######## sample_datapath ########
`config.mk`:
```
export PLATFORM = sky130hd
export DESIGN_NAME = sample_datapath
export DESIGN_NICKNAME = d
export VERILOG_FILES = /design/src/rtl/sample_datapath.sv
export SDC_FILE = /design/constraint.sdc
export NUM_CORES = 1
export LEC_CHECK = 0
export CAP_MARGIN = 30
export CORE_MARGIN = 2
export CORE_UTILIZATION = 38
export CTS_CLUSTER_DIAMETER = 200
export DETAILED_ROUTE_END_ITERATION = 7
export PLACE_DENSITY = 0.59
export SYNTH_ARGS = -nofsm -noshare
export SYNTH_HDL_FRONTEND = slang
export SYNTH_SLANG_ARGS = --single-unit
```
`constraint.sdc`:
```
create_clock -name CLK -period 2.6 [get_ports CLK]
set_input_delay 0.52 -clock CLK [delete_from_list [all_inputs] [get_ports CLK]]
set_output_delay 0.52 -clock CLK [all_outputs]
set_load 0.1 [all_outputs]
```
`src/rtl/sample_datapath.sv`:
```
// -----------------------------------------------------------------------------
// sample_datapath
//   Datapath partner of the six-state one-hot sequencer.
//   - S0 runs a prescaler. After DIVIDE consecutive S0 cycles it pulses OVERFLOW
//     to release the sequencer.
//   - S1..S5 loop: sample DIN, rectify it, accumulate with saturation, count
//     samples, then publish the running sum on DOUT.
//   - Clear shortcut (S2 -> S5): the accumulator, count and SAT are cleared
//     instead of publishing.
//
// Ports
//   CLK        in   rising-edge clock (shared with sequencer)
//   RESET_N    in   asynchronous active-low reset
//   S0..S5     in   registered one-hot strobes from the sequencer
//   CLR        in   informational copy of the sequencer CLR input (unused;
//                   the clear path is detected from the strobe order)
//   DIN        in   [DW-1:0] signed sample
//   OVERFLOW   out  registered one-cycle start pulse
//   DOUT       out  [AW-1:0] published accumulator value
//   DVALID     out  one-cycle pulse when DOUT updates
//   SAT        out  sticky saturation flag since last clear
//   NCNT       out  [7:0] samples accumulated since last clear (wraps)
//   ONEHOT_ERR out  sticky multi-hot strobe flag (only with ONEHOT_CHECK_EN)
//
// Optional build macro: ONEHOT_CHECK_EN adds the ONEHOT_ERR output and its
// check logic. Multi-hot cycles never update internal state in either build.
// -----------------------------------------------------------------------------
module sample_datapath #(
  parameter int DW     = 8,
  parameter int AW     = 16,
  parameter int DIVIDE = 10,
  parameter int PW     = 4
) (
  input  logic          CLK,
  input  logic          RESET_N,
  input  logic          S0,
  input  logic          S1,
  input  logic          S2,
  input  logic          S3,
  input  logic          S4,
  input  logic          S5,
  input  logic          CLR,
  input  logic [DW-1:0] DIN,
  output logic          OVERFLOW,
  output logic [AW-1:0] DOUT,
  output logic          DVALID,
  output logic          SAT,
  output logic [7:0]    NCNT
`ifdef ONEHOT_CHECK_EN
  ,
  output logic          ONEHOT_ERR
`endif
);

  // Magnitude of a two's complement value as an unsigned DW-bit number.
  // The most negative value maps to 2^(DW-1), which still fits in DW bits.
  function automatic logic [DW-1:0] abs_mag(input logic [DW-1:0] v);
    logic [DW-1:0] r;
    if (v[DW-1]) begin
      r = (~v) + DW'(1'b1);
    end else begin
      r = v;
    end
    return r;
  endfunction

`ifdef ONEHOT_CHECK_EN
  // More than one strobe high: clearing the lowest set bit leaves something.
  function automatic logic multi_hot(input logic [5:0] v);
    return ((v & (v - 6'd1)) != 6'd0);
  endfunction
`endif

  logic [PW-1:0] pcnt_q,     pcnt_d;
  logic          overflow_q, overflow_d;
  logic [DW-1:0] sample_q,   sample_d;
  logic [AW-1:0] operand_q,  operand_d;
  logic [AW-1:0] acc_q,      acc_d;
  logic [AW-1:0] dout_q,     dout_d;
  logic          dvalid_q,   dvalid_d;
  logic          sat_q,      sat_d;
  logic [7:0]    ncnt_q,     ncnt_d;
  logic          prev_s2_q,  prev_s2_d;
`ifdef ONEHOT_CHECK_EN
  logic          onehot_err_q, onehot_err_d;
`endif

  logic [5:0]    strb_s;
  logic [AW:0]   sum_s;
  logic          unused_clr_s;

  assign unused_clr_s = CLR;
  assign strb_s       = {S5, S4, S3, S2, S1, S0};

  // Next-state logic: decode the one-hot strobe and update the matching stage.
  always_comb begin
    pcnt_d     = pcnt_q;
    overflow_d = 1'b0;
    sample_d   = sample_q;
    operand_d  = operand_q;
    acc_d      = acc_q;
    dout_d     = dout_q;
    dvalid_d   = 1'b0;
    sat_d      = sat_q;
    ncnt_d     = ncnt_q;
    prev_s2_d  = prev_s2_q;
    // One extra bit keeps the carry so saturation can be detected.
    sum_s      = {1'b0, acc_q} + {1'b0, operand_q};
`ifdef ONEHOT_CHECK_EN
    onehot_err_d = onehot_err_q | multi_hot(strb_s);
`endif

    case (strb_s)
      6'b000001: begin
        prev_s2_d = 1'b0;
        if (pcnt_q == PW'(DIVIDE - 1)) begin
          pcnt_d     = '0;
          overflow_d = 1'b1;
        end else begin
          pcnt_d = pcnt_q + PW'(1'b1);
        end
      end
      6'b000010: begin
        pcnt_d    = '0;
        prev_s2_d = 1'b0;
        sample_d  = DIN;
      end
      6'b000100: begin
        pcnt_d    = '0;
        prev_s2_d = 1'b1;
        operand_d = AW'(abs_mag(sample_q));
      end
      6'b001000: begin
        pcnt_d    = '0;
        prev_s2_d = 1'b0;
        if (sum_s[AW]) begin
          acc_d = '1;
          sat_d = 1'b1;
        end else begin
          acc_d = sum_s[AW-1:0];
        end
      end
      6'b010000: begin
        pcnt_d    = '0;
        prev_s2_d = 1'b0;
        ncnt_d    = ncnt_q + 8'd1;
      end
      6'b100000: begin
        pcnt_d    = '0;
        prev_s2_d = 1'b0;
        // S5 straight after S2 is the clear shortcut; after S4 it publishes.
        if (prev_s2_q) begin
          acc_d  = '0;
          ncnt_d = 8'd0;
          sat_d  = 1'b0;
        end else begin
          dout_d   = acc_q;
          dvalid_d = 1'b1;
        end
      end
      default: begin
        // All low: sequencer in reset, prescaler restarts. Multi-hot: hold all.
        if (strb_s == 6'b000000) begin
          pcnt_d = '0;
        end else begin
          pcnt_d = pcnt_q;
        end
      end
    endcase
  end

  // State registers with asynchronous active-low reset.
  always_ff @(posedge CLK or negedge RESET_N) begin
    if (!RESET_N) begin
      pcnt_q     <= '0;
      overflow_q <= 1'b0;
      sample_q   <= '0;
      operand_q  <= '0;
      acc_q      <= '0;
      dout_q     <= '0;
      dvalid_q   <= 1'b0;
      sat_q      <= 1'b0;
      ncnt_q     <= 8'd0;
      prev_s2_q  <= 1'b0;
    end else begin
      pcnt_q     <= pcnt_d;
      overflow_q <= overflow_d;
      sample_q   <= sample_d;
      operand_q  <= operand_d;
      acc_q      <= acc_d;
      dout_q     <= dout_d;
      dvalid_q   <= dvalid_d;
      sat_q      <= sat_d;
      ncnt_q     <= ncnt_d;
      prev_s2_q  <= prev_s2_d;
    end
  end

`ifdef ONEHOT_CHECK_EN
  // Sticky multi-hot flag, cleared only by reset.
  always_ff @(posedge CLK or negedge RESET_N) begin
    if (!RESET_N) begin
      onehot_err_q <= 1'b0;
    end else begin
      onehot_err_q <= onehot_err_d;
    end
  end

  assign ONEHOT_ERR = onehot_err_q;
`endif

  assign OVERFLOW = overflow_q;
  assign DOUT     = dout_q;
  assign DVALID   = dvalid_q;
  assign SAT      = sat_q;
  assign NCNT     = ncnt_q;

endmodule
```
######## uart_rx_8n1 ########
## src/rtl/uart_rx_8n1.sv

```systemverilog
// uart_rx_8n1: 8N1 UART receiver with a 2-flop input synchronizer, mid-bit
// sampling, one-cycle valid/frame-error pulses and break (held-low) handling.
module uart_rx_8n1 #(
  parameter int BAUD_DIV = 5208
) (
  input  logic       clk,
  input  logic       rst,
  input  logic       Rx_serial,
  output logic [7:0] UART_Rx,
  output logic       Flag_Rx,
  output logic       Frame_err,
  output logic       Rx_busy
);

  typedef enum logic [2:0] {
    S_IDLE  = 3'd0,
    S_START = 3'd1,
    S_DATA  = 3'd2,
    S_STOP  = 3'd3,
    S_BREAK = 3'd4
  } state_t;

  // Start bit is checked at its middle; data/stop bits one full bit later,
  // so every later sample also lands mid-bit.
  localparam logic [15:0] HALF_M1 = 16'(BAUD_DIV / 2 - 1);
  localparam logic [15:0] FULL_M1 = 16'(BAUD_DIV - 1);

  logic        rx_meta_q, rx_s_q;
  state_t      state_q, state_d;
  logic [15:0] baud_q, baud_d;
  logic [2:0]  bit_q, bit_d;
  logic [7:0]  shift_q, shift_d;
  logic [7:0]  data_q, data_d;
  logic        flag_q, flag_d;
  logic        ferr_q, ferr_d;

  // Two-flop synchronizer; idles at 1 so reset never looks like a start bit.
  always_ff @(posedge clk) begin
    if (rst) begin
      rx_meta_q <= 1'b1;
      rx_s_q    <= 1'b1;
    end else begin
      rx_meta_q <= Rx_serial;
      rx_s_q    <= rx_meta_q;
    end
  end

  // State, counters, shift register and output registers.
  always_ff @(posedge clk) begin
    if (rst) begin
      state_q <= S_IDLE;
      baud_q  <= '0;
      bit_q   <= '0;
      shift_q <= '0;
      data_q  <= '0;
      flag_q  <= 1'b0;
      ferr_q  <= 1'b0;
    end else begin
      state_q <= state_d;
      baud_q  <= baud_d;
      bit_q   <= bit_d;
      shift_q <= shift_d;
      data_q  <= data_d;
      flag_q  <= flag_d;
      ferr_q  <= ferr_d;
    end
  end

  // Next-state logic; the baud counter is zeroed on every state transition.
  always_comb begin
    state_d = state_q;
    baud_d  = baud_q + 16'd1;
    bit_d   = bit_q;
    shift_d = shift_q;
    data_d  = data_q;
    flag_d  = 1'b0;
    ferr_d  = 1'b0;
    case (state_q)
      S_IDLE: begin
        baud_d = '0;
        bit_d  = '0;
        if (!rx_s_q) state_d = S_START;
      end
      S_START: begin
        if (baud_q == HALF_M1) begin
          baud_d  = '0;
          // A line back high at mid-start is a glitch: drop it silently.
          state_d = rx_s_q ? S_IDLE : S_DATA;
        end
      end
      S_DATA: begin
        if (baud_q == FULL_M1) begin
          baud_d  = '0;
          shift_d = {rx_s_q, shift_q[7:1]};  // LSB arrives first
          bit_d   = bit_q + 3'd1;
          if (bit_q == 3'd7) state_d = S_STOP;
        end
      end
      S_STOP: begin
        if (baud_q == FULL_M1) begin
          baud_d = '0;
          if (rx_s_q) begin
            // Leaving mid-stop-bit lets a back-to-back start bit be caught.
            data_d  = shift_q;
            flag_d  = 1'b1;
            state_d = S_IDLE;
          end else begin
            ferr_d  = 1'b1;
            state_d = S_BREAK;
          end
        end
      end
      S_BREAK: begin
        // Wait for the line to recover so a held-low line is not re-decoded.
        baud_d = '0;
        if (rx_s_q) state_d = S_IDLE;
      end
      default: begin
        state_d = S_IDLE;
        baud_d  = '0;
        bit_d   = '0;
      end
    endcase
  end

  assign UART_Rx   = data_q;
  assign Flag_Rx   = flag_q;
  assign Frame_err = ferr_q;
  assign Rx_busy   = (state_q != S_IDLE);

endmodule

```

## config.mk

```make
export PLATFORM = sky130hd
export DESIGN_NAME = uart_rx_8n1
export DESIGN_NICKNAME = d
export VERILOG_FILES = /design/src/rtl/uart_rx_8n1.sv
export SDC_FILE = /design/constraint.sdc
export NUM_CORES = 1
export LEC_CHECK = 0
export ABC_AREA = 1
export CORE_UTILIZATION = 45
export CTS_BUF_LIST = sky130_fd_sc_hd__clkbuf_16
export DETAILED_ROUTE_END_ITERATION = 8
export PLACE_DENSITY = 0.67
export SYNTH_ARGS = -nofsm -noshare
export SYNTH_HDL_FRONTEND = slang
export SYNTH_SLANG_ARGS = --single-unit
```

## constraint.sdc

```tcl
create_clock -name clk -period 2.94 [get_ports clk]
set_clock_uncertainty 0.1 [all_clocks]
set_input_delay 0.441 -clock clk [delete_from_list [all_inputs] [get_ports clk]]
set_output_delay 0.441 -clock clk [all_outputs]
set_load 0.01 [all_outputs]
```

######## controller_sequencer ########
File: src/rtl/controller_sequencer.sv
// SAP-1 control unit: six-state one-hot ring (T1..T6) decoded with the IR opcode
// into the control word, plus a sticky halt flag that freezes the ring at T4.
module controller_sequencer #(
  parameter int unsigned          OP_W    = 4,
  parameter logic [OP_W-1:0]      HALT_OP = OP_W'(4'b1111)
) (
  input  logic            CLK,
  input  logic            CLR,
  input  logic [OP_W-1:0] opcode,
  output logic [5:0]      T,
  output logic            C_P,
  output logic            E_P,
  output logic            L_M_bar,
  output logic            C_E_bar,
  output logic            L_I_bar,
  output logic            E_I_bar,
  output logic            L_A_bar,
  output logic            E_A,
  output logic            S_U,
  output logic            E_U,
  output logic            L_B_bar,
  output logic            L_O_bar,
  output logic            HLT
);

  typedef enum logic [5:0] {
    S_T1 = 6'b000001,
    S_T2 = 6'b000010,
    S_T3 = 6'b000100,
    S_T4 = 6'b001000,
    S_T5 = 6'b010000,
    S_T6 = 6'b100000
  } ring_e;

  localparam logic [OP_W-1:0] OP_LDA = OP_W'(4'b0000);
  localparam logic [OP_W-1:0] OP_ADD = OP_W'(4'b0001);
  localparam logic [OP_W-1:0] OP_SUB = OP_W'(4'b0010);
  localparam logic [OP_W-1:0] OP_OUT = OP_W'(4'b1110);

  ring_e state_q, state_d;
  logic  hlt_q, hlt_d;
  logic  halt_now;

  assign halt_now = !hlt_q && (state_q == S_T4) && (opcode == HALT_OP);
  assign hlt_d    = hlt_q | halt_now;

  always_ff @(posedge CLK) begin
    if (CLR) begin
      state_q <= S_T1;
      hlt_q   <= 1'b0;
    end else begin
      state_q <= state_d;
      hlt_q   <= hlt_d;
    end
  end

  // Any non-one-hot value falls to the default arm and recovers to T1.
  always_comb begin
    state_d = S_T1;
    if (hlt_q || halt_now) begin
      state_d = state_q;
    end else begin
      case (state_q)
        S_T1:    state_d = S_T2;
        S_T2:    state_d = S_T3;
        S_T3:    state_d = S_T4;
        S_T4:    state_d = S_T5;
        S_T5:    state_d = S_T6;
        S_T6:    state_d = S_T1;
        default: state_d = S_T1;
      endcase
    end
  end

  always_comb begin
    C_P     = 1'b0;
    E_P     = 1'b0;
    L_M_bar = 1'b1;
    C_E_bar = 1'b1;
    L_I_bar = 1'b1;
    E_I_bar = 1'b1;
    L_A_bar = 1'b1;
    E_A     = 1'b0;
    S_U     = 1'b0;
    E_U     = 1'b0;
    L_B_bar = 1'b1;
    L_O_bar = 1'b1;
    if (!hlt_q && !halt_now) begin
      case (state_q)
        S_T1: begin
          E_P     = 1'b1;
          L_M_bar = 1'b0;
        end
        S_T2: C_P = 1'b1;
        S_T3: begin
          C_E_bar = 1'b0;
          L_I_bar = 1'b0;
        end
        S_T4: begin
          if (opcode == OP_LDA || opcode == OP_ADD || opcode == OP_SUB) begin
            E_I_bar = 1'b0;
            L_M_bar = 1'b0;
          end else if (opcode == OP_OUT) begin
            E_A     = 1'b1;
            L_O_bar = 1'b0;
          end
        end
        S_T5: begin
          if (opcode == OP_LDA) begin
            C_E_bar = 1'b0;
            L_A_bar = 1'b0;
          end else if (opcode == OP_ADD || opcode == OP_SUB) begin
            C_E_bar = 1'b0;
            L_B_bar = 1'b0;
          end
        end
        S_T6: begin
          if (opcode == OP_ADD || opcode == OP_SUB) begin
            E_U     = 1'b1;
            L_A_bar = 1'b0;
            S_U     = (opcode == OP_SUB);
          end
        end
        default: ;
      endcase
    end
  end

  assign T   = state_q;
  assign HLT = hlt_d;

endmodule
File: config.mk
export PLATFORM = sky130hd
export DESIGN_NAME = controller_sequencer
export DESIGN_NICKNAME = d
export VERILOG_FILES = /design/src/rtl/controller_sequencer.sv
export SDC_FILE = /design/constraint.sdc
export NUM_CORES = 1
export LEC_CHECK = 0
export CAP_MARGIN = 15
export CORE_MARGIN = 3
export CORE_UTILIZATION = 30
export CTS_BUF_LIST = sky130_fd_sc_hd__clkbuf_8
export DETAILED_ROUTE_END_ITERATION = 10
export HOLD_SLACK_MARGIN = 0.02
export MAX_ROUTING_LAYER = met4
export PLACE_DENSITY = 0.67
export SETUP_SLACK_MARGIN = 0.4
export SYNTH_ARGS = -nofsm -noshare
export SYNTH_HDL_FRONTEND = slang
export SYNTH_SLANG_ARGS = --single-unit
File: constraint.sdc
create_clock -name CLK -period 5.4 [get_ports CLK]
set_clock_uncertainty 0.15 [all_clocks]
set_input_delay 1.08 -clock CLK [delete_from_list [all_inputs] [get_ports CLK]]
set_output_delay 1.08 -clock CLK [all_outputs]
set_load 0.02 [all_outputs]
######## lz_norm_pipe ########
<file path="config.mk">
export PLATFORM = sky130hd
export DESIGN_NAME = lz_norm_pipe
export DESIGN_NICKNAME = d
export VERILOG_FILES = /design/src/rtl/lif_norm_pkg.sv /design/src/rtl/lz_count.sv /design/src/rtl/lz_norm_pipe.sv
export SDC_FILE = /design/constraint.sdc
export NUM_CORES = 1
export LEC_CHECK = 0
export CORE_ASPECT_RATIO = 2
export CORE_MARGIN = 2
export CORE_UTILIZATION = 35
export CTS_CLUSTER_SIZE = 16
export DETAILED_ROUTE_END_ITERATION = 10
export PLACE_DENSITY = 0.64
export SLEW_MARGIN = 20
export SYNTH_ARGS = -nofsm -noshare
export SYNTH_HDL_FRONTEND = slang
export SYNTH_HIERARCHICAL = 1
export SYNTH_SLANG_ARGS = --single-unit
</file>
<file path="constraint.sdc">
create_clock -name clk -period 2.65 [get_ports clk]
set_input_delay 0.53 -clock clk [delete_from_list [all_inputs] [get_ports clk]]
set_output_delay 0.53 -clock clk [all_outputs]
set_load 0.01 [all_outputs]
</file>
<file path="src/rtl/lif_norm_pkg.sv">
// Shared definitions for the LIF normaliser datapath.
//   NORM_UNSIGNED / NORM_SIGNED : values carried on the mode bit.
//   kw_of(width)                : shift-count width for a given data width.
package lif_norm_pkg;

  localparam logic NORM_UNSIGNED = 1'b0;
  localparam logic NORM_SIGNED   = 1'b1;

  // Shift counts run 0..width-1, so ceil(log2(width)) bits are enough.
  function automatic int kw_of(input int width);
    return $clog2(width);
  endfunction

endpackage

</file>
<file path="src/rtl/lz_count.sv">
// Combinational priority encoder producing the normalising shift count.
//   i_data : word to examine
//   i_mode : NORM_UNSIGNED -> leading-zero count
//            NORM_SIGNED   -> redundant sign-bit count
//   o_k    : shift count (0 for an all-zero word)
//   o_zero : word is all zeros
module lz_count
  import lif_norm_pkg::*;
#(
  parameter int WIDTH = 16,
  parameter int KW    = kw_of(WIDTH)
) (
  input  logic [WIDTH-1:0] i_data,
  input  logic             i_mode,
  output logic [KW-1:0]    o_k,
  output logic             o_zero
);

  logic w_found;

  always_comb begin
    o_k     = '0;
    w_found = 1'b0;
    o_zero  = (i_data == '0);
    if (i_mode == NORM_SIGNED) begin
      // First bit below the sign that differs from it marks the end of the
      // redundant sign run; the sign bit itself is never shifted out.
      for (int i = WIDTH - 2; i >= 0; i--) begin
        if (!w_found && (i_data[i] != i_data[WIDTH-1])) begin
          o_k     = KW'(WIDTH - 2 - i);
          w_found = 1'b1;
        end
      end
      // All-ones: every bit matches the sign, shift as far as possible.
      if (!w_found && !o_zero) begin
        o_k = KW'(WIDTH - 1);
      end
    end else begin
      for (int i = WIDTH - 1; i >= 0; i--) begin
        if (!w_found && i_data[i]) begin
          o_k     = KW'(WIDTH - 1 - i);
          w_found = 1'b1;
        end
      end
    end
  end

endmodule

</file>
<file path="src/rtl/lz_norm_pipe.sv">
// Two-stage pipelined leading-bit normaliser with valid/ready flow control.
//   clk, rst            : clock (rising edge), async active-high reset
//   in_valid/in_ready   : input handshake
//   in_data, in_mode    : word to normalise and its mode (0 unsigned, 1 signed)
//   out_valid/out_ready : output handshake
//   out_data            : left-normalised word
//   out_k               : shift count applied
//   out_zero            : input word was all zeros
//   out_mode            : mode carried with the result
module lz_norm_pipe
  import lif_norm_pkg::*;
#(
  parameter int WIDTH = 16,
  parameter int KW    = kw_of(WIDTH)
) (
  input  logic             clk,
  input  logic             rst,
  input  logic             in_valid,
  output logic             in_ready,
  input  logic [WIDTH-1:0] in_data,
  input  logic             in_mode,
  output logic             out_valid,
  input  logic             out_ready,
  output logic [WIDTH-1:0] out_data,
  output logic [KW-1:0]    out_k,
  output logic             out_zero,
  output logic             out_mode
);

  logic [KW-1:0]    w_k_p0;
  logic             w_zero_p0;
  logic             w_load_p1;
  logic             w_load_p2;
  logic             w_adv_p1;
  logic [WIDTH-1:0] w_shift_p1;

  logic             r_vld_p1;
  logic [WIDTH-1:0] r_data_p1;
  logic [KW-1:0]    r_k_p1;
  logic             r_zero_p1;
  logic             r_mode_p1;

  logic             r_vld_p2;
  logic [WIDTH-1:0] r_data_p2;
  logic [KW-1:0]    r_k_p2;
  logic             r_zero_p2;
  logic             r_mode_p2;

  lz_count #(
    .WIDTH (WIDTH),
    .KW    (KW)
  ) u_lz_count (
    .i_data (in_data),
    .i_mode (in_mode),
    .o_k    (w_k_p0),
    .o_zero (w_zero_p0)
  );

  // Stage 2 can take a word when empty or when its word leaves this cycle;
  // stage 1 drains only into a loadable stage 2. No skid buffer, so in_ready
  // is combinational from out_ready.
  assign w_load_p2 = !r_vld_p2 || out_ready;
  assign w_adv_p1  = r_vld_p1 && w_load_p2;
  assign in_ready  = !r_vld_p1 || w_adv_p1;
  assign w_load_p1 = in_valid && in_ready;

  // ---- stage 1: input word, mode, shift count, zero flag ----
  always_ff @(posedge clk or posedge rst) begin
    if (rst) begin
      r_vld_p1 <= 1'b0;
    end else if (in_ready) begin
      r_vld_p1 <= in_valid;
    end
  end

  always_ff @(posedge clk) begin
    if (w_load_p1) begin
      r_data_p1 <= in_data;
      r_k_p1    <= w_k_p0;
      r_zero_p1 <= w_zero_p0;
      r_mode_p1 <= in_mode;
    end
  end

  assign w_shift_p1 = r_data_p1 << r_k_p1;

  // ---- stage 2: shifted word, shift count, zero flag, mode ----
  // Payload is cleared on reset so the outputs read zero while idle after reset.
  always_ff @(posedge clk or posedge rst) begin
    if (rst) begin
      r_vld_p2  <= 1'b0;
      r_data_p2 <= '0;
      r_k_p2    <= '0;
      r_zero_p2 <= 1'b0;
      r_mode_p2 <= 1'b0;
    end else if (w_load_p2) begin
      r_vld_p2 <= r_vld_p1;
      if (r_vld_p1) begin
        r_data_p2 <= w_shift_p1;
        r_k_p2    <= r_k_p1;
        r_zero_p2 <= r_zero_p1;
        r_mode_p2 <= r_mode_p1;
      end
    end
  end

  assign out_valid = r_vld_p2;
  assign out_data  = r_data_p2;
  assign out_k     = r_k_p2;
  assign out_zero  = r_zero_p2;
  assign out_mode  = r_mode_p2;

endmodule

</file>
######## ir_tcu_sequencer ########
--- config.mk ---
export PLATFORM = sky130hd
export DESIGN_NAME = ir_tcu_sequencer
export DESIGN_NICKNAME = d
export VERILOG_FILES = /design/src/rtl/ir_tcu_sequencer.sv
export SDC_FILE = /design/constraint.sdc
export NUM_CORES = 1
export LEC_CHECK = 0
export CORE_UTILIZATION = 38
export CTS_CLUSTER_DIAMETER = 120
export DETAILED_ROUTE_END_ITERATION = 8
export PLACE_DENSITY = 0.76
export SYNTH_ARGS = -nofsm -noshare
export SYNTH_HDL_FRONTEND = slang
export SYNTH_SLANG_ARGS = --single-unit
--- constraint.sdc ---
create_clock -name i_clk -period 1.65 [get_ports i_clk]
set_clock_uncertainty 0.05 [all_clocks]
set_input_delay 0.33 -clock i_clk [delete_from_list [all_inputs] [get_ports i_clk]]
set_output_delay 0.33 -clock i_clk [all_outputs]
set_load 0.005 [all_outputs]
--- src/rtl/ir_tcu_sequencer.sv ---
// Instruction register and timing-control unit ahead of the 6502 control decoder.
// It latches opcodes at fetch end, injects BRK for reset/NMI/IRQ, applies RDY stalls and traps a runaway TCU.
module ir_tcu_sequencer #(
    parameter logic [3:0] MAX_TCU    = 4'd7,
    parameter logic [3:0] RESET_TCU  = 4'd1,
    parameter logic [7:0] BRK_OPCODE = 8'h00
) (
    input  logic       i_clk,
    input  logic       i_reset_n,
    input  logic [7:0] i_data,
    input  logic [3:0] i_tcu_next,
    input  logic       i_rw,
    input  logic       i_rdy,
    input  logic       i_nmi_n,
    input  logic       i_irq_n,
    input  logic       i_irq_mask,
    output logic [7:0] o_ir,
    output logic [3:0] o_tcu,
    output logic       o_sync,
    output logic [1:0] o_int_type,
    output logic       o_int_active,
    output logic       o_tcu_overflow
);

    typedef enum logic [1:0] {
        INT_NONE  = 2'd0,
        INT_IRQ   = 2'd1,
        INT_NMI   = 2'd2,
        INT_RESET = 2'd3
    } int_type_e;

    logic [7:0] ir_q, ir_d;
    logic [3:0] tcu_q, tcu_d;
    int_type_e  int_type_q, int_type_d;
    logic       int_active_q, int_active_d;
    logic       overflow_q, overflow_d;
    logic       nmi_prev_q;
    logic       nmi_pending_q, nmi_pending_d;

    logic stall;
    logic fetch_end;
    logic nmi_edge;
    logic irq_req;

    // Only read cycles can be stretched by RDY; writes always complete.
    assign stall     = ~i_rdy & i_rw;
    assign fetch_end = ~stall & (tcu_q == 4'd0);
    assign nmi_edge  = nmi_prev_q & ~i_nmi_n;
    assign irq_req   = ~i_irq_n & ~i_irq_mask;

    always_comb begin
        ir_d          = ir_q;
        tcu_d         = tcu_q;
        int_type_d    = int_type_q;
        int_active_d  = int_active_q;
        overflow_d    = overflow_q;
        nmi_pending_d = nmi_pending_q;

        if (!stall) begin
            if (i_tcu_next > MAX_TCU) begin
                tcu_d      = 4'd0;
                overflow_d = 1'b1;
            end else begin
                tcu_d = i_tcu_next;
            end
        end

        // Priority uses the registered pending flag, so an edge seen on this very clock waits for the next fetch.
        if (fetch_end) begin
            if (nmi_pending_q) begin
                ir_d          = BRK_OPCODE;
                int_type_d    = INT_NMI;
                int_active_d  = 1'b1;
                nmi_pending_d = 1'b0;
            end else if (irq_req) begin
                ir_d         = BRK_OPCODE;
                int_type_d   = INT_IRQ;
                int_active_d = 1'b1;
            end else begin
                ir_d         = i_data;
                int_type_d   = INT_NONE;
                int_active_d = 1'b0;
            end
        end

        if (nmi_edge) begin
            nmi_pending_d = 1'b1;
        end
    end

    always_ff @(posedge i_clk) begin
        if (!i_reset_n) begin
            ir_q          <= BRK_OPCODE;
            tcu_q         <= RESET_TCU;
            int_type_q    <= INT_RESET;
            int_active_q  <= 1'b1;
            overflow_q    <= 1'b0;
            nmi_prev_q    <= 1'b1;
            nmi_pending_q <= 1'b0;
        end else begin
            ir_q          <= ir_d;
            tcu_q         <= tcu_d;
            int_type_q    <= int_type_d;
            int_active_q  <= int_active_d;
            overflow_q    <= overflow_d;
            nmi_prev_q    <= i_nmi_n;
            nmi_pending_q <= nmi_pending_d;
        end
    end

    assign o_ir           = ir_q;
    assign o_tcu          = tcu_q;
    assign o_sync         = (tcu_q == 4'd0);
    assign o_int_type     = int_type_q;
    assign o_int_active   = int_active_q;
    assign o_tcu_overflow = overflow_q;

endmodule


## Gallery

The metal 1 layer.
picture 1
Scale: 4 px per µm. Supply wires on this layer in grey.
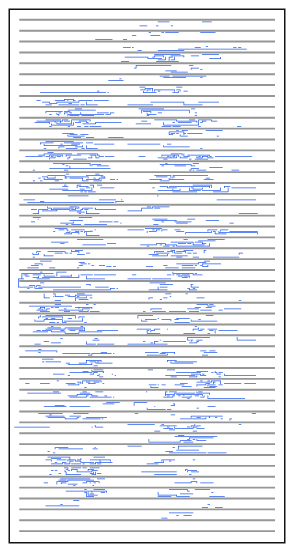
picture 2
Scale: 8 px per µm. Supply wires on this layer in grey.
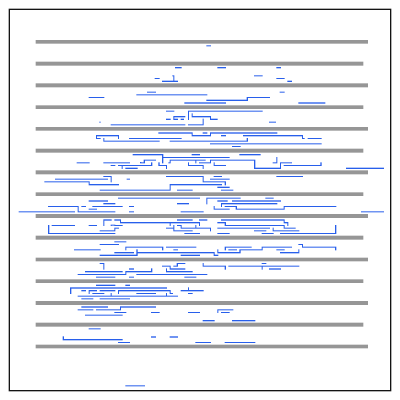
picture 3
Scale: 4 px per µm. Supply wires on this layer in grey.
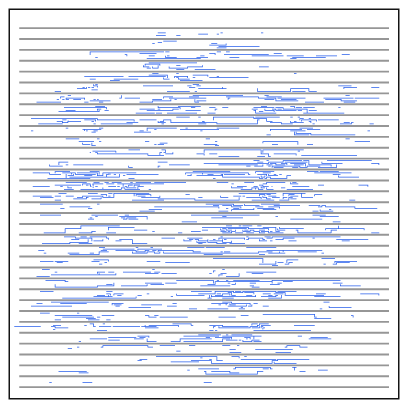
picture 4
Scale: 8 px per µm. Supply wires on this layer in grey.
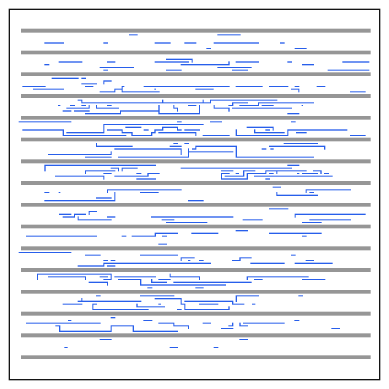
picture 5
Scale: 6 px per µm. Supply wires on this layer in grey.
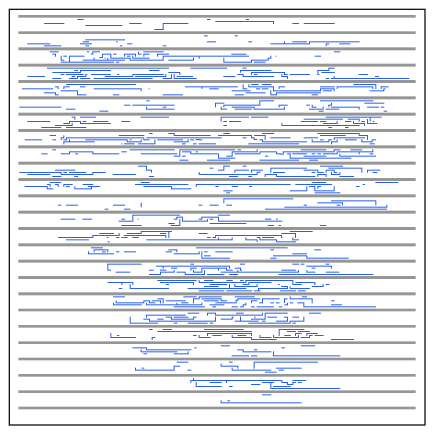
picture 2 -> controller_sequencer
picture 5 -> uart_rx_8n1
picture 1 -> lz_norm_pipe
picture 4 -> ir_tcu_sequencer
picture 3 -> sample_datapath

### Pin map, sample_datapath

Scale: 4 px per µm. Pins as bars across the die edge, other pins in grey.
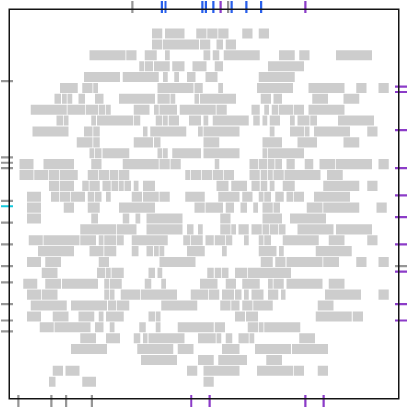
Cyan shows S1, pins 1, direction input, edge west. Blue shows NCNT, pins 8, direction output, edge north. Purple shows DOUT, pins 16, direction output, edge 10 east, 4 south, 2 north.
All pins by edge: 13 west, 12 north, 11 east, 8 south.

==> out/qor.yml, sample_datapath <==
outcome:
  status: "finished, final reports clean"
critical_path:
  cp_num_cells: 8
  crit_top_cell: "a211oi_1"
  crit_buf_inv: 0
  r2r-start: "operand_q[0]$_DFFE_PN0P_"
  start_kind: "flip-flop"
layout:
  comb_area_share_pct: 39.7
  instances_no_fill: 480
  layout_top_cell: "dfrtp_1"
pwr:
  power.total_mw: 2.34
clock_network:
  cts_resized: 0
  cts_max_level: 3
  cts_buffers: 9
grt:
  antenna_found_initial: 0
placement:
  dpl.cell_count: 464
floorplanning:
  die_h_um: 97.0
synth:
  synthTopCellsByCount: "64 x dfrtp_1, 36 x nand2_1, 23 x o21ai_0"
  ys_sh_adder_pct: 5.48
==> sample_datapath: power breakdown <==
group          total, mW  switching, mW  internal, mW
registers           1.14         0.0733          1.06
clock network      0.822          0.384         0.437
logic              0.379          0.222         0.157
==> sample_datapath: metal layers <==
layer  GRT usage, %  wire, µm  up-vias
met5              0         0        -
met3           3.47       207        9
met2           23.5      2910       37
li1               -         -     1245
met4           6.50        91        0
met1           18.6      3040     1168
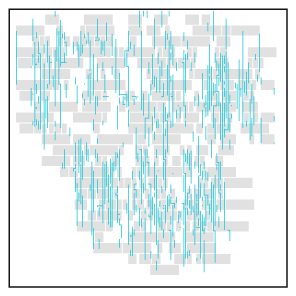
*The metal 2 layer, uart_rx_8n1*
Scale: 4 px per µm. Cells faint in the background.
The layer carries 1730 µm of wire. The longest straight run is 24.1 µm. The layer holds 44% of the routed length. 233 nets have wire on it. The wires run mostly vertical.

==> out/qor.yml, uart_rx_8n1 <==
synth:
  synth_area_um2: 2020
  yosysTopAreaCell: "dfxtp_1"
  synth_cell_types: 29
  syn-mean-instance-area_um2: 7.47
  ys_seq_share_pct: 41.6
pwr:
  p_leak_nw: 0.897
  power.total_mw: 1.65
  pwr-share-clk_pct: 33.5
  comb-power_uw: 444
detailed_routing:
  drt_iter0_drc: 92
clock_network:
  ctsLongestPathBuffers: 2
  numClockSinks: 42
layout:
  seq_area_um2: 841
  nClkBuffers: 5
  ff_count: 42
  largest_cell_class: "combinational gates"
outcome:
  status: "finished, final reports clean"
timing:
  fin_tns_setup_ns: 0
  slew_headroom_pct: 61.8
critical_path:
  cpPeakStageDelay_ns: 0.52
  r2r-start: "baud_q[0]$_SDFF_PP0_"
  slowest_stage: "clkdlybuf4s50_1"
  critPathMaxFanout: 6
  crit_required_ns: 2.40
floorplanning:
  fp_util_pct: 46.8
placement:
  dp_hpwl_um: 2670
  place.gp.congestion: 0.851
grt:
  grt_usage_pct: 17.9
  grt_max_degree: 24
==> uart_rx_8n1: synthesized netlist by cell type, types with 2 or more instances <==
library cell	count
nand2_2	3
nor3_1	11
xor2_1	7
nand2_1	38
nand4_1	8
nor2_1	50
nand2_4	3
a21oi_1	10
o21ai_0	19
nand3_1	12
or2_2	2
dfxtp_1	42
inv_1	27
inv_2	7
ha_1	3
nor2_2	13
nor2_4	4
==> uart_rx_8n1: metal layers <==
metal	global-route usage, %	share of wire (%)	vias to the layer above
met5	0	0	-
met4	8.16	1.6	0
met3	3.95	4.9	6
met2	27.2	44	39
met1	24.4	49	779
li1	-	-	896
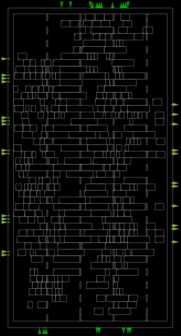
*Placed standard cells, lz_norm_pipe*
# Taps: 98
Layout fillers: 776

### Signal wires on met3, lz_norm_pipe

Scale: 4 px per µm.
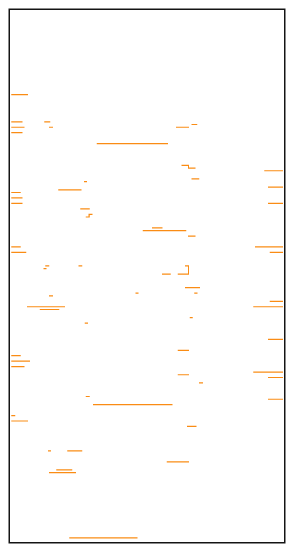
The layer carries 232 µm of wire. The layer holds 3.1% of the routed length. The longest straight run is 19.6 µm. The wires run mostly horizontal.

==> out/qor.yml, lz_norm_pipe <==
critical_path:
  r2r_cells: 4
  crit_required_ns: 2.69
  cpPeakStageDelay_ns: 0.52
  start_kind: "primary input"
  crit_buf_inv: 1
layout:
  drive_gt1_share_pct: 17.3
clock_network:
  cts_resized: 15
  ctsRootBufferMaster: "clkbuf_16"
  numClockSinks: 46
placement:
  dp_hpwl_um: 6150
  place.gp.congestion: 0.972
pwr:
  swShare_pct: 26.8
  sequentialPowerShare_pct: 42.3
outcome:
  status: "finished, final reports clean"
synth:
  ys_ff: 46
  synth_cell_types: 54
  ys.flop_type: "dfrtp_1"
grt:
  grt_max_degree: 25
  grt_pass1_vias: 2502
detailed_routing:
  highest_layer: "met4"
  drt_pre_antenna_iters: 4
==> lz_norm_pipe: layout make-up <==
type,instances,area [µm²]
Inverter,12,50.0
Multi-Input combinational cell,214,1530
Clock buffer,6,133
Timing Repair Buffer,73,644
Tap cell,98,123
Fill cell,776,4390
Sequential cell,46,1260
Clock inverter,2,36.3
==> lz_norm_pipe: flip-flops by register name, indices dropped and copies added (netlist names) <==
register	cells
out_data	16
r_data_p1	16
out_k	4
r_k_p1	4
out_mode	1
out_valid	1
out_zero	1
r_mode_p1	1
r_vld_p1	1
r_zero_p1	1
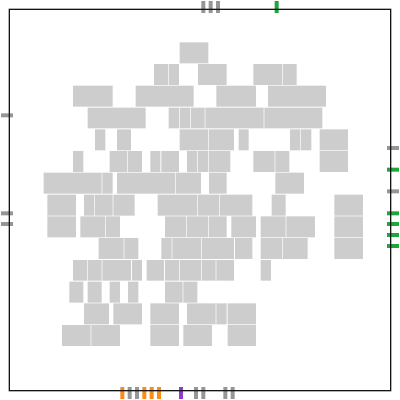
*Pin map, controller_sequencer*
Scale: 8 px per µm. Pins as bars across the die edge, other pins in grey.
Green shows T, pins 6, direction output, edge 5 east, 1 north. Purple shows L_B_bar, pins 1, direction output, edge south. Orange shows opcode, pins 4, direction input, edge south.
All pins by edge: 11 south, 7 east, 4 north, 3 west.

==> out/qor.yml, controller_sequencer <==
timing:
  fin_tns_setup_ns: 0
  slew_headroom_pct: 75.7
  clock.fmax_mhz: 253
  tightest_slew_ns: 0.364
  setup_ws_ns: 1.44
synth:
  synth_nets: 77
  yosys_area_um2: 517
  ys_seq_share_pct: 27.1
  yosysTopAreaCell: "dfxtp_1"
  ys_ff: 7
  async_flop_share_pct: 0
  yosys_warnings: 0
layout:
  final_area_um2: 802
  comb_area_um2: 337
  nClkBuffers: 3
  fill_cells: 148
  final-clk-cell-share_pct: 5.62
  instances_no_fill: 112
  comb_cells: 56
  comb_area_share_pct: 42.0
outcome:
  status: "finished, final reports clean"
clock_network:
  cts_hold_buf: 0
  cts_max_level: 1
critical_path:
  reg2reg_slack_ns: 3.67
  r2r-start: "T[4]$_SDFFE_PP0N_"
floorplanning:
  die_w_um: 47.5
  chipArea_um2: 2260
  fp_util_pct: 33.1
  coreArea_um2: 1560
  die_h_um: 47.5
detailed_routing:
  drt_pre_antenna_iters: 4
  highest_layer: "met4"
  antenna_left: 0
  drc_errors: 0
  routed_wl_um: 1380
placement:
  place.gp.congestion: 0.741
  dp_hpwl_um: 1090
  dpl.cell_count: 108
grt:
  grt_busiest_layer: "met2"
  grt_use_met1_pct: 17.9
  grt_max_degree: 11
  grt_overflow: 0
min_path:
  hold_class: "flip-flop to flip-flop"
  min_to: "T[5]$_SDFFE_PP0N_"
job:
  tool_warnings: 26
==> controller_sequencer: cells by family after synthesis <==
family	after synthesis	synth area share, %
buffers and inverters	8	7.74
XOR/XNOR	1	1.70
AND-OR/OR-AND	15	18.2
flip-flops	7	27.1
AND/OR/NAND/NOR	40	45.3
==> controller_sequencer: worst max-delay path, cell delays in order <==
cell and delay (ns):
clkdlybuf4s50_1 0.48, nand2b_1 0.24, nor3_1 0.14, and2_1 0.18
clkdlybuf4s50_1 0.61
### Signal wires on met3, ir_tcu_sequencer

Scale: 8 px per µm.
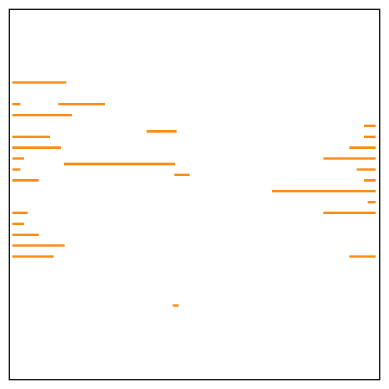
25 nets have wire on it. The longest straight run is 13.6 µm. The wires run mostly horizontal. The layer carries 108 µm of wire.

==> out/qor.yml, ir_tcu_sequencer <==
pwr:
  sequentialPowerShare_pct: 52.1
  power.total_uw: 913
  p_switching_uw: 212
  vdd_drop_max_mv: 0.499
  pg_seq_uw: 476
  pwr-share-comb_pct: 18.8
synth:
  yosysTopAreaCell: "dfxtp_1"
  synth_nets: 98
  synth_area_um2: 739
  mux_share_pct: 0
  synthAoiAreaFrac_pct: 21.8
  top_cell_area_share_pct: 48.7
  ys_seq_share_pct: 48.7
  synthCells: 79
  area_leaders: "dfxtp_1 49%, a21oi_1 7.4%, a31o_1 7.1%, nand2_1 6.1%, nand3b_1 3.0%"
clock_network:
  cts_buffers: 3
  cts_max_level: 1
timing:
  slew_headroom_pct: 82.5
  tightest_slew_ns: 0.261
  finalMaxSlewViolations: 0
  hold_viol_final: 0
  setup_viol: 0
critical_path:
  start_kind: "flip-flop"
  cp-end-kind: "output pin"
  reg2reg_slack_ns: 0.17
  r2r-start: "o_tcu[3]$_SDFFE_PN0N_"
  cp-endpoint: "o_tcu[3]"
  critPathMaxFanout: 3
min_path:
  min_to: "nmi_pending_q$_SDFFE_PN0P_"
detailed_routing:
  drt_iter0_drc: 10
  wl_met1_um: 765
  avgRoutedWirePerCell_um: 12.3
floorplanning:
  die_w_um: 46.1
layout:
  area_growth_pct: 55.3
  instances_no_fill: 141
grt:
  antenna_found_initial: 0
placement:
  preCtsSetupSlack_ns: 0.00937
job:
  drv_cap: 0
  tool_warnings: 26
outcome:
  status: "finished, final reports clean"
ir_tcu_sequencer: state kept, by name, indices dropped and copies added, names as in the netlist:
signal          cells
o_int_type          2
o_tcu               4
o_tcu_overflow      1
o_ir                8
o_int_active        1
nmi_prev_q          1
nmi_pending_q       1
ir_tcu_sequencer: layout make-up:
type,instances,area [µm²],share of cell area (%)
Clock buffer,4,36.3,3.16
Timing Repair Buffer,39,375,32.7
Sequential cell,18,364,31.7
Multi-Input combinational cell,52,330,28.8
Inverter,3,11.3,0.980
Tap cell,25,31.3,2.72

######## pipe_skid_stage ########
### The metal 2 layer, pipe_skid_stage

Scale: 1.5 px per µm. Cells faint in the background.
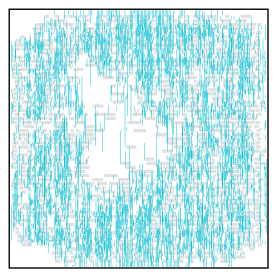

`src/rtl/pipe_skid_stage.sv`:
```
// Pipeline-stage register with ready/valid on both sides, synchronous flush and an
// optional skid entry that lets in_ready come straight from a flop.
module pipe_skid_stage #(
  parameter int PAYLOAD_W     = 160,
  parameter int SKID          = 1,
  parameter int CLEAR_PAYLOAD = 1
) (
  input  logic                 clk,
  input  logic                 reset,
  input  logic                 flush,
  input  logic                 in_valid,
  output logic                 in_ready,
  input  logic [PAYLOAD_W-1:0] in_data,
  output logic                 out_valid,
  input  logic                 out_ready,
  output logic [PAYLOAD_W-1:0] out_data,
  output logic [1:0]           occupancy
);

  logic                 m_valid;
  logic                 s_valid;
  logic                 ready_q;
  logic [PAYLOAD_W-1:0] m_data;
  logic [PAYLOAD_W-1:0] s_data;

  logic accept;
  logic consume;
  logic clear;
  logic m_valid_n;
  logic s_valid_n;
  logic m_load;
  logic m_from_s;
  logic s_load;

  assign accept   = in_valid & in_ready;
  assign consume  = m_valid & out_ready;
  assign clear    = reset | flush;
  assign in_ready = (SKID != 0) ? ready_q : (!m_valid | out_ready);

  assign out_valid = m_valid;
  assign out_data  = m_data;

  // Next-state of the two entries; the skid entry only fills when main is stalled.
  always_comb begin
    m_valid_n = m_valid;
    s_valid_n = s_valid;
    m_load    = 1'b0;
    m_from_s  = 1'b0;
    s_load    = 1'b0;
    if (SKID != 0) begin
      if (!m_valid) begin
        if (accept) begin
          m_valid_n = 1'b1;
          m_load    = 1'b1;
        end
      end else if (s_valid) begin
        if (consume) begin
          s_valid_n = 1'b0;
          m_from_s  = 1'b1;
        end
      end else if (consume) begin
        if (accept) begin
          m_load = 1'b1;
        end else begin
          m_valid_n = 1'b0;
        end
      end else if (accept) begin
        s_valid_n = 1'b1;
        s_load    = 1'b1;
      end
    end else begin
      s_valid_n = 1'b0;
      if (accept) begin
        m_valid_n = 1'b1;
        m_load    = 1'b1;
      end else if (consume) begin
        m_valid_n = 1'b0;
      end
    end
  end

  // Reset and flush empty the stage identically; an accept in that cycle is dropped.
  always_ff @(posedge clk) begin
    if (clear) begin
      m_valid   <= 1'b0;
      s_valid   <= 1'b0;
      ready_q   <= 1'b1;
      occupancy <= 2'd0;
    end else begin
      m_valid   <= m_valid_n;
      s_valid   <= s_valid_n;
      ready_q   <= !s_valid_n;
      occupancy <= {1'b0, m_valid_n} + {1'b0, s_valid_n};
    end
  end

  always_ff @(posedge clk) begin
    if (clear) begin
      if (CLEAR_PAYLOAD != 0) begin
        m_data <= '0;
        s_data <= '0;
      end
    end else begin
      if (m_load) begin
        m_data <= in_data;
      end else if (m_from_s) begin
        m_data <= s_data;
      end
      if (s_load) begin
        s_data <= in_data;
      end
    end
  end

  a_skid_implies_main: assert property (@(posedge clk) disable iff (reset)
    s_valid |-> m_valid);

  a_occupancy_matches: assert property (@(posedge clk) disable iff (reset)
    occupancy == ({1'b0, m_valid} + {1'b0, s_valid}));

  a_stall_stable: assert property (@(posedge clk) disable iff (reset)
    (out_valid && !out_ready && !flush) |=> $stable(out_data));

  generate
    if (SKID == 0) begin : g_single
      a_single_entry: assert property (@(posedge clk) disable iff (reset)
        occupancy <= 2'd1);
    end else begin : g_skid
      a_ready_registered: assert property (@(posedge clk) disable iff (reset)
        in_ready == !s_valid);
    end
  endgenerate

endmodule
```
`config.mk`:
```
export PLATFORM = sky130hd
export DESIGN_NAME = pipe_skid_stage
export DESIGN_NICKNAME = d
export VERILOG_FILES = /design/src/rtl/pipe_skid_stage.sv
export SDC_FILE = /design/constraint.sdc
export NUM_CORES = 1
export LEC_CHECK = 0
export ABC_AREA = 1
export CORE_UTILIZATION = 48
export DETAILED_ROUTE_END_ITERATION = 16
export PLACE_DENSITY = 0.78
export SLEW_MARGIN = 20
export SYNTH_ARGS = -nofsm -noshare
export SYNTH_HDL_FRONTEND = slang
export SYNTH_SLANG_ARGS = --single-unit
```
`constraint.sdc`:
```
create_clock -name clk -period 1.8 [get_ports clk]
set_input_delay 0.18 -clock clk [delete_from_list [all_inputs] [get_ports clk]]
set_output_delay 0.18 -clock clk [all_outputs]
set_load 0.05 [all_outputs]
```
######## apb_master_ctrl ########
`config.mk`:
```
export PLATFORM = sky130hd
export DESIGN_NAME = apb_master_ctrl
export DESIGN_NICKNAME = d
export VERILOG_FILES = /design/src/rtl/apb_master_ctrl.sv
export SDC_FILE = /design/constraint.sdc
export NUM_CORES = 1
export LEC_CHECK = 0
export CAP_MARGIN = 10
export CORE_MARGIN = 8
export CORE_UTILIZATION = 41
export DETAILED_ROUTE_END_ITERATION = 6
export PLACE_DENSITY = 0.78
export REMOVE_ABC_BUFFERS = 1
export SETUP_SLACK_MARGIN = 0.15
export SYNTH_ARGS = -nofsm -noshare
export SYNTH_HDL_FRONTEND = slang
export SYNTH_SLANG_ARGS = --single-unit
export TNS_END_PERCENT = 30
```
`constraint.sdc`:
```
create_clock -name pclk -period 2.69 [get_ports pclk]
set_clock_uncertainty 0.2 [all_clocks]
set_input_delay 0.538 -clock pclk [delete_from_list [all_inputs] [get_ports pclk]]
set_output_delay 0.538 -clock pclk [all_outputs]
set_load 0.01 [all_outputs]
```
`src/rtl/apb_master_ctrl.sv`:
```
// APB3 master controller: turns a command port into IDLE/SETUP/ACCESS bus
// cycles toward two slaves selected by the address MSB, with wait states,
// slave-error reporting and an optional wait-state timeout.
module apb_master_ctrl #(
    parameter int unsigned AW      = 9,
    parameter int unsigned DW      = 8,
    parameter int unsigned TIMEOUT = 16
) (
    input  logic          pclk,
    input  logic          presetn,
    input  logic          transfer,
    input  logic          read_write,
    input  logic [AW-1:0] apb_write_paddr,
    input  logic [DW-1:0] apb_write_data,
    input  logic [AW-1:0] apb_read_paddr,
    output logic [DW-1:0] apb_read_data_out,
    output logic          xfer_done,
    output logic          xfer_err,
    output logic          psel1,
    output logic          psel2,
    output logic          penable,
    output logic          pwrite,
    output logic [AW-1:0] paddr,
    output logic [DW-1:0] pwdata,
    input  logic [DW-1:0] prdata,
    input  logic          pready,
    input  logic          pslverr
);

    localparam int unsigned     CW       = (TIMEOUT > 0) ? $clog2(TIMEOUT + 1) : 1;
    localparam logic [CW-1:0]   CNT_LAST = (TIMEOUT > 0) ? CW'(TIMEOUT - 1) : '0;
    localparam logic [CW-1:0]   CNT_MAX  = (TIMEOUT > 0) ? CW'(TIMEOUT) : '0;

    typedef enum logic [1:0] {
        IDLE   = 2'd0,
        SETUP  = 2'd1,
        ACCESS = 2'd2
    } state_t;

    state_t        state, state_d;
    logic [CW-1:0] wait_cnt, wait_cnt_d;

    logic          accept;
    logic          complete;
    logic          abort;
    logic          timeout_hit;

    logic [DW-1:0] rdata_d;
    logic          done_d, err_d;
    logic          psel1_d, psel2_d, penable_d, pwrite_d;
    logic [AW-1:0] paddr_d;
    logic [DW-1:0] pwdata_d;

    // The counter holds the number of wait edges already seen, so the abort
    // fires on the TIMEOUT-th low-pready edge in ACCESS.
    assign timeout_hit = (TIMEOUT != 0) && (wait_cnt == CNT_LAST);
    assign complete    = (state == ACCESS) && pready;
    assign abort       = (state == ACCESS) && !pready && timeout_hit;
    assign accept      = transfer && ((state == IDLE) || complete);

    // State and all output registers, synchronous active-low reset
    always_ff @(posedge pclk) begin
        if (!presetn) begin
            state             <= IDLE;
            wait_cnt          <= '0;
            apb_read_data_out <= '0;
            xfer_done         <= 1'b0;
            xfer_err          <= 1'b0;
            psel1             <= 1'b0;
            psel2             <= 1'b0;
            penable           <= 1'b0;
            pwrite            <= 1'b0;
            paddr             <= '0;
            pwdata            <= '0;
        end else begin
            state             <= state_d;
            wait_cnt          <= wait_cnt_d;
            apb_read_data_out <= rdata_d;
            xfer_done         <= done_d;
            xfer_err          <= err_d;
            psel1             <= psel1_d;
            psel2             <= psel2_d;
            penable           <= penable_d;
            pwrite            <= pwrite_d;
            paddr             <= paddr_d;
            pwdata            <= pwdata_d;
        end
    end

    // Next-state logic: timeout only considered while pready is low
    always_comb begin
        state_d = state;
        case (state)
            IDLE:    if (transfer) state_d = SETUP;
            SETUP:   state_d = ACCESS;
            ACCESS: begin
                if (pready)           state_d = transfer ? SETUP : IDLE;
                else if (timeout_hit) state_d = IDLE;
                else                  state_d = ACCESS;
            end
            default: state_d = IDLE;
        endcase
    end

    // Next values of the registered outputs, command latch and wait counter
    always_comb begin
        paddr_d    = paddr;
        pwrite_d   = pwrite;
        pwdata_d   = pwdata;
        rdata_d    = apb_read_data_out;
        wait_cnt_d = wait_cnt;

        if (accept) begin
            pwrite_d = ~read_write;
            paddr_d  = read_write ? apb_read_paddr : apb_write_paddr;
            if (!read_write) pwdata_d = apb_write_data;
        end

        if (complete && !pwrite && !pslverr) rdata_d = prdata;

        if (state == SETUP) begin
            wait_cnt_d = '0;
        end else if ((state == ACCESS) && !pready && (wait_cnt != CNT_MAX)) begin
            wait_cnt_d = wait_cnt + 1'b1;
        end

        // Selects are derived from the address being latched this edge so a
        // back-to-back transfer switches slaves right at its SETUP cycle.
        psel1_d   = (state_d != IDLE) && !paddr_d[AW-1];
        psel2_d   = (state_d != IDLE) &&  paddr_d[AW-1];
        penable_d = (state_d == ACCESS);
        done_d    = complete || abort;
        err_d     = (complete && pslverr) || abort;
    end

endmodule

```
######## dlfloat_mac_driver ########
## src/rtl/dlfloat_mac_driver.sv

```systemverilog
// rtl/dlfloat_mac_driver.sv - host-side operand/result driver for the dlfloat MAC link
// Optional DLMAC_SPECIAL_FLAG_EN adds per-word special-value flags (o_res_special).
module dlfloat_mac_driver #(
  parameter int          FIFO_DEPTH = 4,
  parameter int          RES_LAT    = 4,
  parameter logic [15:0] IDLE_WORD  = 16'h0000
) (
  input  logic        i_clk,
  input  logic        i_rst_n,
  input  logic        i_op_valid,
  output logic        o_op_ready,
  input  logic [15:0] i_op_a,
  input  logic [15:0] i_op_b,
  output logic [15:0] o_bus_out,
  input  logic [7:0]  i_byte_in,
  output logic        o_res_valid,
  input  logic        i_res_ready,
  output logic [15:0] o_res_data,
`ifdef DLMAC_SPECIAL_FLAG_EN
  output logic [1:0]  o_res_special,
`endif
  output logic        o_busy
);

  localparam int AW = $clog2(FIFO_DEPTH);
  localparam int CW = AW + 1;

  logic               r_tx_phase;
  logic [15:0]        r_bus_out;
  logic [15:0]        r_b_hold;
  logic               r_b_pend;
  logic [RES_LAT:0]   r_tag;
  logic [CW-1:0]      r_inflight;
  logic [7:0]         r_msb;
  logic               r_lsb_pend;
  logic [15:0]        r_mem [FIFO_DEPTH];
  logic [AW-1:0]      r_wr_ptr;
  logic [AW-1:0]      r_rd_ptr;
  logic [CW-1:0]      r_count;

  logic               w_credit_ok;
  logic               w_accept;
  logic               w_tag_exit;
  logic               w_push;
  logic               w_pop;
  logic [15:0]        w_word;

  // Credits count both queued words and pairs whose result is still on the wire.
  assign w_credit_ok = ({1'b0, r_count} + {1'b0, r_inflight}) < (CW + 1)'(FIFO_DEPTH);
  assign o_op_ready  = r_tx_phase && w_credit_ok;
  assign w_accept    = i_op_valid && o_op_ready;
  assign w_tag_exit  = r_tag[RES_LAT];
  assign w_push      = r_lsb_pend;
  assign w_pop       = o_res_valid && i_res_ready;
  assign w_word      = {r_msb, i_byte_in};

  assign o_bus_out   = r_bus_out;
  assign o_res_valid = (r_count != '0);
  assign o_res_data  = r_mem[r_rd_ptr];
  assign o_busy      = (r_inflight != '0) || (r_count != '0);

  always_ff @(posedge i_clk or negedge i_rst_n) begin
    if (!i_rst_n) begin
      r_tx_phase <= 1'b0;
      r_bus_out  <= IDLE_WORD;
      r_b_hold   <= '0;
      r_b_pend   <= 1'b0;
      r_tag      <= '0;
      r_inflight <= '0;
      r_msb      <= '0;
      r_lsb_pend <= 1'b0;
    end else begin
      r_tx_phase <= ~r_tx_phase;
      r_b_pend   <= w_accept;
      if (w_accept) begin
        r_bus_out <= i_op_a;
        r_b_hold  <= i_op_b;
      end else if (r_b_pend) begin
        r_bus_out <= r_b_hold;
      end else begin
        r_bus_out <= IDLE_WORD;
      end
      // Bit 0 is set on the B-slot edge; bit RES_LAT lines up with the MSB byte.
      r_tag      <= {r_tag[RES_LAT-1:0], r_b_pend};
      if (w_tag_exit) r_msb <= i_byte_in;
      r_lsb_pend <= w_tag_exit;
      r_inflight <= r_inflight + CW'(r_b_pend) - CW'(w_push);
    end
  end

  always_ff @(posedge i_clk or negedge i_rst_n) begin
    if (!i_rst_n) begin
      for (int i = 0; i < FIFO_DEPTH; i++) r_mem[i] <= '0;
      r_wr_ptr <= '0;
      r_rd_ptr <= '0;
      r_count  <= '0;
    end else begin
      if (w_push) begin
        r_mem[r_wr_ptr] <= w_word;
        r_wr_ptr        <= r_wr_ptr + AW'(1);
      end
      if (w_pop) r_rd_ptr <= r_rd_ptr + AW'(1);
      r_count <= r_count + CW'(w_push) - CW'(w_pop);
    end
  end

`ifdef DLMAC_SPECIAL_FLAG_EN
  logic [1:0] r_spec [FIFO_DEPTH];

  always_ff @(posedge i_clk or negedge i_rst_n) begin
    if (!i_rst_n) begin
      for (int i = 0; i < FIFO_DEPTH; i++) r_spec[i] <= 2'b00;
    end else if (w_push) begin
      r_spec[r_wr_ptr] <= {w_word == 16'hFFFF, w_word == 16'h0000};
    end
  end

  assign o_res_special = r_spec[r_rd_ptr];
`endif

  always_ff @(posedge i_clk) begin
    if (i_rst_n) assert (!(w_push && (r_count == CW'(FIFO_DEPTH))));
  end

endmodule

```

## config.mk

```make
export PLATFORM = sky130hd
export DESIGN_NAME = dlfloat_mac_driver
export DESIGN_NICKNAME = d
export VERILOG_FILES = /design/src/rtl/dlfloat_mac_driver.sv
export SDC_FILE = /design/constraint.sdc
export NUM_CORES = 1
export LEC_CHECK = 0
export ABC_AREA = 1
export CORE_ASPECT_RATIO = 0.9
export CORE_MARGIN = 1.5
export CORE_UTILIZATION = 55
export DETAILED_ROUTE_END_ITERATION = 8
export PLACE_DENSITY = 0.79
export SLEW_MARGIN = 20
export SYNTH_ARGS = -nofsm -noshare
export SYNTH_HDL_FRONTEND = slang
export SYNTH_SLANG_ARGS = --single-unit
```

## constraint.sdc

```tcl
create_clock -name i_clk -period 3.97 [get_ports i_clk]
set_clock_uncertainty 0.1 [all_clocks]
set_input_delay 0.794 -clock i_clk [delete_from_list [all_inputs] [get_ports i_clk]]
set_output_delay 0.794 -clock i_clk [all_outputs]
set_load 0.01 [all_outputs]
```

######## mem_dma ########
## src/rtl/mem_dma.sv

```systemverilog
// Word-granular DMA initiator for the data-memory port: block copy with
// memmove ordering, or block fill, over a combinational-read / sync-write RAM.
module mem_dma #(
    parameter int S  = 32,
    parameter int L  = 256,
    localparam int AW = $clog2(L)
) (
    input  logic          clk,
    input  logic          reset,
    input  logic          start,
    input  logic          mode,
    input  logic [AW-1:0] src,
    input  logic [AW-1:0] dst,
    input  logic [AW:0]   len,
    input  logic [S-1:0]  fill_val,
    output logic          busy,
    output logic          done,
    output logic [AW:0]   count,
    output logic [AW-1:0] a,
    output logic [S-1:0]  din,
    input  logic [S-1:0]  dout,
    output logic          mread,
    output logic          mwrite
);

    typedef enum logic [1:0] {
        IDLE = 2'd0,
        RD   = 2'd1,
        WR   = 2'd2,
        DONE = 2'd3
    } state_t;

    localparam logic [AW:0]   CNT_ONE = {{AW{1'b0}}, 1'b1};
    localparam logic [AW-1:0] OFF_ONE = {{(AW-1){1'b0}}, 1'b1};

    state_t        state_r, state_nx_s;
    logic          mode_r, mode_nx_s;
    logic          desc_r, desc_nx_s;
    logic [AW-1:0] src_r, src_nx_s;
    logic [AW-1:0] dst_r, dst_nx_s;
    logic [AW-1:0] off_r, off_nx_s;
    logic [AW:0]   len_r, len_nx_s;
    logic [AW:0]   count_nx_s;
    logic [S-1:0]  fill_r, fill_nx_s;
    logic [S-1:0]  hold_r, hold_nx_s;

    logic          busy_nx_s, done_nx_s, mread_nx_s, mwrite_nx_s;
    logic [AW-1:0] a_nx_s;
    logic [S-1:0]  din_nx_s;

    // Next-state and job-field update
    always_comb begin
        state_nx_s = state_r;
        mode_nx_s  = mode_r;
        desc_nx_s  = desc_r;
        src_nx_s   = src_r;
        dst_nx_s   = dst_r;
        off_nx_s   = off_r;
        len_nx_s   = len_r;
        fill_nx_s  = fill_r;
        hold_nx_s  = hold_r;
        count_nx_s = count;
        case (state_r)
            IDLE: begin
                if (start) begin
                    mode_nx_s  = mode;
                    src_nx_s   = src;
                    dst_nx_s   = dst;
                    len_nx_s   = len;
                    fill_nx_s  = fill_val;
                    count_nx_s = {(AW+1){1'b0}};
                    // A copy whose destination lies above its source runs top-down
                    desc_nx_s  = (mode == 1'b0) && (dst > src);
                    if ((mode == 1'b0) && (dst > src)) begin
                        off_nx_s = len[AW-1:0] - OFF_ONE;
                    end else begin
                        off_nx_s = {AW{1'b0}};
                    end
                    if (len == {(AW+1){1'b0}}) begin
                        state_nx_s = DONE;
                    end else if (mode) begin
                        state_nx_s = WR;
                    end else begin
                        state_nx_s = RD;
                    end
                end else begin
                    state_nx_s = IDLE;
                end
            end
            RD: begin
                hold_nx_s  = dout;
                state_nx_s = WR;
            end
            WR: begin
                count_nx_s = count + CNT_ONE;
                if ((count + CNT_ONE) == len_r) begin
                    state_nx_s = DONE;
                end else begin
                    if (desc_r) begin
                        off_nx_s = off_r - OFF_ONE;
                    end else begin
                        off_nx_s = off_r + OFF_ONE;
                    end
                    if (mode_r) begin
                        state_nx_s = WR;
                    end else begin
                        state_nx_s = RD;
                    end
                end
            end
            DONE: begin
                state_nx_s = IDLE;
            end
            default: begin
                state_nx_s = IDLE;
            end
        endcase
    end

    // Moore output decode from the upcoming state so the ports come straight off flops
    always_comb begin
        busy_nx_s   = 1'b0;
        done_nx_s   = 1'b0;
        mread_nx_s  = 1'b0;
        mwrite_nx_s = 1'b0;
        a_nx_s      = {AW{1'b0}};
        din_nx_s    = {S{1'b0}};
        case (state_nx_s)
            RD: begin
                busy_nx_s  = 1'b1;
                mread_nx_s = 1'b1;
                a_nx_s     = src_nx_s + off_nx_s;
            end
            WR: begin
                busy_nx_s   = 1'b1;
                mwrite_nx_s = 1'b1;
                a_nx_s      = dst_nx_s + off_nx_s;
                if (mode_nx_s) begin
                    din_nx_s = fill_nx_s;
                end else begin
                    din_nx_s = hold_nx_s;
                end
            end
            DONE: begin
                done_nx_s = 1'b1;
            end
            IDLE: begin
                done_nx_s = 1'b0;
            end
            default: begin
                done_nx_s = 1'b0;
            end
        endcase
    end

    // State, job fields and registered outputs
    always_ff @(posedge clk) begin
        if (reset) begin
            state_r <= IDLE;
            mode_r  <= 1'b0;
            desc_r  <= 1'b0;
            src_r   <= {AW{1'b0}};
            dst_r   <= {AW{1'b0}};
            off_r   <= {AW{1'b0}};
            len_r   <= {(AW+1){1'b0}};
            fill_r  <= {S{1'b0}};
            hold_r  <= {S{1'b0}};
            count   <= {(AW+1){1'b0}};
            busy    <= 1'b0;
            done    <= 1'b0;
            mread   <= 1'b0;
            mwrite  <= 1'b0;
            a       <= {AW{1'b0}};
            din     <= {S{1'b0}};
        end else begin
            state_r <= state_nx_s;
            mode_r  <= mode_nx_s;
            desc_r  <= desc_nx_s;
            src_r   <= src_nx_s;
            dst_r   <= dst_nx_s;
            off_r   <= off_nx_s;
            len_r   <= len_nx_s;
            fill_r  <= fill_nx_s;
            hold_r  <= hold_nx_s;
            count   <= count_nx_s;
            busy    <= busy_nx_s;
            done    <= done_nx_s;
            mread   <= mread_nx_s;
            mwrite  <= mwrite_nx_s;
            a       <= a_nx_s;
            din     <= din_nx_s;
        end
    end

endmodule

```

## config.mk

```make
export PLATFORM = sky130hd
export DESIGN_NAME = mem_dma
export DESIGN_NICKNAME = d
export VERILOG_FILES = /design/src/rtl/mem_dma.sv
export SDC_FILE = /design/constraint.sdc
export NUM_CORES = 1
export LEC_CHECK = 0
export CAP_MARGIN = 40
export CORE_MARGIN = 5
export CORE_UTILIZATION = 46
export CTS_CLUSTER_DIAMETER = 30
export DETAILED_ROUTE_END_ITERATION = 10
export PLACE_DENSITY = 0.69
export SLEW_MARGIN = 10
export SYNTH_ARGS = -nofsm -noshare
export SYNTH_HDL_FRONTEND = slang
export SYNTH_SLANG_ARGS = --single-unit
```

## constraint.sdc

```tcl
create_clock -name clk -period 5.8 [get_ports clk]
set_clock_uncertainty 0.05 [all_clocks]
set_input_delay 1.74 -clock clk [delete_from_list [all_inputs] [get_ports clk]]
set_output_delay 1.74 -clock clk [all_outputs]
set_load 0.05 [all_outputs]
```


==> screenshots <==
The metal 2 layer.
Plate I
Scale: 2 px per µm. Cells faint in the background.
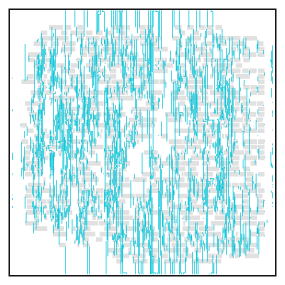
Plate II
Scale: 2 px per µm. Cells faint in the background.
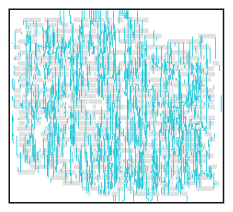
Plate III
Scale: 4 px per µm. Cells faint in the background.
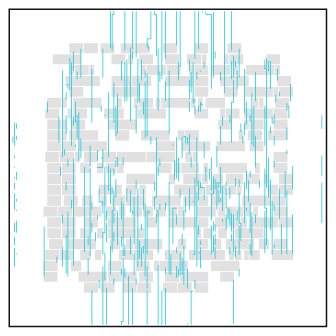
mem_dma -> Plate I
apb_master_ctrl -> Plate III
dlfloat_mac_driver -> Plate II

Key to Plate I:
The wires run mostly vertical. The longest straight run is 44.2 µm. The layer carries 8260 µm of wire. The layer holds 46% of the routed length.

### The metal 1 layer, dlfloat_mac_driver

Scale: 4 px per µm. Supply wires on this layer in grey.
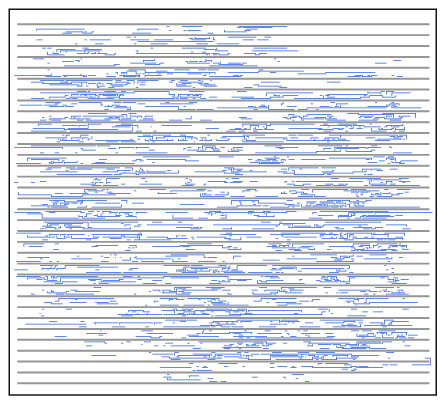
The longest straight run is 25.8 µm. The wires run mostly horizontal.

==> out/qor.yml, dlfloat_mac_driver <==
critical_path:
  reg2reg_slack_ns: 1.82
  cp.arrival_ns: 2.52
  cpPeakStageDelay_ns: 0.59
  crit_chain: "inv_1, o21ai_0, o22ai_1, clkdlybuf4s50_1"
layout:
  n_all_inverters: 51
  comb_cells: 374
  post-route-util_pct: 71.9
  seq_share_pct: 45.9
  largest_cell_class: "registers"
  comb_area_share_pct: 27.7
  area_growth_pct: 25.7
synth:
  synthCells: 586
  ys.flop_type: "dfrtp_1"
  synthTopCellsByCount: "163 x nand2_1, 122 x dfrtp_1, 105 x o21ai_0"
  ys_seq_share_pct: 57.7
  yosysTopAreaCell: "dfrtp_1"
  yosys_warnings: 0
detailed_routing:
  drc_errors: 0
  drt_pre_antenna_iters: 4
outcome:
  status: "finished, final reports clean"
clock_network:
  cts_max_level: 4
  cts_resized: 0
  cts_hold_buf: 0
  cts_setup_buffers: 0
dlfloat_mac_driver: power groups by stage:
stage | sequential (mW) | combinational [mW] | clock, mW
after global placement | 2.00 | 1.81 | 0
after floorplan | 1.93 | 1.26 | 0
after CTS | 2.01 | 1.89 | 1.52
after detailed placement | 2.02 | 1.88 | 0
after global routing | 2.08 | 2.11 | 1.58
final | 2.02 | 1.87 | 1.50
### Signal wires on met3, pipe_skid_stage

Scale: 2 px per µm.
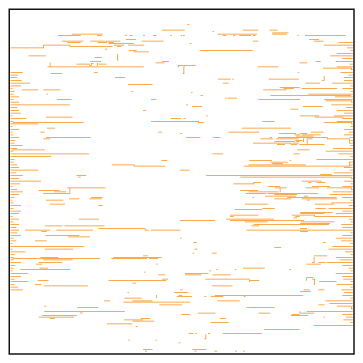
The wires run mostly horizontal. 332 nets have wire on it. The layer holds 8.9% of the routed length.

Notes on 'The metal 2 layer' of pipe_skid_stage above:
The longest straight run is 57.5 µm. The wires run mostly vertical.

==> out/qor.yml, pipe_skid_stage <==
layout:
  post-route-util_pct: 66.5
synth:
  area_leaders: "dfxtp_1 47%, o21ai_0 12%, nand2_1 8.9%, nor2_1 8.8%, nand4_1 7.3%"
  ys.flop_type: "dfxtp_1"
  synthTopCellsByCount: "327 x nand2_1, 325 x dfxtp_1, 323 x nor2_1"
  synth_cell_types: 19
  mux_share_pct: 0
  ys_sh_adder_pct: 0.0907
  yosysTopAreaCell: "dfxtp_1"
pwr:
  power.density_nw_per_um2: 905
  pwr-share-clk_pct: 40.9
placement:
  preCtsSetupSlack_ns: -0.0580
  place.gp.congestion: 0.850
  portBuffers: 328
  dpl.cell_count: 2557
critical_path:
  r2r_cells: 7
  worstSetupPathType: "flip-flop to output pin"
  cp-end-kind: "output pin"
  cp.arrival_ns: 1.46
  r2r-start: "out_valid$_SDFF_PP0_"
  cpPeakStageDelay_ns: 0.56
timing:
  whs_ns: 0.288
  setup_viol: 0
  setup_ws_ns: 0.160
  fin_tns_setup_ns: 0
  rsz0062_at_grt: "false"
min_path:
  min-delay-start: "in_data[133]"
detailed_routing:
  drt_pre_antenna_iters: 5
  avgRoutedWirePerCell_um: 16.5
  drc_errors: 0
clock_network:
  numClockSinks: 325
  cts_resized: 151
  cts_tree: "built"
  cts_hold_buf: 0
floorplanning:
  die_w_um: 172
  std_cell_rows: 61
outcome:
  status: "finished, final reports clean"
grt:
  grtUsageMet3_pct: 5.25
  grt_pass1_vias: 13300
  grt_usage_pct: 28.5
[pipe_skid_stage: tightest hold or removal path: cells and delay by family]
family / cells / cell delay [ns]
AOI/OAI and AO/OA: 1 / 0.06
buffers and inverters: 1 / 0.41
and+or+nand+nor: 1 / 0.09
[pipe_skid_stage: area by class of cell]
class | count | area (µm²)
Antenna cell | 4 | 10.0
Clock buffer | 50 | 1010
Clock inverter | 10 | 83.8
Fill cell | 2402 | 9390
Inverter | 169 | 639
Multi-Input combinational cell | 1300 | 5970
Sequential cell | 325 | 6510
Tap cell | 378 | 473
Timing Repair Buffer | 385 | 3930
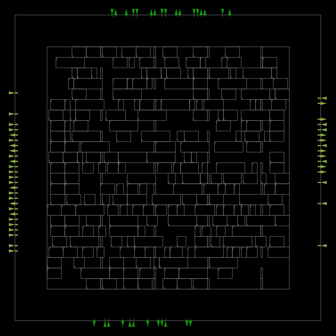
*Placed standard cells, apb_master_ctrl*
Seq/total area: 30.7%
fin util: 63.2%
Flops: 38
Finished Layout Cells: 295

==> out/qor.yml, apb_master_ctrl <==
timing:
  clock.fmax_mhz: 465
  tightest_slew_ns: 0.532
  setup_ws_ns: 0.541
  hold_viol_final: 0
pwr:
  p_leak_nw: 0.972
synth:
  yosys_area_um2: 1620
  ys_seq_share_pct: 46.8
  top_cell_area_share_pct: 46.8
  ys_sh_adder_pct: 2.31
  yosys_warnings: 0
  yosysTopAreaCell: "dfxtp_1"
  syn-mean-instance-area_um2: 9.33
  synthCells: 174
  synth_area_um2: 1620
layout:
  comb_cells: 118
  largestRegisters: "paddr (9), apb_read_data_out (8), pwdata (8)"
  largest_cell_class: "combinational gates"
  top_register: "paddr"
critical_path:
  r2r-start: "wait_cnt[0]$_SDFFE_PP0P_"
  start_kind: "flip-flop"
  cp.arrival_ns: 2.18
min_path:
  hold_class: "flip-flop to flip-flop"
  min-delay-start: "apb_read_data_out[1]$_SDFFE_PN0P_"
detailed_routing:
  drc_errors: 0
  wl_met2_um: 1890
  wl_met3_um: 444
floorplanning:
  pin_count: 71
  coreArea_um2: 3910
outcome:
  status: "finished, final reports clean"
grt:
  use_met2_pct: 21.7
clock_network:
  cts_hold_buf: 0
==> apb_master_ctrl: through the flow <==
stage,instance area (µm²),hold WS (ns),total power [mW]
6_report,2470,0.256,1.21
5_1_grt,2470,0.272,1.27
4_1_cts,2470,0.258,1.23
3_5_place_dp,2380,0.248,0.834
3_3_place_gp,2380,0.242,0.831
2_1_floorplan,1570,0.256,0.693
==> apb_master_ctrl: critical path, delay by kind of cell, from the launching register on <==
family / cells / cell delay [ns]
AND-OR/OR-AND: 2 / 0.37
adder cells (fa/ha/maj): 2 / 0.42
flip-flops: 1 / 0.34
AND/OR/NAND/NOR: 2 / 0.76
### Metal 4, mem_dma

Scale: 3 px per µm. Supply wires on this layer in grey.
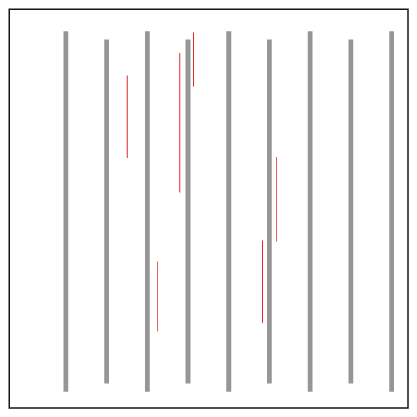
The layer holds 0.94% of the routed length. The layer carries 169 µm of wire. The longest straight run is 46.2 µm.

==> out/qor.yml, mem_dma <==
detailed_routing:
  drt_iter0_drc: 381
  via_per_inst: 5.35
  wl_met1_um: 8480
pwr:
  power.density_nw_per_um2: 327
  sequentialPowerShare_pct: 39.6
  p_switching_uw: 872
  p_leak_nw: 3.75
  swShare_pct: 29.3
grt:
  grt_pass1_wl_um: 29100
  use_met2_pct: 32.7
  grt_use_met1_pct: 27.2
  grt_usage_pct: 20.3
  grt_pass1_vias: 5808
clock_network:
  ctsLongestPathBuffers: 2
job:
  tool_warnings: 28
timing:
  whs_ns: 0.408
  fin_tns_setup_ns: 0
  finalMaxSlewViolations: 0
  setup_ws_ns: 0.329
synth:
  syn-mean-instance-area_um2: 8.91
  synthAoiAreaFrac_pct: 12.7
  xor_share_pct: 3.41
  yosysMostFrequentCell: "dfxtp_1"
  synth_cell_types: 47
layout:
  comb_area_um2: 3560
  final-clk-cell-share_pct: 6.51
  comb_cells: 550
  nets: 1028
  n_all_inverters: 26
  ff_count: 154
min_path:
  min-delay-start: "fill_r[16]$_SDFF_PP0_"
floorplanning:
  std_cell_rows: 44
  chipArea_um2: 17500
  die_h_um: 132
  pin_count: 146
outcome:
  status: "finished, final reports clean"
placement:
  preCtsSetupSlack_ns: -0.0463
-- mem_dma: cell usage in the layout (no fill, tap or decap), drive strengths merged, types with 7 or more instances in the layout --
cell type      instances
dfxtp                154
clkdlybuf4s50        144
nand2                108
nor2                  86
a21oi                 65
mux2i                 58
and3b                 32
a211oi                32
inv                   27
ha                    26
clkbuf                21
o21ai                 18
buf                   14
xnor2                 14
nor3                  13
xor2                  12
nand3                 11
nor2b                  8
and2                   7
-- mem_dma: tightest hold or removal path, stage by stage (launching register included) --
cell     delay [ns]
dfxtp_1        0.30
nand2_1        0.06
a21oi_1        0.06

######## gelato_fetch_scheduler ########
### Metal 4, gelato_fetch_scheduler

Scale: 3 px per µm. Supply wires on this layer in grey.
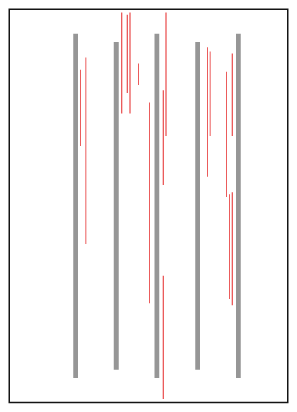

==> config.mk <==
export PLATFORM = sky130hd
export DESIGN_NAME = gelato_fetch_scheduler
export DESIGN_NICKNAME = d
export VERILOG_FILES = /design/src/rtl/gelato_fetch_scheduler.sv
export SDC_FILE = /design/constraint.sdc
export NUM_CORES = 1
export LEC_CHECK = 0
export CORE_ASPECT_RATIO = 1.5
export CORE_MARGIN = 8
export CORE_UTILIZATION = 46
export DETAILED_ROUTE_END_ITERATION = 10
export PLACE_DENSITY_LB_ADDON = 0.08
export SYNTH_ARGS = -nofsm -noshare
export SYNTH_HDL_FRONTEND = slang
export SYNTH_SLANG_ARGS = --single-unit
==> constraint.sdc <==
create_clock -name clk -period 7.8 [get_ports clk]
set_input_delay 1.56 -clock clk [delete_from_list [all_inputs] [get_ports clk]]
set_output_delay 1.56 -clock clk [all_outputs]
set_load 0.01 [all_outputs]
==> src/rtl/gelato_fetch_scheduler.sv <==
// gelato_fetch_scheduler: round-robin warp fetch scheduler for the Gelato SIMT frontend.
// Picks an eligible warp, reads its PC/mask from the split/PC table, and issues a fetch request.
//
// Ports:
//   clk, rst                     clock, synchronous active-high reset
//   rdy                          global enable; low freezes FSM, rr pointer and fetch handshakes
//   warp_active_i, warp_stall_i  per-warp launch and stall status
//   pct_req_*                    one-cycle PC table read request (valid, warp)
//   pct_rsp_*                    PC table response (valid, pc, active mask)
//   fetch_*                      valid/ready fetch request to the instruction fetch stage
//   fetch_done_*                 completion of a warp's outstanding fetch
//   inflight_o                   per-warp outstanding-fetch flags
module gelato_fetch_scheduler #(
    parameter int NUM_WARPS   = 8,
    parameter int WARP_W      = 3,
    parameter int PC_W        = 32,
    parameter int NUM_THREADS = 32
) (
    input  logic                   clk,
    input  logic                   rst,
    input  logic                   rdy,
    input  logic [NUM_WARPS-1:0]   warp_active_i,
    input  logic [NUM_WARPS-1:0]   warp_stall_i,
    output logic                   pct_req_valid_o,
    output logic [WARP_W-1:0]      pct_req_warp_o,
    input  logic                   pct_rsp_valid_i,
    input  logic [PC_W-1:0]        pct_rsp_pc_i,
    input  logic [NUM_THREADS-1:0] pct_rsp_mask_i,
    output logic                   fetch_valid_o,
    input  logic                   fetch_ready_i,
    output logic [WARP_W-1:0]      fetch_warp_o,
    output logic [PC_W-1:0]        fetch_pc_o,
    output logic [NUM_THREADS-1:0] fetch_mask_o,
    input  logic                   fetch_done_valid_i,
    input  logic [WARP_W-1:0]      fetch_done_warp_i,
    output logic [NUM_WARPS-1:0]   inflight_o
);

    typedef enum logic [1:0] {
        S_IDLE  = 2'd0,
        S_WAIT  = 2'd1,
        S_ISSUE = 2'd2
    } state_e;

    state_e                 state_q, state_d;
    logic [WARP_W-1:0]      rr_ptr_q, rr_ptr_d;
    logic [WARP_W-1:0]      sel_warp_q, sel_warp_d;
    logic [NUM_WARPS-1:0]   inflight_q, inflight_d;
    logic [PC_W-1:0]        pc_q, pc_d;
    logic [NUM_THREADS-1:0] mask_q, mask_d;
    // A response captured while rdy was low, waiting to be acted on.
    logic                   rsp_held_q, rsp_held_d;

    logic [NUM_WARPS-1:0]   elig;
    logic                   any_elig;
    logic [WARP_W-1:0]      pick;
    logic [WARP_W-1:0]      idx;
    logic                   found;
    logic                   req_fire;
    logic                   hs;
    logic                   rsp_now;
    logic                   rsp_any;
    logic [NUM_THREADS-1:0] mask_eff;

    assign elig     = warp_active_i & ~warp_stall_i & ~inflight_q;
    assign any_elig = |elig;

    // Round-robin search starting just after rr_ptr; the index wraps
    // explicitly so no arithmetic ever exceeds WARP_W bits.
    always_comb begin
        pick  = '0;
        found = 1'b0;
        idx   = rr_ptr_q;
        for (int i = 0; i < NUM_WARPS; i++) begin
            idx = (idx == WARP_W'(NUM_WARPS - 1)) ? '0 : idx + WARP_W'(1);
            if (!found && elig[idx]) begin
                pick  = idx;
                found = 1'b1;
            end
        end
    end

    assign req_fire = (state_q == S_IDLE) && any_elig && rdy;
    assign rsp_now  = (state_q == S_WAIT) && pct_rsp_valid_i;
    assign rsp_any  = rsp_now || rsp_held_q;
    assign mask_eff = rsp_now ? pct_rsp_mask_i : mask_q;

    // Outputs are gated by rst so nothing is asserted while reset is held.
    assign pct_req_valid_o = req_fire && !rst;
    assign pct_req_warp_o  = pct_req_valid_o ? pick : '0;
    assign fetch_valid_o   = (state_q == S_ISSUE) && rdy && !rst;
    assign hs              = fetch_valid_o && fetch_ready_i;

    assign fetch_warp_o = sel_warp_q;
    assign fetch_pc_o   = pc_q;
    assign fetch_mask_o = mask_q;
    assign inflight_o   = inflight_q;

    always_comb begin
        state_d    = state_q;
        rr_ptr_d   = rr_ptr_q;
        sel_warp_d = sel_warp_q;
        pc_d       = pc_q;
        mask_d     = mask_q;
        rsp_held_d = rsp_held_q;

        // Responses are captured even with rdy low so they are not lost.
        if (rsp_now) begin
            pc_d       = pct_rsp_pc_i;
            mask_d     = pct_rsp_mask_i;
            rsp_held_d = 1'b1;
        end

        unique case (state_q)
            S_IDLE: begin
                if (req_fire) begin
                    sel_warp_d = pick;
                    rr_ptr_d   = pick;
                    state_d    = S_WAIT;
                end
            end
            S_WAIT: begin
                if (rdy && rsp_any) begin
                    rsp_held_d = 1'b0;
                    // An all-zero mask means the warp has exited: drop it.
                    state_d    = (mask_eff != '0) ? S_ISSUE : S_IDLE;
                end
            end
            S_ISSUE: begin
                if (hs) begin
                    state_d = S_IDLE;
                end
            end
            default: begin
                state_d = S_IDLE;
            end
        endcase

        // Clear first so a same-warp set in the same cycle wins.
        inflight_d = inflight_q;
        if (fetch_done_valid_i) begin
            inflight_d[fetch_done_warp_i] = 1'b0;
        end
        if (hs) begin
            inflight_d[sel_warp_q] = 1'b1;
        end
    end

    always_ff @(posedge clk) begin
        if (rst) begin
            state_q    <= S_IDLE;
            rr_ptr_q   <= WARP_W'(NUM_WARPS - 1);
            sel_warp_q <= '0;
            inflight_q <= '0;
            pc_q       <= '0;
            mask_q     <= '0;
            rsp_held_q <= 1'b0;
        end else begin
            state_q    <= state_d;
            rr_ptr_q   <= rr_ptr_d;
            sel_warp_q <= sel_warp_d;
            inflight_q <= inflight_d;
            pc_q       <= pc_d;
            mask_q     <= mask_d;
            rsp_held_q <= rsp_held_d;
        end
    end

endmodule

######## dmem_arbiter ########
## config.mk

```make
export PLATFORM = sky130hd
export DESIGN_NAME = dmem_arbiter
export DESIGN_NICKNAME = d
export VERILOG_FILES = /design/src/rtl/dmem_arbiter.sv
export SDC_FILE = /design/constraint.sdc
export NUM_CORES = 1
export LEC_CHECK = 0
export CAP_MARGIN = 0
export CORE_ASPECT_RATIO = 0.9
export CORE_MARGIN = 2
export CORE_UTILIZATION = 34
export DETAILED_ROUTE_END_ITERATION = 10
export PLACE_DENSITY = 0.87
export SKIP_LAST_GASP = 1
export SYNTH_ARGS = -nofsm -noshare
export SYNTH_HDL_FRONTEND = slang
export SYNTH_SLANG_ARGS = --single-unit
```

## constraint.sdc

```tcl
create_clock -name clk -period 3.3 [get_ports clk]
set_input_delay 0.33 -clock clk [delete_from_list [all_inputs] [get_ports clk]]
set_output_delay 0.33 -clock clk [all_outputs]
set_load 0.1 [all_outputs]
```

## src/rtl/dmem_arbiter.sv

```systemverilog
// dmem_arbiter: two-port round-robin arbiter for the single-port data memory.
//   Port 0 (m0_*) : CPU load/store path.
//   Port 1 (m1_*) : loader/debug DMA path. m1_lock holds the grant for bursts.
//                   The burst is force-released after MAX_BURST beats while
//                   port 0 is waiting.
//   Memory (mem_*): combinational request drive. Read data arrives one cycle
//                   after the strobe and is routed back to the issuing port.
// Reset is asynchronous and active-high.
module dmem_arbiter #(
    parameter int ADDR_W    = 9,
    parameter int MAX_BURST = 8
) (
    input  logic              clk,
    input  logic              rst,
    // port 0: CPU
    input  logic              m0_req,
    input  logic              m0_we,
    input  logic [ADDR_W-1:0] m0_addr,
    input  logic [31:0]       m0_wdata,
    input  logic [3:0]        m0_be,
    output logic              m0_gnt,
    output logic              m0_rvalid,
    output logic [31:0]       m0_rdata,
    // port 1: loader / debug DMA
    input  logic              m1_req,
    input  logic              m1_we,
    input  logic [ADDR_W-1:0] m1_addr,
    input  logic [31:0]       m1_wdata,
    input  logic [3:0]        m1_be,
    input  logic              m1_lock,
    output logic              m1_gnt,
    output logic              m1_rvalid,
    output logic [31:0]       m1_rdata,
    // memory side
    output logic              mem_en,
    output logic              mem_we,
    output logic [ADDR_W-1:0] mem_addr,
    output logic [31:0]       mem_wdata,
    output logic [3:0]        mem_be,
    input  logic [31:0]       mem_rdata
);

    localparam int CNT_W = $clog2(MAX_BURST + 1);

    logic             r_last_winner;  // 1 = port 1 won the last accepted beat
    logic             r_locked;
    logic [CNT_W-1:0] r_burst_cnt;
    logic             r_rd_tag_valid;
    logic             r_rd_tag;       // port that issued the in-flight read
    logic [31:0]      r_m0_rdata;
    logic [31:0]      r_m1_rdata;

    logic w_g0, w_g1, w_at_cap, w_force_rel;

    // Grant selection. Grants are masked during reset so every output is
    // quiet while rst is high, regardless of the request inputs.
    always_comb begin
        w_g0 = 1'b0;
        w_g1 = 1'b0;
        if (!rst) begin
            if (r_locked && m1_req) begin
                w_g1 = 1'b1;
            end else if (m0_req && m1_req) begin
                w_g0 = r_last_winner;
                w_g1 = !r_last_winner;
            end else begin
                w_g0 = m0_req;
                w_g1 = m1_req;
            end
        end
    end

    assign m0_gnt = w_g0;
    assign m1_gnt = w_g1;

    always_comb begin
        mem_en    = w_g0 | w_g1;
        mem_we    = 1'b0;
        mem_addr  = '0;
        mem_wdata = '0;
        mem_be    = '0;
        if (w_g0) begin
            mem_we    = m0_we;
            mem_addr  = m0_addr;
            mem_wdata = m0_wdata;
            mem_be    = m0_be;
        end else if (w_g1) begin
            mem_we    = m1_we;
            mem_addr  = m1_addr;
            mem_wdata = m1_wdata;
            mem_be    = m1_be;
        end
    end

    // The cap only bites while port 0 is waiting; otherwise the counter
    // just saturates and the burst runs on.
    assign w_at_cap    = (r_burst_cnt == CNT_W'(MAX_BURST - 1));
    assign w_force_rel = w_g1 && m1_lock && m0_req && w_at_cap;

    // Read data is passed straight through in the return cycle. Each port
    // keeps its last returned word, so its rdata holds while the other
    // port is being served.
    assign m0_rvalid = r_rd_tag_valid && !r_rd_tag;
    assign m1_rvalid = r_rd_tag_valid &&  r_rd_tag;
    assign m0_rdata  = m0_rvalid ? mem_rdata : r_m0_rdata;
    assign m1_rdata  = m1_rvalid ? mem_rdata : r_m1_rdata;

    always_ff @(posedge clk or posedge rst) begin
        if (rst) begin
            r_last_winner  <= 1'b1;
            r_locked       <= 1'b0;
            r_burst_cnt    <= '0;
            r_rd_tag_valid <= 1'b0;
            r_rd_tag       <= 1'b0;
            r_m0_rdata     <= '0;
            r_m1_rdata     <= '0;
        end else begin
            if (w_g0 || w_g1) begin
                r_last_winner  <= w_g1;
                r_rd_tag_valid <= !mem_we;
                r_rd_tag       <= w_g1;
            end else begin
                r_rd_tag_valid <= 1'b0;
            end

            r_locked <= w_g1 && m1_lock && !(m0_req && w_at_cap);

            if (w_g0 || !w_g1 || w_force_rel) begin
                r_burst_cnt <= '0;
            end else if (r_locked || m1_lock) begin
                if (!w_at_cap) r_burst_cnt <= r_burst_cnt + 1'b1;
            end else begin
                r_burst_cnt <= '0;
            end

            if (m0_rvalid) r_m0_rdata <= mem_rdata;
            if (m1_rvalid) r_m1_rdata <= mem_rdata;
        end
    end

endmodule

```

######## button_conditioner_flat ########
==> src/rtl/button_conditioner_if.sv <==
// Button conditioner signal bundle: raw contact in, debounced level and event pulses out.
//   BTN_RAW     raw asynchronous push-button, 1 = pressed
//   BTN_LEVEL   debounced button state
//   BTN_PRESS   one-cycle pulse on accepted press
//   BTN_RELEASE one-cycle pulse on accepted release
//   BTN_LONG    one-cycle pulse when a hold reaches the long-press time
interface button_conditioner_if;
   logic BTN_RAW;
   logic BTN_LEVEL;
   logic BTN_PRESS;
   logic BTN_RELEASE;
   logic BTN_LONG;

   // Conditioner side
   modport master (
      input  BTN_RAW,
      output BTN_LEVEL,
      output BTN_PRESS,
      output BTN_RELEASE,
      output BTN_LONG
   );

   // Button / consumer side
   modport slave (
      output BTN_RAW,
      input  BTN_LEVEL,
      input  BTN_PRESS,
      input  BTN_RELEASE,
      input  BTN_LONG
   );
endinterface

==> src/rtl/button_conditioner.sv <==
// Synchronises and debounces the push-button, producing a clean level plus
// press / release / long-press pulses.
//   CLK  system clock
//   RST  synchronous active-high reset
//   btn  button_conditioner_if.master (BTN_RAW in; BTN_LEVEL, BTN_PRESS,
//        BTN_RELEASE, BTN_LONG out, all registered)
module button_conditioner #(
   parameter int unsigned CLK_FREQ    = 12_000_000,
   parameter int unsigned DEBOUNCE_MS = 20,
   parameter int unsigned LONG_MS     = 1000
) (
   input  logic                 CLK,
   input  logic                 RST,
   button_conditioner_if.master btn
);

   localparam int unsigned DB_CYCLES   = CLK_FREQ / 1000 * DEBOUNCE_MS;
   localparam int unsigned LONG_CYCLES = CLK_FREQ / 1000 * LONG_MS;
   localparam int unsigned DB_W        = $clog2(DB_CYCLES + 1);
   localparam int unsigned HOLD_W      = $clog2(LONG_CYCLES + 1);

   typedef enum logic [1:0] {
      IDLE,
      ARM_PRESS,
      PRESSED,
      ARM_RELEASE
   } state_t;

   state_t              state_q, state_nxt;
   logic [DB_W-1:0]     cnt_q, cnt_nxt;
   logic [HOLD_W-1:0]   hold_q, hold_nxt;
   logic                level_q, level_nxt;
   logic                press_q, press_nxt;
   logic                release_q, release_nxt;
   logic                long_q, long_nxt;
   logic                meta_q, sync_q;

   // Two-stage synchroniser; only sync_q is used by the FSM
   always_ff @(posedge CLK) begin
      if (RST) begin
         meta_q <= 1'b0;
         sync_q <= 1'b0;
      end else begin
         meta_q <= btn.BTN_RAW;
         sync_q <= meta_q;
      end
   end

   // State, counters and registered outputs
   always_ff @(posedge CLK) begin
      if (RST) begin
         state_q   <= IDLE;
         cnt_q     <= '0;
         hold_q    <= '0;
         level_q   <= 1'b0;
         press_q   <= 1'b0;
         release_q <= 1'b0;
         long_q    <= 1'b0;
      end else begin
         state_q   <= state_nxt;
         cnt_q     <= cnt_nxt;
         hold_q    <= hold_nxt;
         level_q   <= level_nxt;
         press_q   <= press_nxt;
         release_q <= release_nxt;
         long_q    <= long_nxt;
      end
   end

   // Next-state and output decode
   always_comb begin
      state_nxt   = state_q;
      cnt_nxt     = cnt_q;
      hold_nxt    = hold_q;
      level_nxt   = level_q;
      press_nxt   = 1'b0;
      release_nxt = 1'b0;
      long_nxt    = 1'b0;

      // Hold time keeps running through release bounce, saturating so the long pulse fires once
      if (state_q == PRESSED || state_q == ARM_RELEASE) begin
         if (hold_q != HOLD_W'(LONG_CYCLES))
            hold_nxt = hold_q + HOLD_W'(1);
         if (hold_q == HOLD_W'(LONG_CYCLES - 1))
            long_nxt = 1'b1;
      end

      case (state_q)
         IDLE: begin
            level_nxt = 1'b0;
            if (sync_q) begin
               state_nxt = ARM_PRESS;
               cnt_nxt   = DB_W'(1);
            end
         end
         ARM_PRESS: begin
            if (!sync_q) begin
               state_nxt = IDLE;
            end else if (cnt_q == DB_W'(DB_CYCLES - 1)) begin
               state_nxt = PRESSED;
               level_nxt = 1'b1;
               press_nxt = 1'b1;
               hold_nxt  = '0;
            end else begin
               cnt_nxt = cnt_q + DB_W'(1);
            end
         end
         PRESSED: begin
            if (!sync_q) begin
               state_nxt = ARM_RELEASE;
               cnt_nxt   = DB_W'(1);
            end
         end
         ARM_RELEASE: begin
            if (sync_q) begin
               state_nxt = PRESSED;
            end else if (cnt_q == DB_W'(DB_CYCLES - 1)) begin
               state_nxt   = IDLE;
               level_nxt   = 1'b0;
               release_nxt = 1'b1;
            end else begin
               cnt_nxt = cnt_q + DB_W'(1);
            end
         end
         default: begin
            state_nxt = IDLE;
         end
      endcase
   end

   assign btn.BTN_LEVEL   = level_q;
   assign btn.BTN_PRESS   = press_q;
   assign btn.BTN_RELEASE = release_q;
   assign btn.BTN_LONG    = long_q;

endmodule

==> src/flat_wrapper.sv <==
// flat-port wrapper written by rule: the top's interface ports become plain ports
module button_conditioner_flat 
#(
   parameter int unsigned CLK_FREQ    = 12_000_000,
   parameter int unsigned DEBOUNCE_MS = 20,
   parameter int unsigned LONG_MS     = 1000
)
  (CLK, RST, btn_BTN_RAW, btn_BTN_LEVEL, btn_BTN_PRESS, btn_BTN_RELEASE, btn_BTN_LONG);
  button_conditioner_if btn_i ();
  input  logic CLK;
  input  logic RST;
  input wire logic [$bits(btn_i.BTN_RAW)-1:0] btn_BTN_RAW;
  output wire logic [$bits(btn_i.BTN_LEVEL)-1:0] btn_BTN_LEVEL;
  output wire logic [$bits(btn_i.BTN_PRESS)-1:0] btn_BTN_PRESS;
  output wire logic [$bits(btn_i.BTN_RELEASE)-1:0] btn_BTN_RELEASE;
  output wire logic [$bits(btn_i.BTN_LONG)-1:0] btn_BTN_LONG;
  assign btn_i.BTN_RAW = btn_BTN_RAW;
  assign btn_BTN_LEVEL = btn_i.BTN_LEVEL;
  assign btn_BTN_PRESS = btn_i.BTN_PRESS;
  assign btn_BTN_RELEASE = btn_i.BTN_RELEASE;
  assign btn_BTN_LONG = btn_i.BTN_LONG;
  button_conditioner #(.CLK_FREQ(CLK_FREQ), .DEBOUNCE_MS(DEBOUNCE_MS), .LONG_MS(LONG_MS)) u_core (.CLK(CLK), .RST(RST), .btn(btn_i));
endmodule
==> config.mk <==
export PLATFORM = sky130hd
export DESIGN_NAME = button_conditioner_flat
export DESIGN_NICKNAME = d
export VERILOG_FILES = /design/src/rtl/button_conditioner_if.sv /design/src/rtl/button_conditioner.sv /design/src/flat_wrapper.sv
export SDC_FILE = /design/constraint.sdc
export NUM_CORES = 1
export LEC_CHECK = 0
export CAP_MARGIN = 10
export CORE_MARGIN = 4
export CORE_UTILIZATION = 47
export CTS_CLUSTER_DIAMETER = 200
export DETAILED_ROUTE_END_ITERATION = 16
export GPL_TIMING_DRIVEN = 0
export HOLD_SLACK_MARGIN = 0.03
export PLACE_DENSITY = 0.75
export SLEW_MARGIN = 15
export SYNTH_ARGS = -nofsm -noshare
export SYNTH_HDL_FRONTEND = slang
export SYNTH_SLANG_ARGS = --single-unit
==> constraint.sdc <==
create_clock -name CLK -period 4.5 [get_ports CLK]
set_input_delay 1.35 -clock CLK [delete_from_list [all_inputs] [get_ports CLK]]
set_output_delay 1.35 -clock CLK [all_outputs]
set_load 0.005 [all_outputs]

==> layout pictures side by side <==
The metal 1 layer.
image #1
Scale: 3 px per µm. Supply wires on this layer in grey.
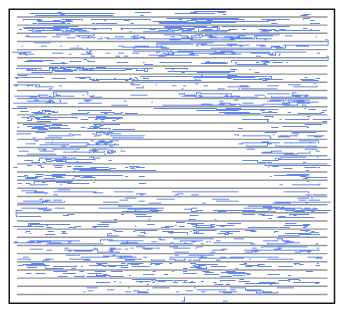
image #2
Scale: 4 px per µm. Supply wires on this layer in grey.
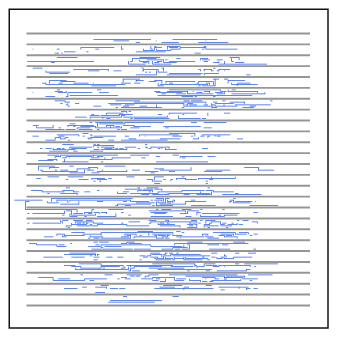
image #3
Scale: 3 px per µm. Supply wires on this layer in grey.
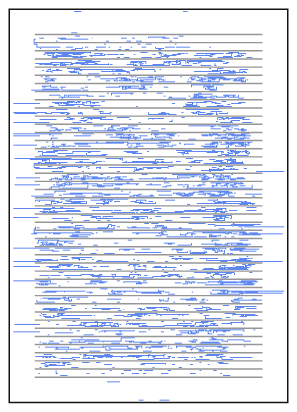
button_conditioner_flat: image #2
dmem_arbiter: image #1
gelato_fetch_scheduler: image #3
- smallest die: image #2

### Placed standard cells, button_conditioner_flat

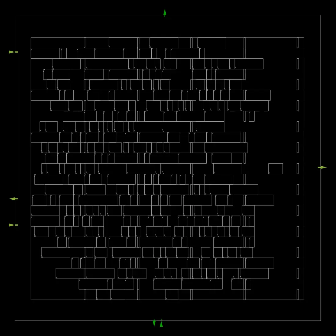
fin util: 55.6%
Flops: 50
Core ar.: 4820 µm²
Seq/total area: 37.4%
# Taps: 67

==> out/qor.yml, button_conditioner_flat <==
outcome:
  status: "finished, final reports clean"
timing:
  fin_tns_setup_ns: 0
  clock.fmax_mhz: 388
  fin_crit_sh_pct: 57.3
  period_minus_slack_ns: 2.58
  setup_viol: 0
  finalMaxSlewViolations: 0
  clock_skew_ns: 0.00689
  slew_headroom_pct: 49.6
clock_network:
  cts_buffers: 5
  numClockSinks: 50
synth:
  synthCells: 276
  ys_ff: 50
  yosysTopAreaCell: "dfxtp_1"
  synth-edff-count: 0
  yosys_warnings: 0
placement:
  dpl.cell_count: 349
  preCtsSetupSlack_ns: 1.59
  portBuffers: 6
grt:
  grt_max_degree: 16
  grt_busiest_layer: "met2"
  grt_overflow: 0
  use_met2_pct: 26.0
  antenna_found_initial: 0
floorplanning:
  die_w_um: 79.3
  die_h_um: 79.3
detailed_routing:
  drt_pre_antenna_iters: 4
  wl_met2_um: 2130
  highest_layer: "met4"
  routed_wl_um: 4590
  antenna_left: 0
layout:
  instances_no_fill: 357
  layout_top_cell: "dfxtp_1"
  top_register: "u_core.hold_q"
  layout.cells.most_common_list: "50 x dfxtp_1, 43 x nor2_1, 21 x nand2_1, 21 x xor2_1, 17 x nand4_1"
critical_path:
  worstSetupPathType: "primary input to flip-flop"
  slowest_stage: "clkdlybuf4s50_1"
  reg2reg_slack_ns: 2.41
  cp-startpoint: "RST"
  cp-end-kind: "flip-flop"
  r2r-start: "u_core.cnt_q[16]$_SDFFE_PP0P_"
min_path:
  hold_class: "flip-flop to flip-flop"
  whs_path_depth: 1
==> button_conditioner_flat: final cells by class <==
type / instances / area [µm²]
clock inverter: 2 / 60.1
tap: 67 / 83.8
sequential: 50 / 1000
multi-input combinational: 211 / 1320
buffer: 10 / 47.5
fill: 470 / 2140
inverter: 5 / 18.8
clock buffer: 6 / 82.6
timing repair buffer: 6 / 60.1
==> button_conditioner_flat: power breakdown <==
| part | switching, mW | internal [mW] |
|---|---|---|
| registers | 0.000762 | 0.444 |
| logic | 0.0132 | 0.00635 |
| clock network | 0.144 | 0.237 |
| total | 0.158 | 0.687 |
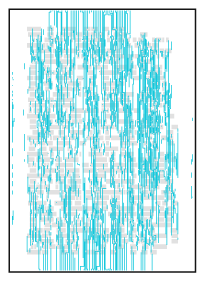
*The metal 2 layer, gelato_fetch_scheduler*
Scale: 2 px per µm. Cells faint in the background.
The layer holds 54% of the routed length. The layer carries 7430 µm of wire. The longest straight run is 42.0 µm.

Notes on 'Metal 4' of gelato_fetch_scheduler above:
The longest straight run is 66.6 µm. 16 nets have wire on it. The layer carries 577 µm of wire.

==> out/qor.yml, gelato_fetch_scheduler <==
outcome:
  status: "finished, final reports clean"
synth:
  yosys_area_um2: 4030
  async_flop_share_pct: 0
  top_cell_area_share_pct: 40.3
  ys.flop_type: "dfxtp_1"
pwr:
  power.density_nw_per_um2: 271
critical_path:
  r2r-start: "rr_ptr_q[0]$_SDFFE_PP1P_"
  worstSetupPathType: "primary input to output pin"
clock_network:
  cts_hold_buf: 0
  clkTransAtPathRegs_ns: 0.06
placement:
  dp_hpwl_um: 10600
floorplanning:
  pin_count: 169
timing:
  setup_viol: 0
  fin_crit_sh_pct: 82.6
  period_minus_slack_ns: 6.44
detailed_routing:
  drt_pre_antenna_iters: 4
layout:
  final-clk-cell-share_pct: 4.88
min_path:
  min_to: "fetch_pc_o[15]$_SDFFE_PP0P_"
  hold_class: "flip-flop to flip-flop"
==> gelato_fetch_scheduler: per-stage QoR <==
stage	cell area (µm²)	hold slack, ns	cells	setup slack [ns]	total power, mW
final	6050	0.452	784	1.36	1.64
after detailed placement	5750	0.446	769	1.37	1.22
after global routing	6050	0.464	784	1.15	1.73
after CTS	6050	0.454	784	1.37	1.64
after global placement	5750	0.441	769	1.42	1.22
after floorplan	4030	0.475	515	2.52	1.00
### Signal wires on met3, dmem_arbiter

Scale: 3 px per µm.
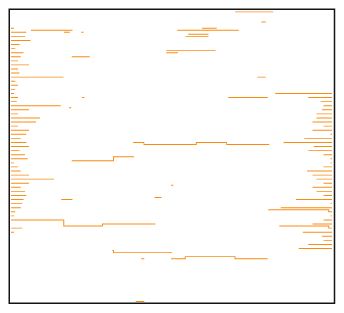
The layer carries 746 µm of wire. The wires run mostly horizontal.

==> out/qor.yml, dmem_arbiter <==
grt:
  use_met2_pct: 34.3
synth:
  async_flop_share_pct: 100
  synth_nets: 368
  synthAoiAreaFrac_pct: 14.4
  top_cell_area_share_pct: 53.8
detailed_routing:
  avgRoutedWirePerCell_um: 18.1
  wl_met1_um: 4550
  vias: 2959
timing:
  period_minus_slack_ns: 2.61
critical_path:
  r2r_cells: 3
  cp-startpoint: "m0_req"
pwr:
  vdd_drop_max_mv: 0.710
  p_leak_nw: 2.75
layout:
  comb_area_share_pct: 22.0
  drive_gt1_share_pct: 40.7
  nets: 609
floorplanning:
  tapCellCount: 126
outcome:
  status: "finished, final reports clean"
-- dmem_arbiter: critical path: stages --
cell             delay (ns)
clkdlybuf4s50_1        0.51
and3b_4                0.26
nor3b_4                0.16
buf_4                  0.47
a22o_1                 0.31
buf_12                 0.20
-- dmem_arbiter: state kept, by name, indices dropped and copies added, names as in the netlist --
register        cells
r_locked            1
r_m1_rdata         32
r_rd_tag            1
r_last_winner       1
r_burst_cnt         4
r_rd_tag_valid      1
r_m0_rdata         32
-- dmem_arbiter: power by group --
group	switching, mW	internal (mW)
clock	0.311	0.349
sequential	0.0753	1.17
combinational	2.96	0.940


==> layout pictures side by side <==
Metal 4.
panel A
Scale: 4 px per µm. Supply wires on this layer in grey.
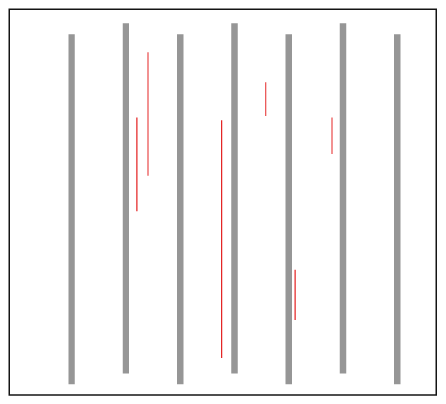
panel B
Scale: 3 px per µm. Supply wires on this layer in grey.
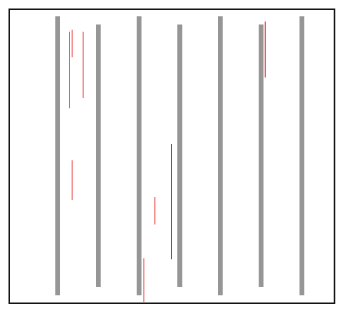
panel C
Scale: 4 px per µm. Supply wires on this layer in grey.
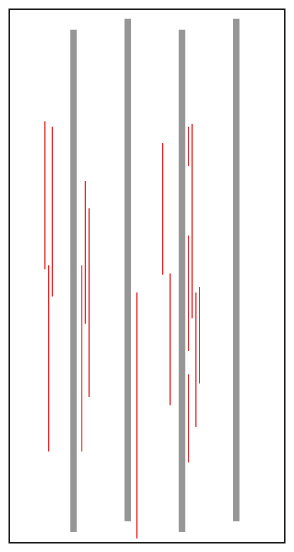
panel D
Scale: 2 px per µm. Supply wires on this layer in grey.
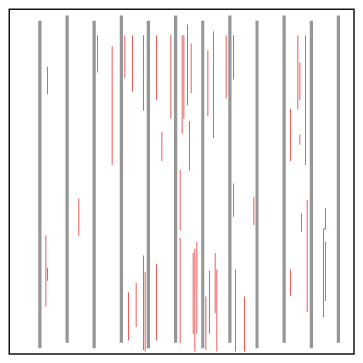
| from | picture |
|---|---|
| pipe_skid_stage | panel D |
| dmem_arbiter | panel B |
| lz_norm_pipe | panel C |
| dlfloat_mac_driver | panel A |


==> screenshots <==
The metal 1 layer.
(a)
Scale: 4 px per µm. Supply wires on this layer in grey.
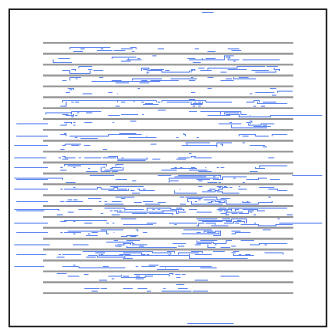
(b)
Scale: 2 px per µm. Supply wires on this layer in grey.
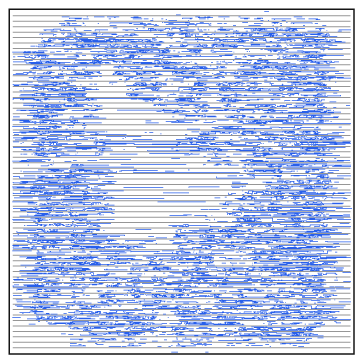
(c)
Scale: 3 px per µm. Supply wires on this layer in grey.
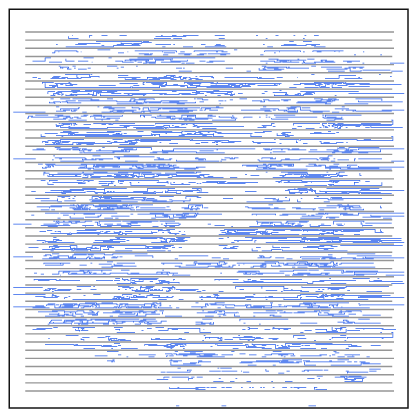
| from | picture |
|---|---|
| pipe_skid_stage | (b) |
| mem_dma | (c) |
| apb_master_ctrl | (a) |
Of these, largest die: (b)
Of these, smallest die: (a)

Power figures rest on the tool's default switching activity, not on a simulated workload.
